# pipe_hazard_ctrl

pipe_hazard_ctrl/sizing.png
The bar under the picture is 20 um long.
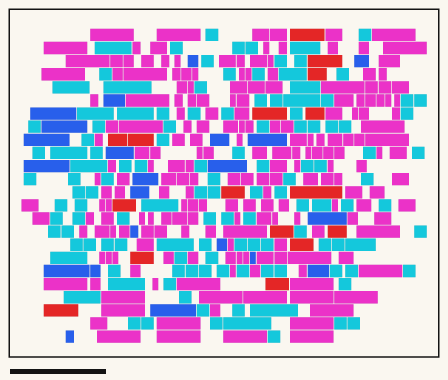

File: config.mk
export PLATFORM = sky130hd
export DESIGN_NAME = pipe_hazard_ctrl
export DESIGN_NICKNAME = d
export VERILOG_FILES = /design/src/rtl/pipe_pkg.sv /design/src/rtl/wb_shift_pipe.sv /design/src/rtl/pipe_hazard_ctrl.sv
export SDC_FILE = /design/constraint.sdc
export NUM_CORES = 1
export LEC_CHECK = 0
export CAP_MARGIN = 25
export CORE_ASPECT_RATIO = 0.8
export CORE_MARGIN = 2
export CORE_UTILIZATION = 40
export DETAILED_ROUTE_END_ITERATION = 16
export HOLD_SLACK_MARGIN = 0.02
export PLACE_DENSITY = 0.68
export SYNTH_ARGS = -nofsm -noshare
export SYNTH_HDL_FRONTEND = slang
export SYNTH_SLANG_ARGS = --single-unit
File: constraint.sdc
create_clock -name clk -period 2.8 [get_ports clk]
set_clock_uncertainty 0.2 [all_clocks]
set_input_delay 0.42 -clock clk [delete_from_list [all_inputs] [get_ports clk]]
set_output_delay 0.42 -clock clk [all_outputs]
set_load 0.1 [all_outputs]
File: src/rtl/pipe_pkg.sv
// Shared opcode encodings, issue-controller state and opcode decode helpers
// for the ADD/SUB/LOAD pipeline.
package pipe_pkg;

    localparam int OPC_W = 4;
    localparam int RA_W  = 4;

    localparam logic [OPC_W-1:0] OPC_ADD  = 4'b0001;
    localparam logic [OPC_W-1:0] OPC_SUB  = 4'b0010;
    localparam logic [OPC_W-1:0] OPC_LOAD = 4'b0011;

    typedef enum logic [1:0] {
        RUN   = 2'd0,
        DRAIN = 2'd1,
        HALT  = 2'd2
    } ctrl_state_t;

    function automatic logic is_writer(input logic [OPC_W-1:0] opcode);
        return (opcode == OPC_ADD) || (opcode == OPC_SUB) || (opcode == OPC_LOAD);
    endfunction

    // LOAD carries a memory address in rs2, so only ADD/SUB depend on it.
    function automatic logic reads_rs2(input logic [OPC_W-1:0] opcode);
        return (opcode == OPC_ADD) || (opcode == OPC_SUB);
    endfunction

endpackage

File: src/rtl/wb_shift_pipe.sv
// Fixed-latency delay line of {valid, rd} for in-flight register writes.
// The last stage is the head; it retires the register on the following edge.
module wb_shift_pipe #(
    parameter int DEPTH = 2,
    parameter int RA_W  = 4
) (
    input  logic            clk,
    input  logic            rst_n,
    input  logic            in_v,
    input  logic [RA_W-1:0] in_rd,
    output logic            head_v,
    output logic [RA_W-1:0] head_rd,
    output logic            empty
);

    logic [DEPTH-1:0]           vld_pipe;
    logic [DEPTH-1:0][RA_W-1:0] rd_pipe;

    always_ff @(posedge clk or negedge rst_n) begin
        if (!rst_n) begin
            vld_pipe <= '0;
            rd_pipe  <= '0;
        end else begin
            vld_pipe[0] <= in_v;
            rd_pipe[0]  <= in_rd;
            for (int i = 1; i < DEPTH; i++) begin
                vld_pipe[i] <= vld_pipe[i-1];
                rd_pipe[i]  <= rd_pipe[i-1];
            end
        end
    end

    assign head_v  = vld_pipe[DEPTH-1];
    assign head_rd = rd_pipe[DEPTH-1];
    assign empty   = ~|vld_pipe;

endmodule

File: src/rtl/pipe_hazard_ctrl.sv
// Issue controller between decode and execute: register scoreboard, hazard
// stall, fixed-latency write-back strobe and a drain/halt handshake.
module pipe_hazard_ctrl
    import pipe_pkg::*;
#(
    parameter int NREG      = 16,
    parameter int RA_W      = 4,
    parameter int WB_LAT    = 2,
    parameter int MAX_STALL = 7
) (
    input  logic             clk,
    input  logic             rst_n,
    input  logic             id_valid,
    input  logic [OPC_W-1:0] id_opcode,
    input  logic [RA_W-1:0]  id_rd,
    input  logic [RA_W-1:0]  id_rs1,
    input  logic [RA_W-1:0]  id_rs2,
    input  logic             flush,
    input  logic             drain_req,
    output logic             issue,
    output logic             stall,
    output logic             wb_valid,
    output logic [RA_W-1:0]  wb_rd,
    output logic [NREG-1:0]  pending,
    output logic             drained,
    output logic [3:0]       stall_cnt,
    output logic             err
);

    ctrl_state_t     state;
    logic [NREG-1:0] pend_q;
    logic [NREG-1:0] retire_mask;
    logic [NREG-1:0] set_mask;
    logic [NREG-1:0] eff_pend;
    logic            writer;
    logic            chk_rs2;
    logic            hazard;
    logic            block;
    logic            head_v;
    logic [RA_W-1:0] head_rd;
    logic            pipe_empty;
    logic [3:0]      cnt_nxt;

    assign writer  = is_writer(id_opcode);
    assign chk_rs2 = reads_rs2(id_opcode);

    // The head entry retires this cycle, so its register reads as free
    // (the register file writes through to the reader).
    always_comb begin
        retire_mask = '0;
        if (head_v) retire_mask[head_rd] = 1'b1;
    end

    assign eff_pend = pend_q & ~retire_mask;
    assign hazard   = writer & (eff_pend[id_rs1] | (chk_rs2 & eff_pend[id_rs2]) | eff_pend[id_rd]);
    assign block    = hazard | (state != RUN);
    assign issue    = id_valid & ~flush & ~block;
    assign stall    = id_valid & ~flush & block;

    always_comb begin
        set_mask = '0;
        if (issue && writer) set_mask[id_rd] = 1'b1;
    end

    wb_shift_pipe #(
        .DEPTH (WB_LAT),
        .RA_W  (RA_W)
    ) u_wb_pipe (
        .clk     (clk),
        .rst_n   (rst_n),
        .in_v    (issue & writer),
        .in_rd   (id_rd),
        .head_v  (head_v),
        .head_rd (head_rd),
        .empty   (pipe_empty)
    );

    always_comb begin
        cnt_nxt = 4'd0;
        if (state == RUN && stall) cnt_nxt = (stall_cnt == 4'd15) ? 4'd15 : stall_cnt + 4'd1;
    end

    always_ff @(posedge clk or negedge rst_n) begin
        if (!rst_n) begin
            pend_q    <= '0;
            wb_valid  <= 1'b0;
            wb_rd     <= '0;
            stall_cnt <= 4'd0;
            err       <= 1'b0;
        end else begin
            // Set is applied after clear so a same-cycle reissue keeps the bit.
            pend_q    <= eff_pend | set_mask;
            wb_valid  <= head_v;
            wb_rd     <= head_rd;
            stall_cnt <= cnt_nxt;
            if (state == RUN && cnt_nxt >= 4'(MAX_STALL)) err <= 1'b1;
        end
    end

    always_ff @(posedge clk or negedge rst_n) begin
        if (!rst_n) begin
            state   <= RUN;
            drained <= 1'b0;
        end else begin
            case (state)
                RUN: begin
                    if (drain_req) state <= DRAIN;
                end
                DRAIN: begin
                    if (!drain_req) begin
                        state <= RUN;
                    end else if (pipe_empty && pend_q == '0) begin
                        state   <= HALT;
                        drained <= 1'b1;
                    end
                end
                HALT: begin
                    if (!drain_req) begin
                        state   <= RUN;
                        drained <= 1'b0;
                    end
                end
                default: begin
                    state   <= RUN;
                    drained <= 1'b0;
                end
            endcase
        end
    end

    assign pending = pend_q;

endmodule

# commit_trace_buffer

--- config.mk ---
export PLATFORM = sky130hd
export DESIGN_NAME = commit_trace_buffer
export DESIGN_NICKNAME = d
export VERILOG_FILES = /design/src/rtl/riscv_pkg.sv /design/src/rtl/trace_classify.sv /design/src/rtl/commit_trace_buffer.sv
export SDC_FILE = /design/constraint.sdc
export NUM_CORES = 2
export LEC_CHECK = 0
export CORE_MARGIN = 2
export CORE_UTILIZATION = 60
export CTS_CLUSTER_DIAMETER = 30
export DETAILED_ROUTE_END_ITERATION = 8
export PLACE_DENSITY = 0.9
export SYNTH_ARGS = -nofsm -noshare
export SYNTH_HDL_FRONTEND = slang
export SYNTH_SLANG_ARGS = --single-unit
--- constraint.sdc ---
create_clock -name clk -period 31 [get_ports clk]
set_input_delay 7.75 -clock clk [delete_from_list [all_inputs] [get_ports clk]]
set_output_delay 7.75 -clock clk [all_outputs]
set_load 0.005 [all_outputs]
--- src/rtl/riscv_pkg.sv ---
// riscv_pkg: shared commit-trace record types; the tstamp field exists only with TRACE_TSTAMP_EN.
package riscv_pkg;
    localparam int XLEN = 32;
    typedef enum logic [1:0] {NONE, REG, LOAD, STORE} trace_kind_e;
    typedef struct packed {
        trace_kind_e     kind;
        logic [XLEN-1:0] pc;
        logic [XLEN-1:0] instr;
        logic [4:0]      rd;
        logic [XLEN-1:0] data;
        logic [XLEN-1:0] addr;
`ifdef TRACE_TSTAMP_EN
        logic [31:0]     tstamp;
`endif
    } trace_rec_t;
endpackage

--- src/rtl/trace_classify.sv ---
// trace_classify: turns one channel's commit signals into a trace record (tstamp left 0).
module trace_classify
    import riscv_pkg::*;
#(
    parameter int XLEN = riscv_pkg::XLEN
) (
    input  logic [XLEN-1:0] pc,
    input  logic [XLEN-1:0] instr,
    input  logic [4:0]      reg_addr,
    input  logic [XLEN-1:0] reg_data,
    input  logic            rf_we,
    input  logic            mem_re,
    input  logic            mem_we,
    input  logic [XLEN-1:0] mem_raddr,
    input  logic [XLEN-1:0] mem_waddr,
    input  logic [XLEN-1:0] mem_wdata,
    output trace_rec_t      rec
);
    always_comb begin
        rec = '0;
        rec.pc = pc;
        rec.instr = instr;
        if (mem_we) begin
            rec.kind = STORE;
            rec.addr = mem_waddr;
            rec.data = mem_wdata;
        end else if (mem_re && reg_addr != '0) begin
            rec.kind = LOAD;
            rec.rd = reg_addr;
            rec.data = reg_data;
            rec.addr = mem_raddr;
        end else if (!mem_re && rf_we && reg_addr != '0) begin
            rec.kind = REG;
            rec.rd = reg_addr;
            rec.data = reg_data;
        end
    end
endmodule

--- src/rtl/commit_trace_buffer.sv ---
// commit_trace_buffer: multi-channel commit trace FIFO with all-or-nothing enqueue and drop accounting.
// Define TRACE_TSTAMP_EN to stamp each record with a free-running cycle counter.
module commit_trace_buffer
    import riscv_pkg::*;
#(
    parameter int XLEN  = riscv_pkg::XLEN,
    parameter int CH    = 2,
    parameter int DEPTH = 16
) (
    input  logic                     clk,
    input  logic                     rstn,
    input  logic [CH-1:0]            update_i,
    input  logic [CH-1:0][XLEN-1:0]  pc_i,
    input  logic [CH-1:0][XLEN-1:0]  instr_i,
    input  logic [CH-1:0][4:0]       reg_addr_i,
    input  logic [CH-1:0][XLEN-1:0]  reg_data_i,
    input  logic [CH-1:0]            rf_we_i,
    input  logic [CH-1:0]            mem_re_i,
    input  logic [CH-1:0]            mem_we_i,
    input  logic [CH-1:0][XLEN-1:0]  mem_raddr_i,
    input  logic [CH-1:0][XLEN-1:0]  mem_waddr_i,
    input  logic [CH-1:0][XLEN-1:0]  mem_wdata_i,
    output logic                     rec_valid_o,
    input  logic                     rec_ready_i,
    output trace_rec_t               rec_o,
    output logic [$clog2(DEPTH):0]   count_o,
    output logic [31:0]              drop_cnt_o,
    output logic                     ovf_o
);
    localparam int AW = $clog2(DEPTH);
    localparam int CW = AW + 1;

    trace_rec_t        mem [DEPTH];
    trace_rec_t        rec_c [CH];
    trace_rec_t        rec_w [CH];
    logic [CH-1:0]     cand;
    logic [CW-1:0]     n;
    logic [CW-1:0]     off [CH];
    logic [AW-1:0]     wptr, rptr;
    logic              acc, pop;
    logic [32:0]       drop_sum;

`ifdef TRACE_TSTAMP_EN
    logic [31:0] tstamp_q;
    always_ff @(posedge clk or negedge rstn)
        if (!rstn) tstamp_q <= '0;
        else tstamp_q <= tstamp_q + 32'd1;
`endif

    for (genvar i = 0; i < CH; i++) begin : g_ch
        trace_classify #(.XLEN(XLEN)) u_cls (
            .pc(pc_i[i]), .instr(instr_i[i]), .reg_addr(reg_addr_i[i]), .reg_data(reg_data_i[i]),
            .rf_we(rf_we_i[i]), .mem_re(mem_re_i[i]), .mem_we(mem_we_i[i]),
            .mem_raddr(mem_raddr_i[i]), .mem_waddr(mem_waddr_i[i]), .mem_wdata(mem_wdata_i[i]),
            .rec(rec_c[i])
        );
        assign cand[i] = update_i[i] && pc_i[i] != '0;
    end

    // off[c] is the slot offset of channel c among this cycle's candidates, keeping channel order
    always_comb begin
        n = '0;
        for (int c = 0; c < CH; c++) begin
            off[c] = n;
            n = n + CW'(cand[c]);
            rec_w[c] = rec_c[c];
`ifdef TRACE_TSTAMP_EN
            rec_w[c].tstamp = tstamp_q;
`endif
        end
    end

    // free space is judged before this cycle's pop, so a pop never makes room for a same-cycle push
    assign acc = n <= CW'(DEPTH) - count_o;
    assign rec_valid_o = count_o != '0;
    assign pop = rec_valid_o && rec_ready_i;
    assign rec_o = rec_valid_o ? mem[rptr] : '0;
    assign drop_sum = {1'b0, drop_cnt_o} + 33'(n);

    always_ff @(posedge clk)
        for (int c = 0; c < CH; c++)
            if (acc && cand[c]) mem[wptr + AW'(off[c])] <= rec_w[c];

    always_ff @(posedge clk or negedge rstn) begin
        if (!rstn) begin
            wptr <= '0;
            rptr <= '0;
            count_o <= '0;
            drop_cnt_o <= '0;
            ovf_o <= 1'b0;
        end else begin
            if (acc) wptr <= wptr + AW'(n);
            rptr <= rptr + AW'(pop);
            count_o <= count_o + (acc ? n : '0) - CW'(pop);
            if (!acc) begin
                drop_cnt_o <= drop_sum[32] ? '1 : drop_sum[31:0];
                ovf_o <= 1'b1;
            end
        end
    end
endmodule

# param_ring_rotator

## src/rtl/param_ring_rotator.sv

```systemverilog
// param_ring_rotator: WIDTH-bit walking-pattern source with rotate-left,
// rotate-right, bounce and Johnson modes, step enable, parallel load and a
// one-cycle period-complete pulse (wrap).
// Optional macro ROT_PRESCALE_EN: an 8-bit prescaler so that only every
// DIV-th enabled cycle becomes a step.
module param_ring_rotator #(
    parameter int unsigned WIDTH = 4,
    parameter logic [31:0] INIT  = 32'd1,
    parameter int unsigned DIV   = 1
) (
    input  logic             clk,
    input  logic             reset,
    input  logic             en,
    input  logic [1:0]       mode,
    input  logic             load,
    input  logic [WIDTH-1:0] load_val,
    output logic [WIDTH-1:0] out,
    output logic             wrap,
    output logic             dir
);

    localparam int unsigned CW = $clog2(2 * WIDTH) + 1;
    localparam logic [WIDTH-1:0] INIT_V = WIDTH'(INIT);
    localparam logic [CW-1:0] P_ROT = CW'(WIDTH);
    localparam logic [CW-1:0] P_BNC = CW'(2 * WIDTH - 2);
    localparam logic [CW-1:0] P_JOH = CW'(2 * WIDTH);

    localparam logic [1:0] MODE_ROL = 2'b00;
    localparam logic [1:0] MODE_ROR = 2'b01;
    localparam logic [1:0] MODE_BNC = 2'b10;

    // Out-of-range parameters are rejected at elaboration
    if (WIDTH < 2 || WIDTH > 32 || DIV < 1 || DIV > 255) begin : g_bad_param
        $error("param_ring_rotator: WIDTH or DIV out of range");
    end

    logic [1:0]       mode_q;
    logic [CW-1:0]    cnt;
    logic [CW-1:0]    cnt_n;
    logic [CW-1:0]    period;
    logic [WIDTH-1:0] out_n;
    logic             dir_n;
    logic             wrap_n;
    logic             step;
`ifdef ROT_PRESCALE_EN
    logic [7:0]       presc;
    logic [7:0]       presc_n;
`endif

    // Period length of the currently selected mode
    always_comb begin
        period = P_ROT;
        if (mode == MODE_BNC) begin
            period = P_BNC;
        end else if (mode == 2'b11) begin
            period = P_JOH;
        end
    end

    // Next-state: load beats mode change beats step beats hold
    always_comb begin
        out_n  = out;
        dir_n  = dir;
        cnt_n  = cnt;
        wrap_n = 1'b0;
        step   = 1'b0;
`ifdef ROT_PRESCALE_EN
        presc_n = presc;
`endif
        if (load) begin
            out_n = load_val;
            dir_n = 1'b0;
            cnt_n = '0;
`ifdef ROT_PRESCALE_EN
            presc_n = '0;
`endif
        end else if (mode != mode_q) begin
            // A mode switch restarts the sequence without moving the pattern
            dir_n = 1'b0;
            cnt_n = '0;
`ifdef ROT_PRESCALE_EN
            presc_n = '0;
`endif
        end else if (en) begin
`ifdef ROT_PRESCALE_EN
            if (presc == 8'(DIV - 1)) begin
                step    = 1'b1;
                presc_n = '0;
            end else begin
                presc_n = presc + 8'd1;
            end
`else
            step = 1'b1;
`endif
        end

        if (step) begin
            case (mode)
                MODE_ROL: out_n = {out[WIDTH-2:0], out[WIDTH-1]};
                MODE_ROR: out_n = {out[0], out[WIDTH-1:1]};
                MODE_BNC: begin
                    // Reverse at the end bit in the current direction
                    if (!dir) begin
                        if (out[WIDTH-1]) begin
                            dir_n = 1'b1;
                            out_n = {1'b0, out[WIDTH-1:1]};
                        end else begin
                            out_n = {out[WIDTH-2:0], 1'b0};
                        end
                    end else begin
                        if (out[0]) begin
                            dir_n = 1'b0;
                            out_n = {out[WIDTH-2:0], 1'b0};
                        end else begin
                            out_n = {1'b0, out[WIDTH-1:1]};
                        end
                    end
                end
                default: out_n = {out[WIDTH-2:0], ~out[WIDTH-1]};
            endcase
            if (cnt == period - CW'(1)) begin
                cnt_n  = '0;
                wrap_n = 1'b1;
            end else begin
                cnt_n = cnt + CW'(1);
            end
        end
    end

    // State and output registers
    always_ff @(posedge clk or posedge reset) begin
        if (reset) begin
            out    <= INIT_V;
            dir    <= 1'b0;
            wrap   <= 1'b0;
            cnt    <= '0;
            mode_q <= 2'b00;
        end else begin
            out    <= out_n;
            dir    <= dir_n;
            wrap   <= wrap_n;
            cnt    <= cnt_n;
            mode_q <= mode;
        end
    end

`ifdef ROT_PRESCALE_EN
    // Prescaler register
    always_ff @(posedge clk or posedge reset) begin
        if (reset) begin
            presc <= '0;
        end else begin
            presc <= presc_n;
        end
    end
`endif

endmodule

```

## config.mk

```make
export PLATFORM = sky130hd
export DESIGN_NAME = param_ring_rotator
export DESIGN_NICKNAME = d
export VERILOG_FILES = /design/src/rtl/param_ring_rotator.sv
export SDC_FILE = /design/constraint.sdc
export NUM_CORES = 1
export LEC_CHECK = 0
export ABC_AREA = 1
export CAP_MARGIN = 0
export CORE_UTILIZATION = 52
export CTS_BUF_LIST = sky130_fd_sc_hd__clkbuf_16
export CTS_CLUSTER_DIAMETER = 60
export DETAILED_ROUTE_END_ITERATION = 8
export PLACE_DENSITY_LB_ADDON = 0.08
export SLEW_MARGIN = 0
export SYNTH_ARGS = -nofsm -noshare
export SYNTH_HDL_FRONTEND = slang
export SYNTH_SLANG_ARGS = --single-unit
```

## constraint.sdc

```tcl
create_clock -name clk -period 2.7 [get_ports clk]
set_input_delay 0.54 -clock clk [delete_from_list [all_inputs] [get_ports clk]]
set_output_delay 0.54 -clock clk [all_outputs]
set_load 0.02 [all_outputs]
```

param_ring_rotator/gates.png
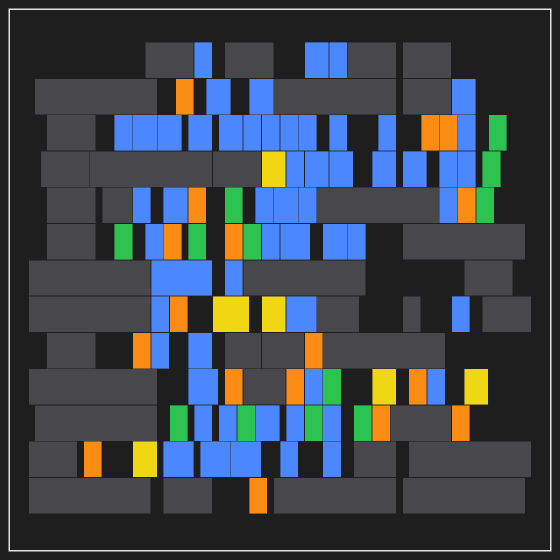
Key: aoi and oai cells = yellow [cells 6]; nor cells = green [cells 12]; inv cells = orange [cells 17]; nand cells = blue [cells 56]

==> impl_metrics.tcl, param_ring_rotator <==
# metrics dict for downstream scripts
set metrics [dict create \
    yosys_most_used_dff "dfrtp_1" \
    cp-startpoint "out[0]$_DFFE_PP1P_" \
    grt_usage_pct 29.9 \
    hold_buffers 0 \
    total_power_mw 0.575 \
    rows 13 \
    crit_buf_inv 1 \
    power.leakage_nw 0.504 \
    warnings 26 \
    ys_area_um2 771 \
    fp_util_pct 57.8 \
    start_kind "register" \
    final_area_um2 1010 \
    met3_usage_pct 10.0 \
    top_layer_used "met4" \
    synthSimpleGateAreaFrac_pct 40.7 \
    portBuffers 15 \
    wl_per_cell_um 13.4 \
    status "finished, final reports clean" \
    peakVddDrop_mv 0.368 \
    grt_pass1_vias 609 \
    cts_setup_buffers 0 \
    ys_types 20 \
    reg2reg_depth 7 \
    yosysMostFrequentCell "nand2_1" \
    slew_headroom_pct 69.4 \
    crit_fanout 6 \
    post-route-min-period_ns 1.98 \
    netlist.area_leader.share_pct 35.7 \
    netSwitchingPower_mw 0.147 \
    sequentialPowerShare_pct 35.4 \
    rsz0062_at_grt "no" \
    powerDensity_nw_per_um2 570 \
    ys_async_sr_fraction_pct 100 \
    dieArea_um2 1640 \
    hp-class "register to register" \
    dieWidth_um 40.5 \
    use_met1_pct 38.8 \
    fin_hold_ws_ns 0.577 \
    synth_area_um2 771 \
    clk_pin_slew_worst_paths_ns 0.04 \
    power-top-group "clock" \
    top_cells_by_area "dfrtp_1 (36%), nand2_1 (16%), nand3_1 (11%)" \
    edf_count 0 \
    common_cells "nand2_1 (32), nand3_1 (17), inv_1 (14)" \
    nNetsFinal 141 \
    hold_depth 1 \
    sw_frac_of_total_pct 25.6 \
]
param_ring_rotator: layout make-up:
type                       instances  area (um2)
multi-input combinational         81         394
fill                             112         327
sequential                        12         302
timing repair buffer              15         150
clock buffer                       3        75.1
inverter                          17        63.8
tap                               15        18.8
clock inverter                     1        3.75
param_ring_rotator: how the worst max path moves through the flow:
stage                          to  slack, ns  cells past startpoint
finish                     out[0]       0.72                      1
global route               out[0]       0.70                      1
CTS                        out[0]       0.72                      1
detailed placement  dir$_DFF_PP0_       0.59                      7
global placement    dir$_DFF_PP0_       0.67                      7
floorplan           dir$_DFF_PP0_       1.39                      7
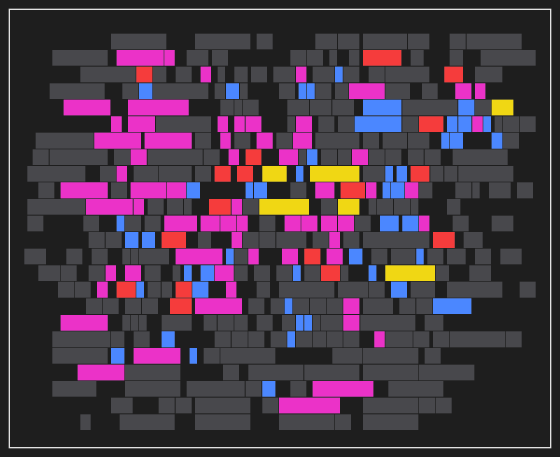
pipe_hazard_ctrl/gates.png
Key: non-inverting ao/oa cells = red [cells 17]; mux cells = yellow [cells 6]; nand cells = blue [cells 47]; aoi and oai cells = magenta [cells 64]

Notes on pipe_hazard_ctrl/sizing.png above:
Key: x3 and x4 = cyan [cells 125, share 34%]; x6 and larger = red [cells 16, share 4.3%]; x2 = blue [cells 22, share 6.0%]; x1 and smaller = magenta [cells 205, share 56%]

==> impl_metrics.tcl, pipe_hazard_ctrl <==
# metrics dict for downstream scripts
set metrics [dict create \
    post-route-min-period_ns 3.46 \
    seq_area_um2 983 \
    grt-ovfl-total 0 \
    sequentialPowerShare_pct 43.2 \
    synthMuxAreaShare_pct 4.46 \
    common_cells "dfrtp_1 (39), nand2_1 (21), o21ai_0 (15)" \
    rrSetupSlack_ns -0.52 \
    r2r_end "pending[9]$_DFF_PN0_" \
    via_per_inst 5.64 \
    hold_buffers 0 \
    yosysWarnings 0 \
    syn_inst 238 \
    logic_area_um2 1490 \
    r2r_start "u_wb_pipe.head_rd[0]$_DFF_PN0_" \
    crit_cells 9 \
    io-pin-count 50 \
    yosys_most_used_dff "dfrtp_1" \
    finalSetupViolCount 24 \
    drc_errors 0 \
    final.setup.tns_ns -9.12 \
    netSwitchingPower_mw 0.367 \
    ys_seq_share_pct 42.5 \
    met3_usage_pct 4.95 \
    ys_cells 238 \
    nWellTaps 78 \
    rsz0062_at_grt "yes" \
    fin_hold_ws_ns 0.0419 \
    inv_count 8 \
    power.share.clock_pct 36.2 \
    ys_types 55 \
    cts_buffers 5 \
    grt_pass1_wl_mm 12.4 \
    status "complete, but fails checks" \
    ys_async_sr_fraction_pct 100 \
    gp_congestion 1.01 \
    final_cell_count_no_fill 446 \
    finalCritPeriodShare_pct 124 \
    slew_headroom_pct 42.6 \
    required_ns 2.18 \
    hp-class "input pin to async pin" \
    timing.final.ws_setup_ns -0.661 \
    vias 2515 \
    comb_power_mw 0.278 \
    total_power_mw 1.35 \
    h-tree-depth 2 \
    cp_top_family "AND-OR/OR-AND gates" \
    grt_pass1_vias 2397 \
    non_clock_buffer_count 134 \
    top_layer_used "met4" \
    ys_sh_xor_pct 0.762 \
    crit_buf_inv 2 \
    grtUsageMet2_pct 39.6 \
    seq_area_share_pct 25.6 \
    power.leakage_nw 1.61 \
    yosysMostFrequentCell "dfrtp_1" \
    syn_nets 260 \
    hpwl_mm 5.95 \
    drive_gt1_share_pct 44.3 \
    core_area_um2 5500 \
    use_met1_pct 37.8 \
    violations "setup timing" \
    ys.flops 39 \
    warnings 29 \
    reg2reg_depth 13 \
    grt_max_degree 40 \
    edf_count 0 \
    largestClassByArea "combinational gates" \
    path_cells "or3b_4, o21a_1, a221o_1, a21o_1, a311oi_2, buf_4, nand3_4, a22o_4, buf_12" \
    cp-endpoint "stall" \
]
==> pipe_hazard_ctrl: what timing repair did <==
action | in CTS | in global routing
setup buffers | 6 | 5
hold endpoints to repair | 0 | 0
pin swaps | 15 | 11
gates resized | 29 | 21
endpoints found under the setup margin | 19 | 24
==> pipe_hazard_ctrl: worst reg2reg max path, delay by kind of cell (launching register included) <==
kind,cells,cell delay (ns)
flops,1,0.41
buf+inv,6,0.81
simple gates,2,0.60
compound gates,5,1.21
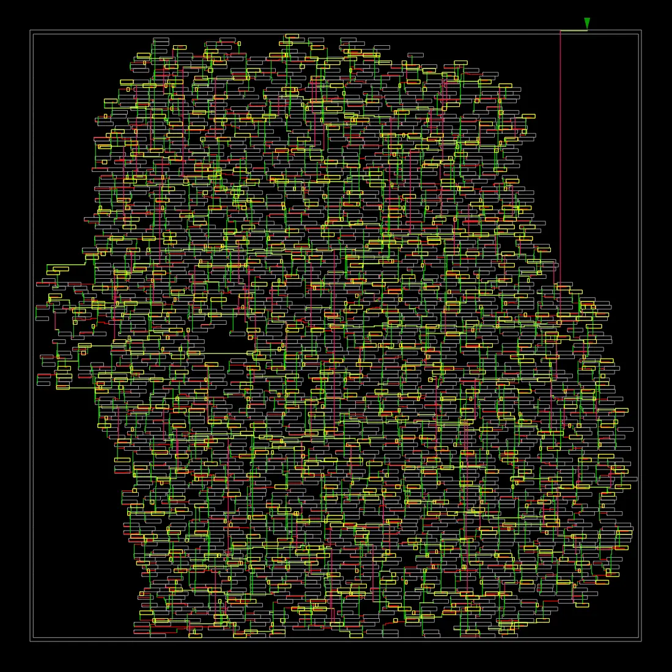
commit_trace_buffer/clock_nets.png
Clock buffer cells: 504
Clock Skews: 0.0603 ns
clk latency of the worst-skew pair: 0.98 ns
CTS Buf Count: 433
power in the clock group: 4.65 mW

==> impl_metrics.tcl, commit_trace_buffer <==
# metrics dict for downstream scripts
set metrics [dict create \
    status "complete, but fails checks" \
    violations "slew limit" \
    hpwl_mm 177 \
    grt_pass1_vias 75800 \
    max_stage_delay_ns 0.98 \
    clockBufferDepth 4 \
    hp-class "register to register" \
    netlist.area_leader.share_pct 58.1 \
    hold_buffers 0 \
    top_usage_layer "met2" \
    vias 71385 \
    rrSetupSlack_ns 25.23 \
    largestClassByArea "sequential cells" \
    rsz0062_at_grt "no" \
    crit_path_end_kind "register" \
    met1_length_mm 114 \
    wl_per_cell_um 37.4 \
    hold_violations 0 \
    cts_setup_buffers 0 \
    met3_usage_pct 10.9 \
    final.setup.tns_ns 0 \
    reg2reg_depth 11 \
    syn_nets 6777 \
    dieWidth_um 435 \
    cp-endpoint "mem[5][79]$_DFFE_PP_" \
    dieArea_um2 190000 \
    crit_buf_inv 3 \
    cts_num_sinks 2206 \
    finalSetupViolCount 0 \
    drc_errors 0 \
    cp_top_family "simple AND/OR/NAND/NOR gates" \
    antenna_left 0 \
    slew_violations 16 \
    diodes 29 \
    ys_seq_share_pct 59.1 \
]
commit_trace_buffer: report_power, final:
part	internal (mW)	switching (mW)
logic	2.07	2.52
clock network	3.07	1.58
registers	4.07	0.241
commit_trace_buffer: flip-flops by register name (all words and copies together) (netlist names):
signal / count
ovf_o: 1
wptr: 4
mem: 2160
count_o: 5
drop_cnt_o: 32
rptr: 4

# imem_loader

imem_loader/clock_nets.png
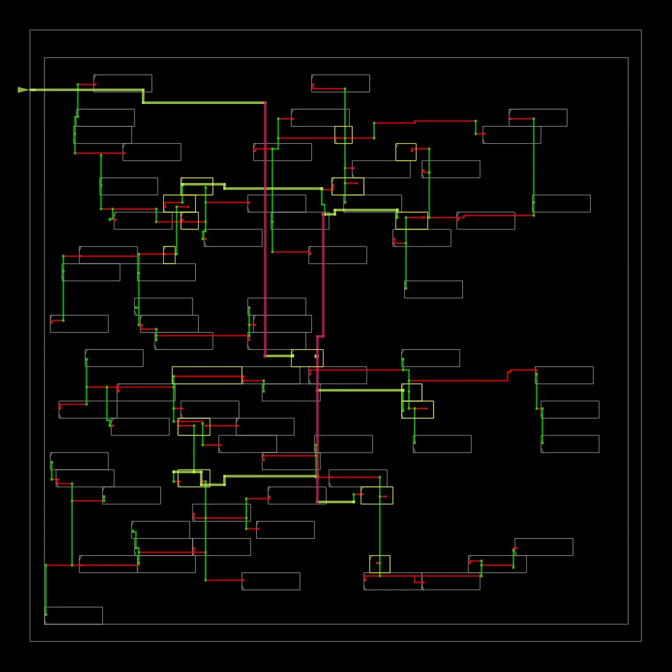

### config.mk
export PLATFORM = sky130hd
export DESIGN_NAME = imem_loader
export DESIGN_NICKNAME = d
export VERILOG_FILES = /design/src/rtl/imem_loader.sv
export SDC_FILE = /design/constraint.sdc
export NUM_CORES = 1
export LEC_CHECK = 0
export ABC_AREA = 1
export ABC_CLOCK_PERIOD_IN_PS = 2600
export CAP_MARGIN = 10
export CORE_MARGIN = 2
export CORE_UTILIZATION = 40
export CTS_CLUSTER_DIAMETER = 80
export DETAILED_ROUTE_END_ITERATION = 7
export GPL_TIMING_DRIVEN = 0
export PLACE_DENSITY = 0.6
export SLEW_MARGIN = 20
export SYNTH_ARGS = -nofsm -noshare
export SYNTH_HDL_FRONTEND = slang
export SYNTH_SLANG_ARGS = --single-unit
export TNS_END_PERCENT = 100
### constraint.sdc
create_clock -name clk -period 2.6 [get_ports clk]
set_input_delay 0.65 -clock clk [delete_from_list [all_inputs] [get_ports clk]]
set_output_delay 0.65 -clock clk [all_outputs]
set_load 0.02 [all_outputs]
### src/rtl/imem_loader.sv
// Byte-stream program loader: writes 16-bit words into instruction memory while holding the core.
// Optional trailing XOR checksum byte when IMEM_LOADER_CHECKSUM_EN is defined.
module imem_loader #(
  parameter int ADDR_W = 8,
  parameter int DEPTH  = 256
) (
  input  logic              clk,
  input  logic              rst,
  input  logic              start,
  input  logic              byte_valid,
  input  logic [7:0]        byte_data,
  output logic              byte_ready,
  output logic              imem_we,
  output logic [ADDR_W-1:0] imem_addr,
  output logic [15:0]       imem_wdata,
  output logic              cpu_hold,
  output logic              done,
  output logic              error
);

  typedef enum logic [3:0] {
    S_IDLE,
    S_LEN_HI,
    S_LEN_LO,
    S_DATA_HI,
    S_DATA_LO,
    S_WRITE,
`ifdef IMEM_LOADER_CHECKSUM_EN
    S_CHK,
`endif
    S_DONE,
    S_ERROR
  } state_t;

  // State entered once the last word is written (or straight after an empty length).
`ifdef IMEM_LOADER_CHECKSUM_EN
  localparam state_t S_FINISH = S_CHK;
`else
  localparam state_t S_FINISH = S_DONE;
`endif

  state_t      state, state_nxt;
  logic [7:0]  hi_byte;
  logic [15:0] len;
  logic [15:0] count;
  logic [15:0] count_inc;
  logic [15:0] len_next;
  logic        xfer;
`ifdef IMEM_LOADER_CHECKSUM_EN
  logic [7:0]  csum;
`endif

  assign xfer      = byte_valid && byte_ready;
  assign len_next  = {hi_byte, byte_data};
  assign count_inc = count + 16'd1;

  // NOTE: every output and next-state term gets a default before the case so no latch is inferred.
  always_comb begin
    state_nxt  = state;
    byte_ready = 1'b0;
    imem_we    = 1'b0;
    cpu_hold   = 1'b1;
    done       = 1'b0;
    error      = 1'b0;
    unique case (state)
      S_IDLE: begin
        cpu_hold = 1'b0;
        if (start) state_nxt = S_LEN_HI;
      end
      S_LEN_HI: begin
        byte_ready = 1'b1;
        if (xfer) state_nxt = S_LEN_LO;
      end
      S_LEN_LO: begin
        byte_ready = 1'b1;
        if (xfer) begin
          if (len_next == 16'd0)
            state_nxt = S_FINISH;
          else if ({1'b0, len_next} > 17'(DEPTH))
            state_nxt = S_ERROR;
          else
            state_nxt = S_DATA_HI;
        end
      end
      S_DATA_HI: begin
        byte_ready = 1'b1;
        if (xfer) state_nxt = S_DATA_LO;
      end
      S_DATA_LO: begin
        byte_ready = 1'b1;
        if (xfer) state_nxt = S_WRITE;
      end
      S_WRITE: begin
        imem_we   = 1'b1;
        state_nxt = (count_inc == len) ? S_FINISH : S_DATA_HI;
      end
`ifdef IMEM_LOADER_CHECKSUM_EN
      S_CHK: begin
        byte_ready = 1'b1;
        if (xfer) state_nxt = (byte_data == csum) ? S_DONE : S_ERROR;
      end
`endif
      S_DONE: begin
        done     = 1'b1;
        cpu_hold = 1'b0;
        if (start) state_nxt = S_LEN_HI;
      end
      S_ERROR: begin
        error = 1'b1;
        if (start) state_nxt = S_LEN_HI;
      end
      default: state_nxt = S_IDLE;
    endcase
  end

  // NOTE: sequential state uses non-blocking assignments so all registers update from pre-edge values.
  always_ff @(posedge clk or posedge rst) begin
    if (rst) begin
      state      <= S_IDLE;
      hi_byte    <= 8'd0;
      len        <= 16'd0;
      count      <= 16'd0;
      imem_addr  <= '0;
      imem_wdata <= 16'd0;
`ifdef IMEM_LOADER_CHECKSUM_EN
      csum       <= 8'd0;
`endif
    end else begin
      state <= state_nxt;
      unique case (state)
        S_IDLE, S_DONE, S_ERROR: begin
          if (start) begin
            imem_addr <= '0;
            count     <= 16'd0;
`ifdef IMEM_LOADER_CHECKSUM_EN
            csum      <= 8'd0;
`endif
          end
        end
        S_LEN_HI: if (xfer) hi_byte <= byte_data;
        S_LEN_LO: if (xfer) len <= len_next;
        S_DATA_HI: begin
          if (xfer) begin
            hi_byte <= byte_data;
`ifdef IMEM_LOADER_CHECKSUM_EN
            csum    <= csum ^ byte_data;
`endif
          end
        end
        S_DATA_LO: begin
          if (xfer) begin
            imem_wdata <= {hi_byte, byte_data};
`ifdef IMEM_LOADER_CHECKSUM_EN
            csum       <= csum ^ byte_data;
`endif
          end
        end
        S_WRITE: begin
          imem_addr <= imem_addr + ADDR_W'(1);
          count     <= count_inc;
        end
        default: ;
      endcase
    end
  end

endmodule

# decoder_bus_arbiter_flat

## config.mk

```make
export PLATFORM = sky130hd
export DESIGN_NAME = decoder_bus_arbiter_flat
export DESIGN_NICKNAME = d
export VERILOG_FILES = /design/src/rtl/decoder_bus_arbiter_if.sv /design/src/rtl/decoder_bus_arbiter.sv /design/src/flat_wrapper.sv
export SDC_FILE = /design/constraint.sdc
export NUM_CORES = 1
export LEC_CHECK = 0
export CORE_MARGIN = 2
export CORE_UTILIZATION = 41
export DETAILED_ROUTE_END_ITERATION = 8
export PLACE_DENSITY = 0.75
export SLEW_MARGIN = 20
export SYNTH_ARGS = -nofsm -noshare
export SYNTH_HDL_FRONTEND = slang
export SYNTH_SLANG_ARGS = --single-unit
export TNS_END_PERCENT = 5
```

## constraint.sdc

```tcl
create_clock -name clk -period 1.7 [get_ports clk]
set_input_delay 0.17 -clock clk [delete_from_list [all_inputs] [get_ports clk]]
set_output_delay 0.17 -clock clk [all_outputs]
set_load 0.005 [all_outputs]
```

## src/rtl/decoder_bus_arbiter_if.sv

```systemverilog
// Bus bundle between the requesters and the decoder arbiter.
// The master side drives requests; the slave side (the arbiter) drives grant and decoder controls.
interface decoder_bus_arbiter_if #(
    parameter int N_REQ = 4
);
    logic [N_REQ-1:0]   req;
    logic [3*N_REQ-1:0] req_adr;
    logic [N_REQ-1:0]   done;
    logic [N_REQ-1:0]   gnt;
    logic               adr0;
    logic               adr1;
    logic               adr2;
    logic               valid;
    logic               busy;
    logic               timeout_err;

    modport master (
        output req, req_adr, done,
        input  gnt, adr0, adr1, adr2, valid, busy, timeout_err
    );

    modport slave (
        input  req, req_adr, done,
        output gnt, adr0, adr1, adr2, valid, busy, timeout_err
    );
endinterface

```

## src/rtl/decoder_bus_arbiter.sv

```systemverilog
// Round-robin arbiter sharing one 3-to-8 address decoder among N_REQ requesters.
// One requester owns the decoder per access; release on done, withdrawal or timeout.
module decoder_bus_arbiter #(
    parameter int N_REQ   = 4,
    parameter int TIMEOUT = 15,
    parameter int TW      = 4
) (
    input  logic                 clk,
    input  logic                 rst,
    decoder_bus_arbiter_if.slave bus
);

    localparam int            PW     = (N_REQ > 2) ? $clog2(N_REQ) : 1;
    localparam bit            TO_EN  = (TIMEOUT != 0);
    localparam logic [TW-1:0] T_LAST = TW'((TIMEOUT > 0) ? (TIMEOUT - 1) : 0);

    typedef enum logic [1:0] {
        ST_IDLE    = 2'd0,
        ST_ACTIVE  = 2'd1,
        ST_RELEASE = 2'd2
    } state_t;

    state_t            state_r;
    state_t            state_s;
    logic [PW-1:0]     ptr_r;
    logic [PW-1:0]     ptr_s;
    logic [PW-1:0]     gidx_r;
    logic [PW-1:0]     gidx_s;
    logic [PW-1:0]     pick_s;
    logic [PW-1:0]     idx_s;
    logic [TW-1:0]     timer_r;
    logic [TW-1:0]     timer_s;
    logic [2:0]        addr_r;
    logic [2:0]        addr_s;
    logic [2:0]        pick_addr_s;
    logic              found_s;
    logic              forced_s;
    logic [N_REQ-1:0]  gnt_r;
    logic [N_REQ-1:0]  gnt_s;
    logic              valid_r;
    logic              busy_r;
    logic              terr_r;

    // Round-robin search: first pending request at or after ptr, wrapping at N_REQ
    always_comb begin
        found_s = 1'b0;
        pick_s  = '0;
        idx_s   = '0;
        for (int i = 0; i < N_REQ; i++) begin
            idx_s = PW'((int'(ptr_r) + i) % N_REQ);
            if (!found_s && bus.req[idx_s]) begin
                found_s = 1'b1;
                pick_s  = idx_s;
            end else begin
                found_s = found_s;
            end
        end
    end

    // Select the winning requester's address slice
    always_comb begin
        pick_addr_s = 3'd0;
        for (int i = 0; i < N_REQ; i++) begin
            if (PW'(i) == pick_s) begin
                pick_addr_s = bus.req_adr[3*i +: 3];
            end else begin
                pick_addr_s = pick_addr_s;
            end
        end
    end

    // Next-state logic; done/withdrawal takes priority so a coincident expiry is not an error
    always_comb begin
        state_s  = state_r;
        ptr_s    = ptr_r;
        gidx_s   = gidx_r;
        timer_s  = timer_r;
        addr_s   = addr_r;
        forced_s = 1'b0;
        case (state_r)
            ST_IDLE: begin
                if (found_s) begin
                    state_s = ST_ACTIVE;
                    gidx_s  = pick_s;
                    addr_s  = pick_addr_s;
                    timer_s = '0;
                end else begin
                    state_s = ST_IDLE;
                end
            end
            ST_ACTIVE: begin
                timer_s = timer_r + TW'(1);
                if (bus.done[gidx_r] || !bus.req[gidx_r]) begin
                    state_s = ST_RELEASE;
                end else if (TO_EN && (timer_r == T_LAST)) begin
                    state_s  = ST_RELEASE;
                    forced_s = 1'b1;
                end else begin
                    state_s = ST_ACTIVE;
                end
            end
            ST_RELEASE: begin
                state_s = ST_IDLE;
                if (int'(gidx_r) == (N_REQ - 1)) begin
                    ptr_s = '0;
                end else begin
                    ptr_s = gidx_r + PW'(1);
                end
            end
            default: begin
                state_s = ST_IDLE;
            end
        endcase
    end

    // One-hot grant for the upcoming cycle
    always_comb begin
        gnt_s = '0;
        if (state_s == ST_ACTIVE) begin
            gnt_s[gidx_s] = 1'b1;
        end else begin
            gnt_s = '0;
        end
    end

    // State, bookkeeping and registered outputs
    always_ff @(posedge clk or posedge rst) begin
        if (rst) begin
            state_r <= ST_IDLE;
            ptr_r   <= '0;
            gidx_r  <= '0;
            timer_r <= '0;
            addr_r  <= 3'd0;
            gnt_r   <= '0;
            valid_r <= 1'b0;
            busy_r  <= 1'b0;
            terr_r  <= 1'b0;
        end else begin
            state_r <= state_s;
            ptr_r   <= ptr_s;
            gidx_r  <= gidx_s;
            timer_r <= timer_s;
            addr_r  <= addr_s;
            gnt_r   <= gnt_s;
            valid_r <= (state_s == ST_ACTIVE);
            busy_r  <= (state_s != ST_IDLE);
            terr_r  <= forced_s;
        end
    end

    assign bus.gnt         = gnt_r;
    assign bus.adr0        = addr_r[2];
    assign bus.adr1        = addr_r[1];
    assign bus.adr2        = addr_r[0];
    assign bus.valid       = valid_r;
    assign bus.busy        = busy_r;
    assign bus.timeout_err = terr_r;

endmodule

```

## src/flat_wrapper.sv

```systemverilog
// flat-port wrapper written by rule: the top's interface ports become plain ports
module decoder_bus_arbiter_flat 
#(
    parameter int N_REQ   = 4,
    parameter int TIMEOUT = 15,
    parameter int TW      = 4
)
  (clk, rst, bus_req, bus_req_adr, bus_done, bus_gnt, bus_adr0, bus_adr1, bus_adr2, bus_valid, bus_busy, bus_timeout_err);
  decoder_bus_arbiter_if #(.N_REQ(N_REQ)) bus_i ();
  input  logic clk;
  input  logic rst;
  input wire logic [$bits(bus_i.req)-1:0] bus_req;
  input wire logic [$bits(bus_i.req_adr)-1:0] bus_req_adr;
  input wire logic [$bits(bus_i.done)-1:0] bus_done;
  output wire logic [$bits(bus_i.gnt)-1:0] bus_gnt;
  output wire logic [$bits(bus_i.adr0)-1:0] bus_adr0;
  output wire logic [$bits(bus_i.adr1)-1:0] bus_adr1;
  output wire logic [$bits(bus_i.adr2)-1:0] bus_adr2;
  output wire logic [$bits(bus_i.valid)-1:0] bus_valid;
  output wire logic [$bits(bus_i.busy)-1:0] bus_busy;
  output wire logic [$bits(bus_i.timeout_err)-1:0] bus_timeout_err;
  assign bus_i.req = bus_req;
  assign bus_i.req_adr = bus_req_adr;
  assign bus_i.done = bus_done;
  assign bus_gnt = bus_i.gnt;
  assign bus_adr0 = bus_i.adr0;
  assign bus_adr1 = bus_i.adr1;
  assign bus_adr2 = bus_i.adr2;
  assign bus_valid = bus_i.valid;
  assign bus_busy = bus_i.busy;
  assign bus_timeout_err = bus_i.timeout_err;
  decoder_bus_arbiter #(.N_REQ(N_REQ), .TIMEOUT(TIMEOUT), .TW(TW)) u_core (.clk(clk), .rst(rst), .bus(bus_i));
endmodule
```

# mem_bus_controller

<file path="src/rtl/mem_bus_pkg.sv">
// rtl/mem_bus_pkg.sv - shared types and line-geometry helper for the memory bus controller
package mem_bus_pkg;

    typedef enum logic {
        OWN_ICACHE = 1'b0,
        OWN_DCACHE = 1'b1
    } owner_e;

    typedef enum logic [1:0] {
        IDLE  = 2'd0,
        ADDR  = 2'd1,
        READ  = 2'd2,
        WRITE = 2'd3
    } state_e;

    // Number of byte-address bits covered by one cache line.
    function automatic int line_offset_w(input int burst_len, input int data_w);
        return $clog2(burst_len * data_w / 8);
    endfunction

endpackage

</file>
<file path="src/rtl/mem_bus_controller_arb.sv">
// rtl/mem_bus_controller_arb.sv - two-requester round-robin arbiter with last-owner memory
import mem_bus_pkg::*;

module rr_arbiter2 (
    input  logic   clk,
    input  logic   reset_n,
    input  logic   req_ic,
    input  logic   req_dc,
    input  logic   accept,
    output logic   gnt_ic,
    output logic   gnt_dc,
    output owner_e winner
);

    owner_e last_owner;

    // On contention the requester that did not win last time gets the bus.
    always_comb begin
        winner = OWN_ICACHE;
        if (req_ic && req_dc) begin
            winner = (last_owner == OWN_ICACHE) ? OWN_DCACHE : OWN_ICACHE;
        end else if (req_dc) begin
            winner = OWN_DCACHE;
        end
    end

    assign gnt_ic = req_ic && (winner == OWN_ICACHE);
    assign gnt_dc = req_dc && (winner == OWN_DCACHE);

    always_ff @(posedge clk or negedge reset_n) begin
        if (!reset_n) begin
            last_owner <= OWN_ICACHE;
        end else if (accept) begin
            last_owner <= winner;
        end
    end

endmodule

</file>
<file path="src/rtl/mem_bus_controller.sv">
// rtl/mem_bus_controller.sv - arbitrates I/D-cache line bursts onto one external memory port
import mem_bus_pkg::*;

module mem_bus_controller #(
    parameter int ADDR_W    = 64,
    parameter int DATA_W    = 64,
    parameter int BURST_LEN = 8
) (
    input  logic              clk,
    input  logic              reset_n,

    input  logic              ic_req_valid,
    input  logic [ADDR_W-1:0] ic_req_addr,
    output logic              ic_req_ready,
    output logic              ic_resp_valid,
    output logic [DATA_W-1:0] ic_resp_data,
    output logic              ic_resp_last,

    input  logic              dc_req_valid,
    input  logic              dc_req_we,
    input  logic [ADDR_W-1:0] dc_req_addr,
    output logic              dc_req_ready,
    input  logic              dc_wdata_valid,
    input  logic [DATA_W-1:0] dc_wdata,
    output logic              dc_wdata_ready,
    output logic              dc_resp_valid,
    output logic [DATA_W-1:0] dc_resp_data,
    output logic              dc_resp_last,
    output logic              dc_wr_done,

    output logic              mem_req_valid,
    input  logic              mem_req_ready,
    output logic [ADDR_W-1:0] mem_req_addr,
    output logic              mem_req_we,
    output logic              mem_wdata_valid,
    output logic [DATA_W-1:0] mem_wdata,
    input  logic              mem_wdata_ready,
    input  logic              mem_rdata_valid,
    input  logic [DATA_W-1:0] mem_rdata
);

    localparam int LINE_OFFSET_W = line_offset_w(BURST_LEN, DATA_W);
    localparam int CNT_W         = $clog2(BURST_LEN);
    localparam logic [CNT_W-1:0]  LAST_BEAT = CNT_W'(BURST_LEN - 1);
    localparam logic [ADDR_W-1:0] LINE_MASK =
        ~((ADDR_W'(1) << LINE_OFFSET_W) - ADDR_W'(1));

    state_e            state;
    owner_e            owner;
    logic              we_q;
    logic [ADDR_W-1:0] addr_q;
    logic [CNT_W-1:0]  beat_cnt;

    logic              in_idle;
    logic              gnt_ic;
    logic              gnt_dc;
    logic              accept;
    owner_e            winner;
    logic [ADDR_W-1:0] sel_addr;
    logic              sel_we;
    logic              rd_beat;
    logic              wr_beat;
    logic              beat_last;

    assign in_idle = (state == IDLE);

    // Requests are masked outside IDLE so the grant stays locked for the burst.
    rr_arbiter2 u_arb (
        .clk     (clk),
        .reset_n (reset_n),
        .req_ic  (in_idle && ic_req_valid),
        .req_dc  (in_idle && dc_req_valid),
        .accept  (accept),
        .gnt_ic  (gnt_ic),
        .gnt_dc  (gnt_dc),
        .winner  (winner)
    );

    assign ic_req_ready = gnt_ic;
    assign dc_req_ready = gnt_dc;
    assign accept       = gnt_ic || gnt_dc;

    assign sel_addr  = (winner == OWN_DCACHE) ? dc_req_addr : ic_req_addr;
    assign sel_we    = (winner == OWN_DCACHE) && dc_req_we;

    assign rd_beat   = (state == READ) && mem_rdata_valid;
    assign wr_beat   = (state == WRITE) && dc_wdata_valid && mem_wdata_ready;
    assign beat_last = (beat_cnt == LAST_BEAT);

    always_ff @(posedge clk or negedge reset_n) begin
        if (!reset_n) begin
            state    <= IDLE;
            owner    <= OWN_ICACHE;
            we_q     <= 1'b0;
            addr_q   <= '0;
            beat_cnt <= '0;
        end else begin
            case (state)
                IDLE: begin
                    if (accept) begin
                        owner  <= winner;
                        we_q   <= sel_we;
                        addr_q <= sel_addr & LINE_MASK;
                        state  <= ADDR;
                    end
                end
                ADDR: begin
                    if (mem_req_ready) begin
                        state <= we_q ? WRITE : READ;
                    end
                end
                READ: begin
                    if (rd_beat) begin
                        beat_cnt <= beat_cnt + CNT_W'(1);
                        if (beat_last) begin
                            state <= IDLE;
                        end
                    end
                end
                WRITE: begin
                    if (wr_beat) begin
                        beat_cnt <= beat_cnt + CNT_W'(1);
                        if (beat_last) begin
                            state <= IDLE;
                        end
                    end
                end
                default: state <= IDLE;
            endcase
        end
    end

    // Read beats are registered once and steered only to the burst owner.
    always_ff @(posedge clk or negedge reset_n) begin
        if (!reset_n) begin
            ic_resp_valid <= 1'b0;
            ic_resp_data  <= '0;
            ic_resp_last  <= 1'b0;
            dc_resp_valid <= 1'b0;
            dc_resp_data  <= '0;
            dc_resp_last  <= 1'b0;
            dc_wr_done    <= 1'b0;
        end else begin
            ic_resp_valid <= rd_beat && (owner == OWN_ICACHE);
            ic_resp_last  <= rd_beat && (owner == OWN_ICACHE) && beat_last;
            dc_resp_valid <= rd_beat && (owner == OWN_DCACHE);
            dc_resp_last  <= rd_beat && (owner == OWN_DCACHE) && beat_last;
            dc_wr_done    <= wr_beat && beat_last;
            if (rd_beat && (owner == OWN_ICACHE)) begin
                ic_resp_data <= mem_rdata;
            end
            if (rd_beat && (owner == OWN_DCACHE)) begin
                dc_resp_data <= mem_rdata;
            end
        end
    end

    assign mem_req_valid   = (state == ADDR);
    assign mem_req_addr    = addr_q;
    assign mem_req_we      = we_q;
    assign mem_wdata_valid = (state == WRITE) && dc_wdata_valid;
    assign mem_wdata       = (state == WRITE) ? dc_wdata : '0;
    assign dc_wdata_ready  = (state == WRITE) && mem_wdata_ready;

endmodule

</file>
<file path="config.mk">
export PLATFORM = sky130hd
export DESIGN_NAME = mem_bus_controller
export DESIGN_NICKNAME = d
export VERILOG_FILES = /design/src/rtl/mem_bus_pkg.sv /design/src/rtl/mem_bus_controller_arb.sv /design/src/rtl/mem_bus_controller.sv
export SDC_FILE = /design/constraint.sdc
export NUM_CORES = 1
export LEC_CHECK = 0
export ABC_AREA = 1
export CELL_PAD_IN_SITES_DETAIL_PLACEMENT = 1
export CELL_PAD_IN_SITES_GLOBAL_PLACEMENT = 1
export CORE_AREA = 8 8 198 200
export CTS_CLUSTER_SIZE = 24
export DETAILED_ROUTE_END_ITERATION = 7
export DIE_AREA = 0 0 206 208
export GPL_TIMING_DRIVEN = 0
export PLACE_DENSITY = 0.87
export SLEW_MARGIN = 20
export SYNTH_ARGS = -nofsm -noshare
export SYNTH_HDL_FRONTEND = slang
export SYNTH_SLANG_ARGS = --single-unit
export TNS_END_PERCENT = 100
</file>
<file path="constraint.sdc">
create_clock -name clk -period 3.2 [get_ports clk]
set_clock_uncertainty 0.2 [all_clocks]
set_input_delay 0.64 -clock clk [delete_from_list [all_inputs] [get_ports clk]]
set_output_delay 0.64 -clock clk [all_outputs]
set_load 0.005 [all_outputs]
</file>
# esti_sample_frontend

File: config.mk
export PLATFORM = sky130hd
export DESIGN_NAME = esti_sample_frontend
export DESIGN_NICKNAME = d
export VERILOG_FILES = /design/src/rtl/esti_pkg.sv /design/src/rtl/esti_axis_cal.sv /design/src/rtl/esti_sample_frontend.sv
export SDC_FILE = /design/constraint.sdc
export NUM_CORES = 1
export LEC_CHECK = 0
export ABC_CLOCK_PERIOD_IN_PS = 3700
export CAP_MARGIN = 20
export CORE_MARGIN = 8
export CORE_UTILIZATION = 45
export CTS_BUF_LIST = sky130_fd_sc_hd__clkbuf_8 sky130_fd_sc_hd__clkbuf_16
export CTS_CLUSTER_DIAMETER = 50
export DETAILED_ROUTE_END_ITERATION = 10
export PLACE_DENSITY = 0.75
export SYNTH_ARGS = -nofsm -noshare
export SYNTH_HDL_FRONTEND = slang
export SYNTH_SLANG_ARGS = --single-unit
File: constraint.sdc
create_clock -name clk -period 3.7 [get_ports clk]
set_clock_uncertainty 0.1 [all_clocks]
set_input_delay 0.37 -clock clk [delete_from_list [all_inputs] [get_ports clk]]
set_output_delay 0.37 -clock clk [all_outputs]
set_load 0.01 [all_outputs]
File: src/rtl/esti_pkg.sv
// esti_pkg
// Shared definitions for the ESTI sample front end.
//   state_e        : top-level operating mode (RUN or offset calibration)
//   DEF_*          : default values for the front-end parameters
package esti_pkg;

  typedef enum logic {
    ST_RUN = 1'b0,
    ST_CAL = 1'b1
  } state_e;

  localparam int DEF_NUM_AXES = 3;
  localparam int DEF_SAMPLE_W = 16;
  localparam int DEF_CAL_LOG2 = 4;
  localparam int DEF_LED_AXIS = 0;

endpackage

File: src/rtl/esti_axis_cal.sv
// esti_axis_cal
// Per-axis offset calibration and correction.
//   clk_i    : clock, rising edge
//   rst_ni   : asynchronous active-low reset
//   acc_en_i : a good calibration frame is ending this cycle, accumulate raw_i
//   finish_i : with acc_en_i, this is the last calibration frame; load the offset
//   raw_i    : raw signed sample of this axis for the ending frame
//   corr_o   : raw_i - offset, saturated to the signed SAMPLE_W range
module esti_axis_cal
  import esti_pkg::*;
#(
  parameter int SAMPLE_W = DEF_SAMPLE_W,
  parameter int CAL_LOG2 = DEF_CAL_LOG2
) (
  input  logic                clk_i,
  input  logic                rst_ni,
  input  logic                acc_en_i,
  input  logic                finish_i,
  input  logic [SAMPLE_W-1:0] raw_i,
  output logic [SAMPLE_W-1:0] corr_o
);

  localparam int ACC_W = SAMPLE_W + CAL_LOG2;

  logic [ACC_W-1:0]    acc_q, acc_d;
  logic [ACC_W-1:0]    acc_sum;
  logic [ACC_W-1:0]    acc_shift;
  logic [SAMPLE_W-1:0] off_q, off_d;
  logic [SAMPLE_W:0]   diff;

  // Accumulate sign-extended raw samples; on the last frame the running sum
  // (including that frame) is averaged into the offset and the accumulator
  // restarts from zero for the next calibration.
  always_comb begin
    acc_sum   = acc_q + {{CAL_LOG2{raw_i[SAMPLE_W-1]}}, raw_i};
    acc_shift = $signed(acc_sum) >>> CAL_LOG2;
    acc_d     = acc_q;
    off_d     = off_q;
    if (acc_en_i) begin
      if (finish_i) begin
        acc_d = '0;
        off_d = acc_shift[SAMPLE_W-1:0];
      end else begin
        acc_d = acc_sum;
      end
    end
  end

  always_ff @(posedge clk_i or negedge rst_ni) begin
    if (!rst_ni) begin
      acc_q <= '0;
      off_q <= '0;
    end else begin
      acc_q <= acc_d;
      off_q <= off_d;
    end
  end

  // One extra bit keeps the difference exact; if the top two bits disagree
  // the result left the SAMPLE_W range and is clamped to the nearest limit.
  always_comb begin
    diff = {raw_i[SAMPLE_W-1], raw_i} - {off_q[SAMPLE_W-1], off_q};
    if (diff[SAMPLE_W] != diff[SAMPLE_W-1]) begin
      corr_o = diff[SAMPLE_W] ? {1'b1, {(SAMPLE_W-1){1'b0}}}
                              : {1'b0, {(SAMPLE_W-1){1'b1}}};
    end else begin
      corr_o = diff[SAMPLE_W-1:0];
    end
  end

endmodule

File: src/rtl/esti_sample_frontend.sv
// esti_sample_frontend
// Assembles big-endian I2C byte bursts into multi-axis sensor frames,
// removes per-axis offsets learned during calibration and presents the
// corrected frame with a valid/ready handshake.
//   clk, reset          : clock and asynchronous active-low reset
//   byte_valid/byte_data: one received byte per cycle
//   frame_end           : burst complete (may coincide with the last byte)
//   cal_start           : start averaging 2^CAL_LOG2 good frames into offsets
//   sample_ready        : downstream accepts the presented frame
//   sample_valid/samples: corrected frame, axis 0 in the LSBs
//   frame_err           : pulse, a frame of the wrong length was discarded
//   cal_busy/cal_done   : calibration in progress / offsets just updated
//   overrun_cnt         : saturating count of overwritten unaccepted frames
//   led_out             : top byte of the corrected LED_AXIS sample
module esti_sample_frontend
  import esti_pkg::*;
#(
  parameter int NUM_AXES = DEF_NUM_AXES,
  parameter int SAMPLE_W = DEF_SAMPLE_W,
  parameter int CAL_LOG2 = DEF_CAL_LOG2,
  parameter int LED_AXIS = DEF_LED_AXIS
) (
  input  logic                         clk,
  input  logic                         reset,
  input  logic                         byte_valid,
  input  logic [7:0]                   byte_data,
  input  logic                         frame_end,
  input  logic                         cal_start,
  input  logic                         sample_ready,
  output logic                         sample_valid,
  output logic [NUM_AXES*SAMPLE_W-1:0] samples,
  output logic                         frame_err,
  output logic                         cal_busy,
  output logic                         cal_done,
  output logic [7:0]                   overrun_cnt,
  output logic [7:0]                   led_out
);

  localparam int BPS         = SAMPLE_W / 8;
  localparam int FRAME_BYTES = NUM_AXES * BPS;
  localparam int FRAME_W     = NUM_AXES * SAMPLE_W;
  localparam int CNT_W       = $clog2(FRAME_BYTES + 2);

  localparam logic [CNT_W-1:0]    FULL_CNT   = CNT_W'(FRAME_BYTES);
  localparam logic [CNT_W-1:0]    EXCESS_CNT = CNT_W'(FRAME_BYTES + 1);
  localparam logic [CNT_W-1:0]    CNT_ONE    = CNT_W'(1);
  localparam logic [CAL_LOG2-1:0] CAL_ONE    = CAL_LOG2'(1);

  logic [CNT_W-1:0]    cnt_q, cnt_eff;
  logic [FRAME_W-1:0]  bytes_q, bytes_eff;
  logic [FRAME_W-1:0]  raw_frame;
  logic [FRAME_W-1:0]  corr;
  logic                good_frame;
  logic                load;
  logic                acc_en;
  logic                cal_last;

  state_e              state_q;
  logic [CAL_LOG2-1:0] cal_cnt_q;
  logic                cal_done_q;
  logic                frame_err_q;
  logic [FRAME_W-1:0]  samples_q;
  logic                valid_q;
  logic [7:0]          ovr_q;

  // Byte position within the frame decides where it lands: byte 0 is the
  // most significant byte of the whole assembly vector. The counter
  // saturates one past a full frame so any excess is remembered without
  // wrapping back to a "correct" length. The byte arriving together with
  // frame_end is folded in here so the ending frame sees it.
  always_comb begin
    bytes_eff = bytes_q;
    cnt_eff   = cnt_q;
    if (byte_valid) begin
      if (cnt_q != EXCESS_CNT) begin
        cnt_eff = cnt_q + CNT_ONE;
      end
      for (int i = 0; i < FRAME_BYTES; i++) begin
        if (cnt_q == CNT_W'(i)) begin
          bytes_eff[(FRAME_BYTES-1-i)*8 +: 8] = byte_data;
        end
      end
    end
  end

  assign good_frame = frame_end && (cnt_eff == FULL_CNT);
  assign load       = good_frame && (state_q == ST_RUN);
  assign acc_en     = good_frame && (state_q == ST_CAL);
  assign cal_last   = &cal_cnt_q;

  // Assembly state always restarts after frame_end, good or bad.
  always_ff @(posedge clk or negedge reset) begin
    if (!reset) begin
      cnt_q   <= '0;
      bytes_q <= '0;
    end else if (frame_end) begin
      cnt_q   <= '0;
      bytes_q <= '0;
    end else begin
      cnt_q   <= cnt_eff;
      bytes_q <= bytes_eff;
    end
  end

  // Axis 0 arrived first, so it sits at the top of the byte vector but
  // belongs in the LSBs of the output word.
  for (genvar k = 0; k < NUM_AXES; k++) begin : g_axis
    assign raw_frame[k*SAMPLE_W +: SAMPLE_W] =
      bytes_eff[(NUM_AXES-1-k)*SAMPLE_W +: SAMPLE_W];

    esti_axis_cal #(
      .SAMPLE_W (SAMPLE_W),
      .CAL_LOG2 (CAL_LOG2)
    ) u_axis_cal (
      .clk_i    (clk),
      .rst_ni   (reset),
      .acc_en_i (acc_en),
      .finish_i (cal_last),
      .raw_i    (raw_frame[k*SAMPLE_W +: SAMPLE_W]),
      .corr_o   (corr[k*SAMPLE_W +: SAMPLE_W])
    );
  end

  // Mode control: calibration counts only good frames and hands back to
  // RUN on the same edge that loads the new offsets.
  always_ff @(posedge clk or negedge reset) begin
    if (!reset) begin
      state_q     <= ST_RUN;
      cal_cnt_q   <= '0;
      cal_done_q  <= 1'b0;
      frame_err_q <= 1'b0;
    end else begin
      frame_err_q <= frame_end && !good_frame;
      cal_done_q  <= 1'b0;
      case (state_q)
        ST_RUN: begin
          cal_cnt_q <= '0;
          if (cal_start) begin
            state_q <= ST_CAL;
          end
        end
        ST_CAL: begin
          if (good_frame) begin
            if (cal_last) begin
              state_q    <= ST_RUN;
              cal_cnt_q  <= '0;
              cal_done_q <= 1'b1;
            end else begin
              cal_cnt_q <= cal_cnt_q + CAL_ONE;
            end
          end
        end
        default: begin
          state_q   <= ST_RUN;
          cal_cnt_q <= '0;
        end
      endcase
    end
  end

  // Output handshake: a load always wins over an accept, and only counts
  // as an overrun when the previous frame was still waiting unaccepted.
  always_ff @(posedge clk or negedge reset) begin
    if (!reset) begin
      samples_q <= '0;
      valid_q   <= 1'b0;
      ovr_q     <= '0;
    end else if (load) begin
      samples_q <= corr;
      valid_q   <= 1'b1;
      if (valid_q && !sample_ready && (ovr_q != 8'hFF)) begin
        ovr_q <= ovr_q + 8'd1;
      end
    end else if (sample_ready) begin
      valid_q <= 1'b0;
    end
  end

  assign sample_valid = valid_q;
  assign samples      = samples_q;
  assign frame_err    = frame_err_q;
  assign cal_busy     = (state_q == ST_CAL);
  assign cal_done     = cal_done_q;
  assign overrun_cnt  = ovr_q;
  assign led_out      = samples_q[LED_AXIS*SAMPLE_W + SAMPLE_W - 1 -: 8];

endmodule


## Gallery

Sizing map.
image #1
The bar under the picture is 50 um long.
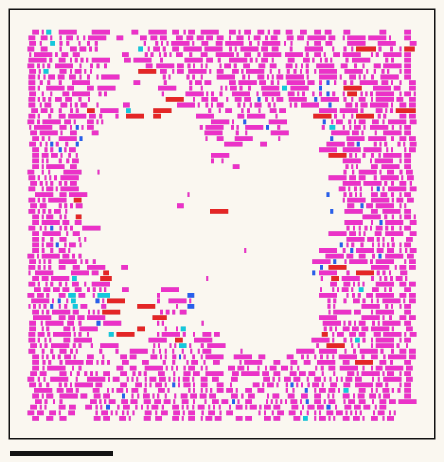
image #2
The bar under the picture is 20 um long.
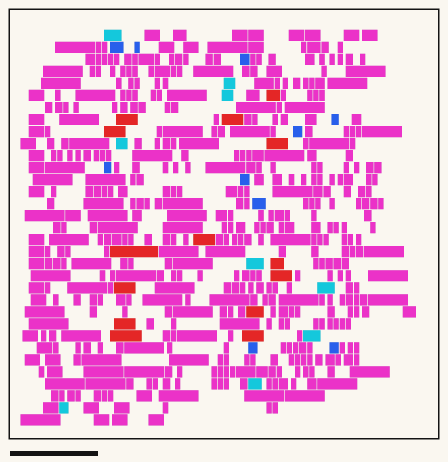
image #3
The bar under the picture is 20 um long.
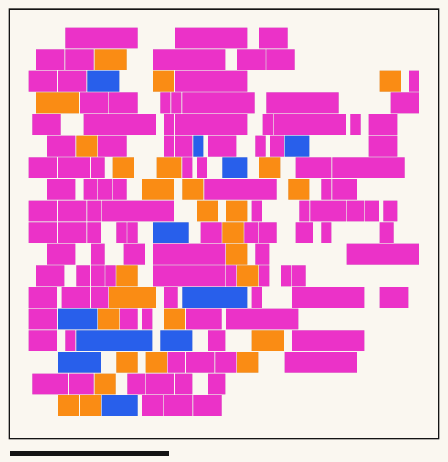
image #4
The bar under the picture is 50 um long.
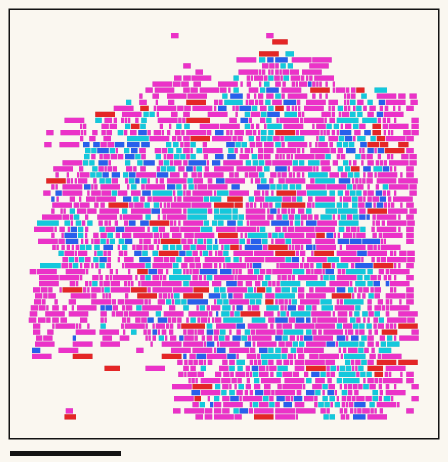
imem_loader: image #2
mem_bus_controller: image #1
decoder_bus_arbiter_flat: image #3
esti_sample_frontend: image #4
The one with the fewest cells is image #3.
The one with the largest die is image #1.

esti_sample_frontend/clock_nets.png
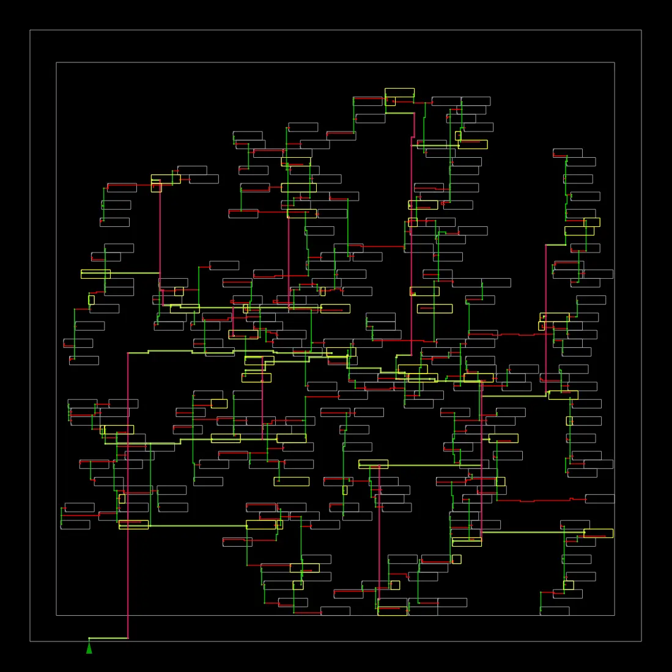
power in the clock group: 2.90 mW
Clock buffer cells: 33
CTS Buf Count: 30
Sink Count: 223
Seq cells: 223

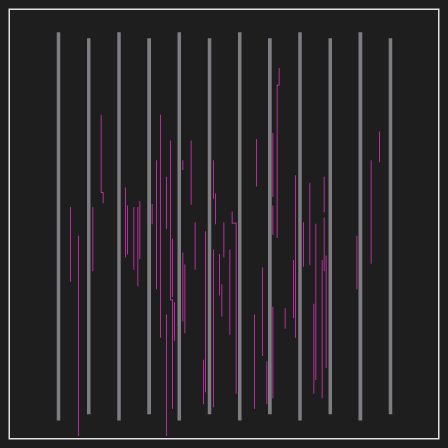
esti_sample_frontend/m4.png
Supply wires on this layer in grey.
The wires run mostly vertical. The longest straight run is 100 um.
via count: 12.8k
Detailed Route WL: 42.2 mm

==> impl_metrics.tcl, esti_sample_frontend <==
# metrics dict for downstream scripts
set metrics [dict create \
    status "complete, but fails checks" \
    violations "setup timing" \
    grt_pass1_wl_mm 64.0 \
    ys_types 82 \
    non_clock_buffer_count 410 \
    met3_usage_pct 3.60 \
    synthMuxAreaShare_pct 4.59 \
    wl_met2_mm 21.0 \
    crit_cells 15 \
    timing.final.ws_setup_ns -0.184 \
    p_int_mw 4.92 \
    synth_area_um2 14000 \
    portBuffers 81 \
    ys_async_sr_fraction_pct 100 \
    nonClkBufAreaFrac_pct 17.7 \
    grt_pass1_vias 13059 \
    finalSetupViolCount 9 \
    path_cells "ha_4, nand3b_1, buf_6, mux2i_2, inv_1, ha_4, fa_2, a21o_1, a2111o_1, o31a_1, a31oi_4, nor3_4, a221o_1, xnor2_2, o31ai_1" \
    final.setup.tns_ns -0.515 \
    dieArea_um2 37000 \
]
-- esti_sample_frontend: state kept, by name (all words and copies together) (netlist names) --
signal,flops
sample_valid,1
overrun_cnt,8
cal_cnt_q,4
cnt_q,3
frame_err,1
g_axis.u_axis_cal.acc_q,60
cal_busy,1
samples,48
g_axis.u_axis_cal.off_q,48
cal_done,1
bytes_q,48
-- esti_sample_frontend: what timing repair did --
action	4_1_cts	5_1_grt
pin swaps	14	69
cloned	0	5
hold endpoints to repair	80	0
hold buffers	1	0
buffers inserted	10	23
gates resized	40	184
setup endpoints to repair	66	94
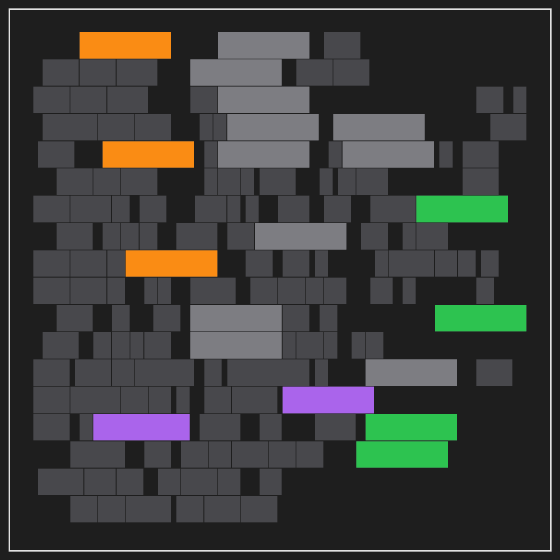
decoder_bus_arbiter_flat/ff_map.png
Key: u_core.timer_r = green [flops 4]; u_core.addr_r = orange [flops 3]; u_core.ptr_r = purple [flops 2]
Another 11 sequential cells are not coloured.
Seq area share: 32.0%
seq pwr: 0.802 mW

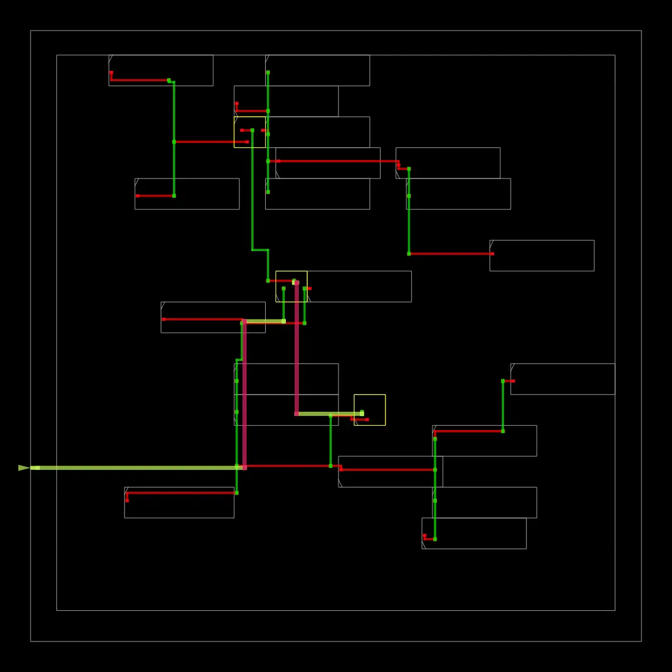
decoder_bus_arbiter_flat/clock_nets.png
power in the clock group: 0.219 mW
Seq cells: 20
clk latency of the worst-skew pair: 0.30 ns
Sink Count: 20

==> impl_metrics.tcl, decoder_bus_arbiter_flat <==
# metrics dict for downstream scripts
set metrics [dict create \
    reg2reg_depth 5 \
    diodes 0 \
    comb_power_mw 1.28 \
    cts_tree "done" \
    lay_top_cells "clkdlybuf4s50_1 (30), dfrtp_1 (19), buf_4 (18)" \
    grt-ovfl-total 0 \
    finalSetupViolCount 1 \
    fillers 189 \
    drt-total-wl_mm 2.49 \
    portBuffers 31 \
    synthToLayoutAreaGrowth_pct 54.2 \
    rows 18 \
    power.share.clock_pct 9.5 \
    ys_cells 101 \
    fin_hold_ws_ns 0.187 \
    cts_setup_buffers 1 \
    core_area_um2 2410 \
    wl_met2_mm 1.33 \
    antenna_left 0 \
    netlist.area_leader.share_pct 49.1 \
    path_class "register to register" \
    status "complete, but fails checks" \
    cts_buffers 3 \
    drive_gt1_share_pct 25.0 \
    yosysWarnings 0 \
    drc_errors 0 \
    nonClkBufAreaFrac_pct 28.5 \
    grt_antenna_before_repair 0 \
    timing.final.ws_setup_ns -0.0314 \
    fp_util_pct 42.3 \
    cp-startpoint "u_core.ptr_r[1]$_DFFE_PP0N_" \
    nNetsFinal 179 \
    worst_pin_slew_ns 0.519 \
    violations "setup timing" \
    slew_violations 0 \
    dp_slack_ns -0.350 \
    synth_area_um2 1020 \
]
==> decoder_bus_arbiter_flat: synthesized netlist by cell type (all sizes together) <==
master / instances
dfrtp: 20
nor2b: 4
nor3: 1
a31o: 2
a21o: 1
nor3b: 1
mux4: 1
ha: 3
nor2: 13
nand2: 7
xor2: 1
and2: 1
or3: 2
o2bb2ai: 1
a21oi: 8
nand4: 1
nor4: 1
o31ai: 3
a211oi: 1
mux2i: 1
o21ai: 4
nand2b: 4
o22ai: 1
nand3: 5
mux2: 4
inv: 5
buf: 1
a2bb2oi: 1
a221o: 3
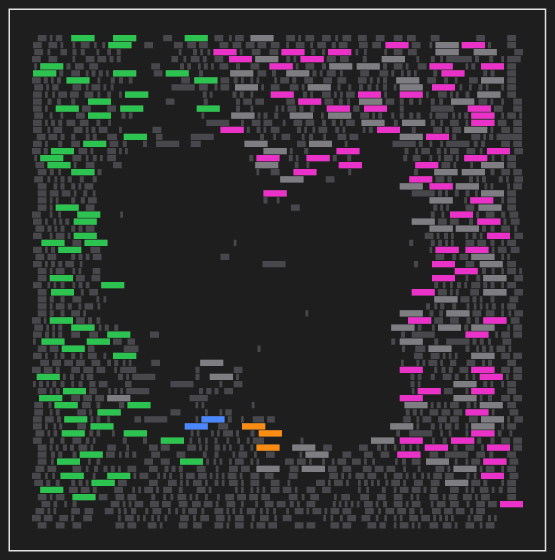
mem_bus_controller/ff_map.png
Key: state = blue [flops 2]; dc_resp_data = magenta [flops 64]; mem_req_addr = green [flops 58, where a vertical strip on the left]; beat_cnt = orange [flops 3]
Another 72 sequential cells are not coloured.

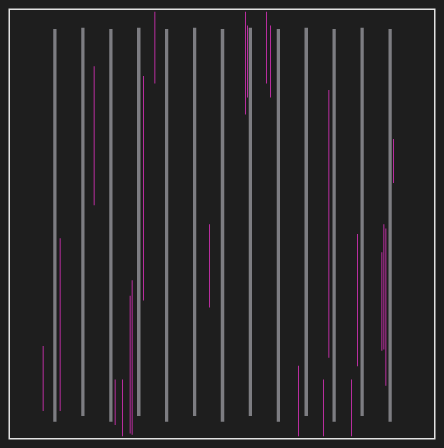
mem_bus_controller/m4.png
Supply wires on this layer in grey.
21 nets have wire on it. The wires run mostly vertical. The layer holds 2.9% of the routed length. The layer carries 1200 um of wire. The longest straight run is 130 um.
via count: 8936
Detailed Route WL: 40.9 mm

==> impl_metrics.tcl, mem_bus_controller <==
# metrics dict for downstream scripts
set metrics [dict create \
    path_cells "buf_4, nand2_1, buf_2, buf_2, nor2_1, clkdlybuf4s50_1" \
    antenna_left 0 \
    grt-ovfl-total 0 \
    grt_max_degree 95 \
    h-tree-depth 4 \
    slew_headroom_pct 58.2 \
    syn_inst 1014 \
    required_ns 2.36 \
    total_power_mw 12.2 \
    grt_antenna_before_repair 1 \
    power_clock_mw 2.11 \
    critPathArrivalTime_ns 2.29 \
    grt_pass1_vias 10153 \
    via_per_inst 4.39 \
    cp-startpoint "state[0]$_DFFE_PN0P_" \
    power.leakage_nw 6.99 \
    met3_usage_pct 6.22 \
    synthSimpleGateAreaFrac_pct 23.2 \
    dieArea_um2 42800 \
    yosys_most_used_dff "dfrtp_1" \
    non_clock_buffer_count 584 \
    drv_cap 0 \
    dieWidth_um 206 \
    comb_power_mw 5.75 \
    seq_area_um2 4980 \
    nWellTaps 468 \
    yosysMostFrequentCell "nand2_1" \
    yosys.area.top_type "dfrtp_1" \
    wl_per_cell_um 20.1 \
    crit_cells 6 \
    common_cells "nand2_1 (268), dfrtp_1 (199), inv_1 (139)" \
    clock.fmax_ghz 0.320 \
    drive_gt1_share_pct 6.06 \
    cts_num_sinks 199 \
    nNetsFinal 1822 \
    clk_latency_ns 0.44 \
    drc_errors 0 \
    cts_tree "done" \
    clockBufferDepth 2 \
    reg2reg_depth 7 \
    comb.multi_input.count 612 \
    sequentialPowerShare_pct 35.8 \
    start_kind "register" \
    fillers 4264 \
    drt-initial-drc-count 334 \
    cts_resized 6 \
    cpMaxStageDelayCell "clkdlybuf4s50_1" \
    netSwitchingPower_mw 4.35 \
    clkbuf_count 20 \
    yosysWarnings 0 \
    warnings 39 \
    chipHeight_um 208 \
    status "finished, final reports clean" \
    clk_pin_slew_worst_paths_ns 0.07 \
    cts_setup_buffers 1 \
    cp-endpoint "mem_wdata[0]" \
    cp_top_family "buffers and inverters" \
    finalSetupViolCount 0 \
    synthAdderAreaFrac_pct 0.293 \
    top_usage_layer "met2" \
    powerDensity_nw_per_um2 820 \
    grtUsageMet2_pct 33.4 \
    synth_area_um2 8540 \
    hp-class "register to register" \
    ys_sh_xor_pct 0.103 \
    nonClkBufAreaFrac_pct 37.3 \
    core_area_um2 36100 \
    io-pin-count 532 \
    placed_area_um2 14300 \
    netlist.area_leader.share_pct 58.3 \
]
-- mem_bus_controller: per-layer routing --
metal	vias up	share of wire (%)
li1	4212	-
met5	-	0.032
met3	60	8.9
met2	369	51
met4	2	2.9
met1	4293	38
-- mem_bus_controller: per-stage QoR --
step	hold WS, ns	util, %	setup WS (ns)
after floorplan	0.144	-	1.16
after CTS	0.281	41.4	0.00153
after global routing	0.305	41.4	-0.0687
final	0.279	41.4	0.0725
after detailed placement	0.263	39.7	-0.249
after global placement	0.257	39.6	-7.28
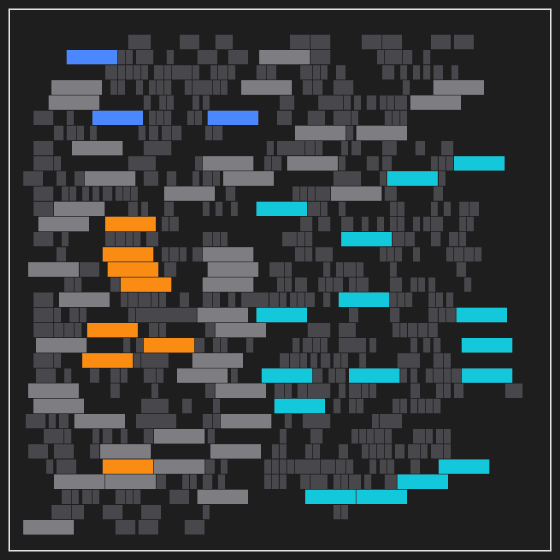
imem_loader/ff_map.png
Key: count = cyan [flops 16]; state = blue [flops 3]; hi_byte = orange [flops 8, where middle left]

## Picture notes: imem_loader/clock_nets.png
clk latency of the worst-skew pair: 0.34 ns
Clock Skews: 0.00671 ns
Clock buffer cells: 9
Seq cells: 67
CTS Buf Count: 9

==> impl_metrics.tcl, imem_loader <==
# metrics dict for downstream scripts
set metrics [dict create \
    grtUsageMet2_pct 30.7 \
    crit_fanout 6 \
    core_area_um2 8300 \
    cp-endpoint "done" \
    drv_cap 0 \
    crit_path_end_kind "output port" \
    gp_congestion 0.856 \
    power.leakage_nw 1.95 \
    cts_num_sinks 67 \
    netlist.area_leader.share_pct 48.6 \
    drt-initial-drc-count 193 \
    drc_errors 0 \
    inv_count 60 \
    finalCritPeriodShare_pct 93.7 \
    finalSetupViolCount 0 \
    synthToLayoutAreaGrowth_pct 22.0 \
    syn_inst 463 \
    yosysWarnings 0 \
    reg.largest.list "count (16), imem_wdata (16), len (16)" \
    use_met1_pct 27.1 \
    top_layer_used "met4" \
    io-pin-count 41 \
    timing.final.ws_setup_ns 0.163 \
    reg2reg_depth 14 \
    required_ns 1.95 \
    rows 33 \
    logic_area_um2 1500 \
    top_cells_by_area "dfrtp_1 (49%), nand2_1 (16%), o21ai_0 (7.5%)" \
    hpwl_mm 6.38 \
    cts_setup_buffers 0 \
    r2r_end "state[0]$_DFFE_PP0P_" \
    hold_depth 1 \
    hold_end "imem_addr[7]$_DFFE_PP0P_" \
    status "finished, final reports clean" \
    critPathArrivalTime_ns 1.79 \
    seq_area_um2 1680 \
    ys.flops 67 \
    lay_top_cells "nand2_1 (144), dfrtp_1 (67), inv_1 (58)" \
    non_clock_buffer_count 52 \
    post-route-min-period_ns 2.44 \
    lay_top_count "nand2_1" \
    ys_cells 463 \
    yosys.area.top_type "dfrtp_1" \
    crit_cells 4 \
    clk_pin_slew_worst_paths_ns 0.08 \
    grt_max_degree 43 \
    syn_nets 477 \
    synth_area_per_cell_um2 7.45 \
    hp-class "register to register" \
    dp_slack_ns 0.148 \
    comb.multi_input.count 325 \
    wl_met2_mm 4.00 \
    met3_usage_pct 4.26 \
    chipHeight_um 96.9 \
    portBuffers 40 \
    ys_area_um2 3450 \
    clockBufferDepth 2 \
    final_area_um2 4210 \
    worst_pin_slew_ns 0.547 \
    warnings 26 \
    cts_resized 5 \
    drive_gt1_share_pct 6.35 \
    drt-total-wl_mm 8.51 \
    seq_area_share_pct 39.8 \
    crit_buf_inv 2 \
    grt_pass1_wl_mm 15.0 \
    final.setup.tns_ns 0 \
]
imem_loader: kinds of logic after synthesis:
| kind of cell | Yosys count | synth area share [%] |
|---|---|---|
| AND-OR/OR-AND | 77 | 12.0 |
| adder cells (fa/ha/maj) | 2 | 0.725 |
| buffers and inverters | 71 | 8.09 |
| flip-flops | 67 | 48.6 |
| AND/OR/NAND/NOR | 246 | 30.6 |
imem_loader: where the power goes:
part | total, mW | switching, mW | internal [mW]
combinational | 1.83 | 1.11 | 0.712
sequential | 1.67 | 0.281 | 1.39
clock | 0.883 | 0.434 | 0.449


## Gallery

The clock network.
Plate I
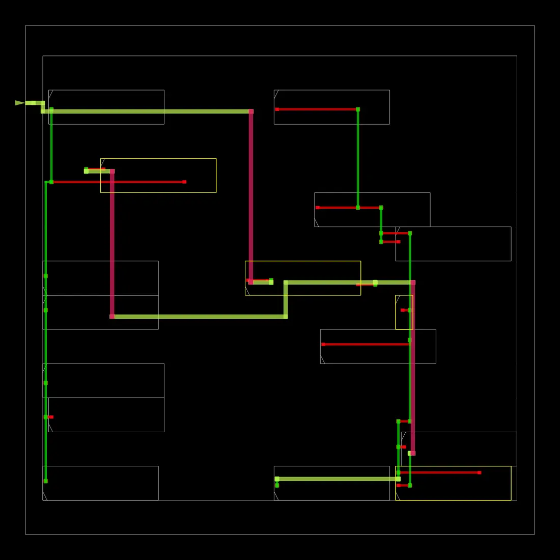
Plate II
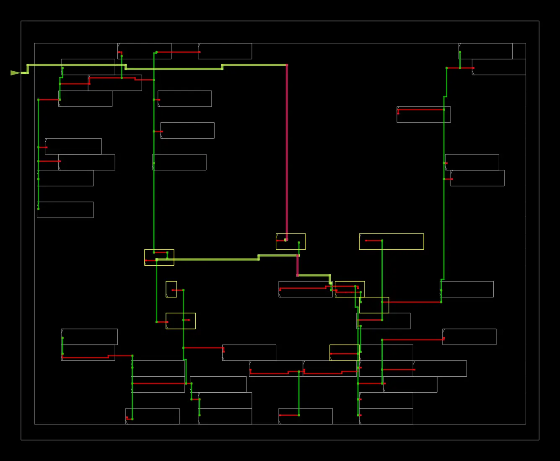
Plate III
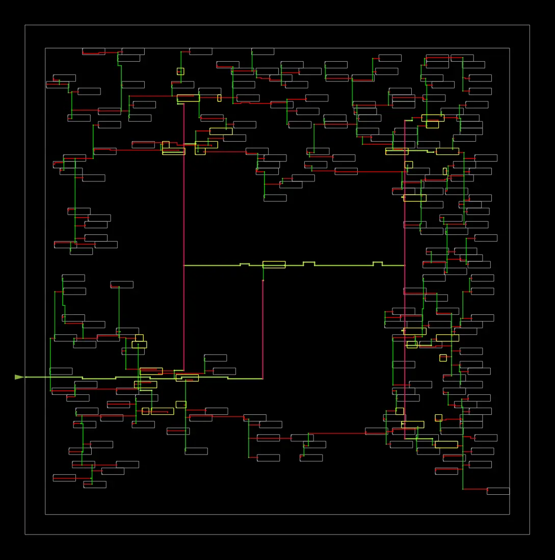
mem_bus_controller: Plate III
pipe_hazard_ctrl: Plate II
param_ring_rotator: Plate I


## Gallery

Clock wires, drivers and flops.
(a)
The bar under the picture is 20 um long.
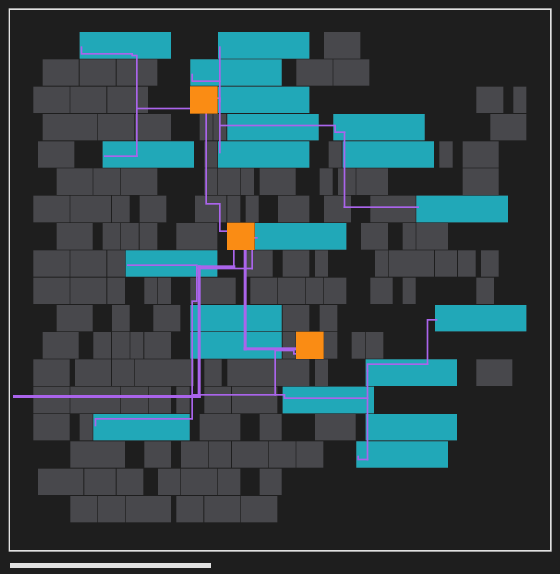
(b)
The bar under the picture is 50 um long.
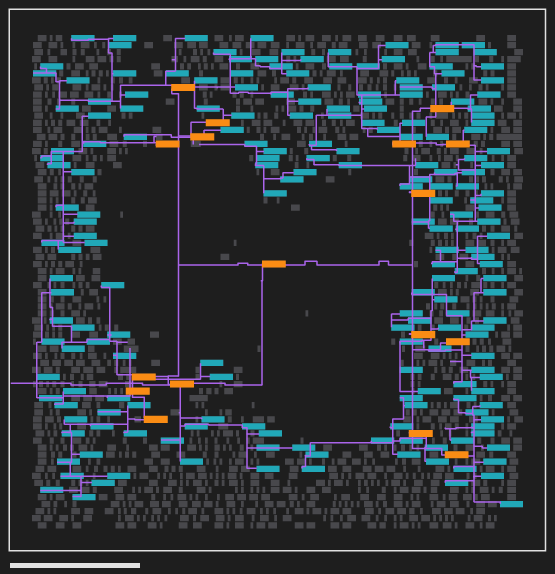
(c)
The bar under the picture is 100 um long.
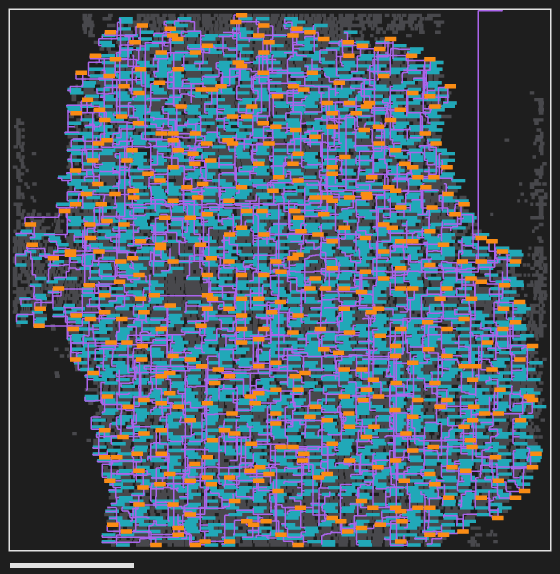
(d)
The bar under the picture is 20 um long.
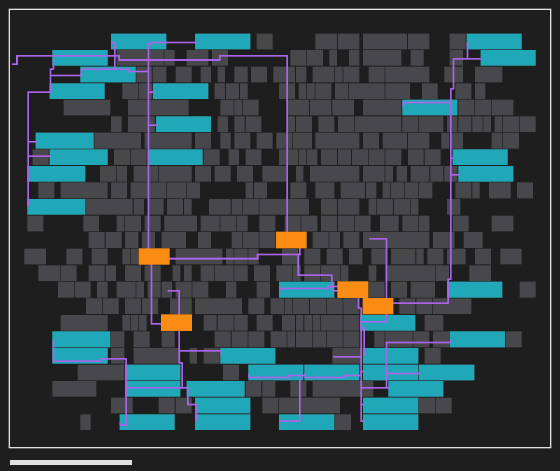
(e)
The bar under the picture is 10 um long.
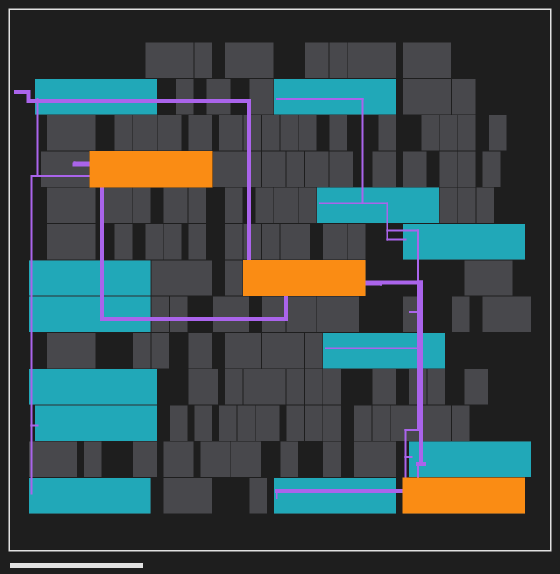
(f)
The bar under the picture is 20 um long.
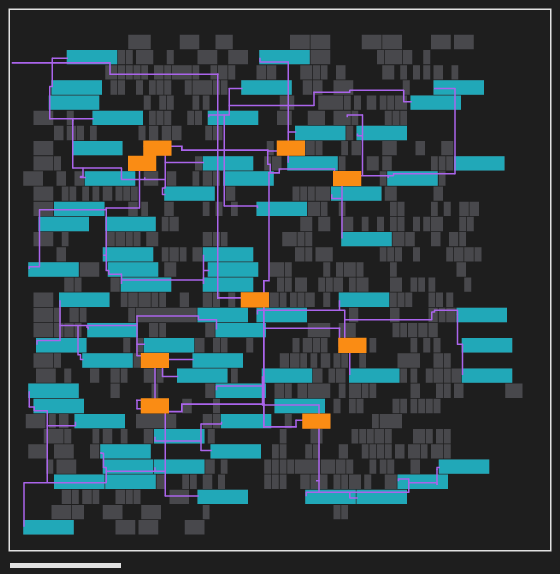
The one with the fewest sequential cells is (e).
pipe_hazard_ctrl: (d)
param_ring_rotator: (e)
imem_loader: (f)
mem_bus_controller: (b)
commit_trace_buffer: (c)
decoder_bus_arbiter_flat: (a)

No activity file was given, so power comes from the tool's default toggle rates.
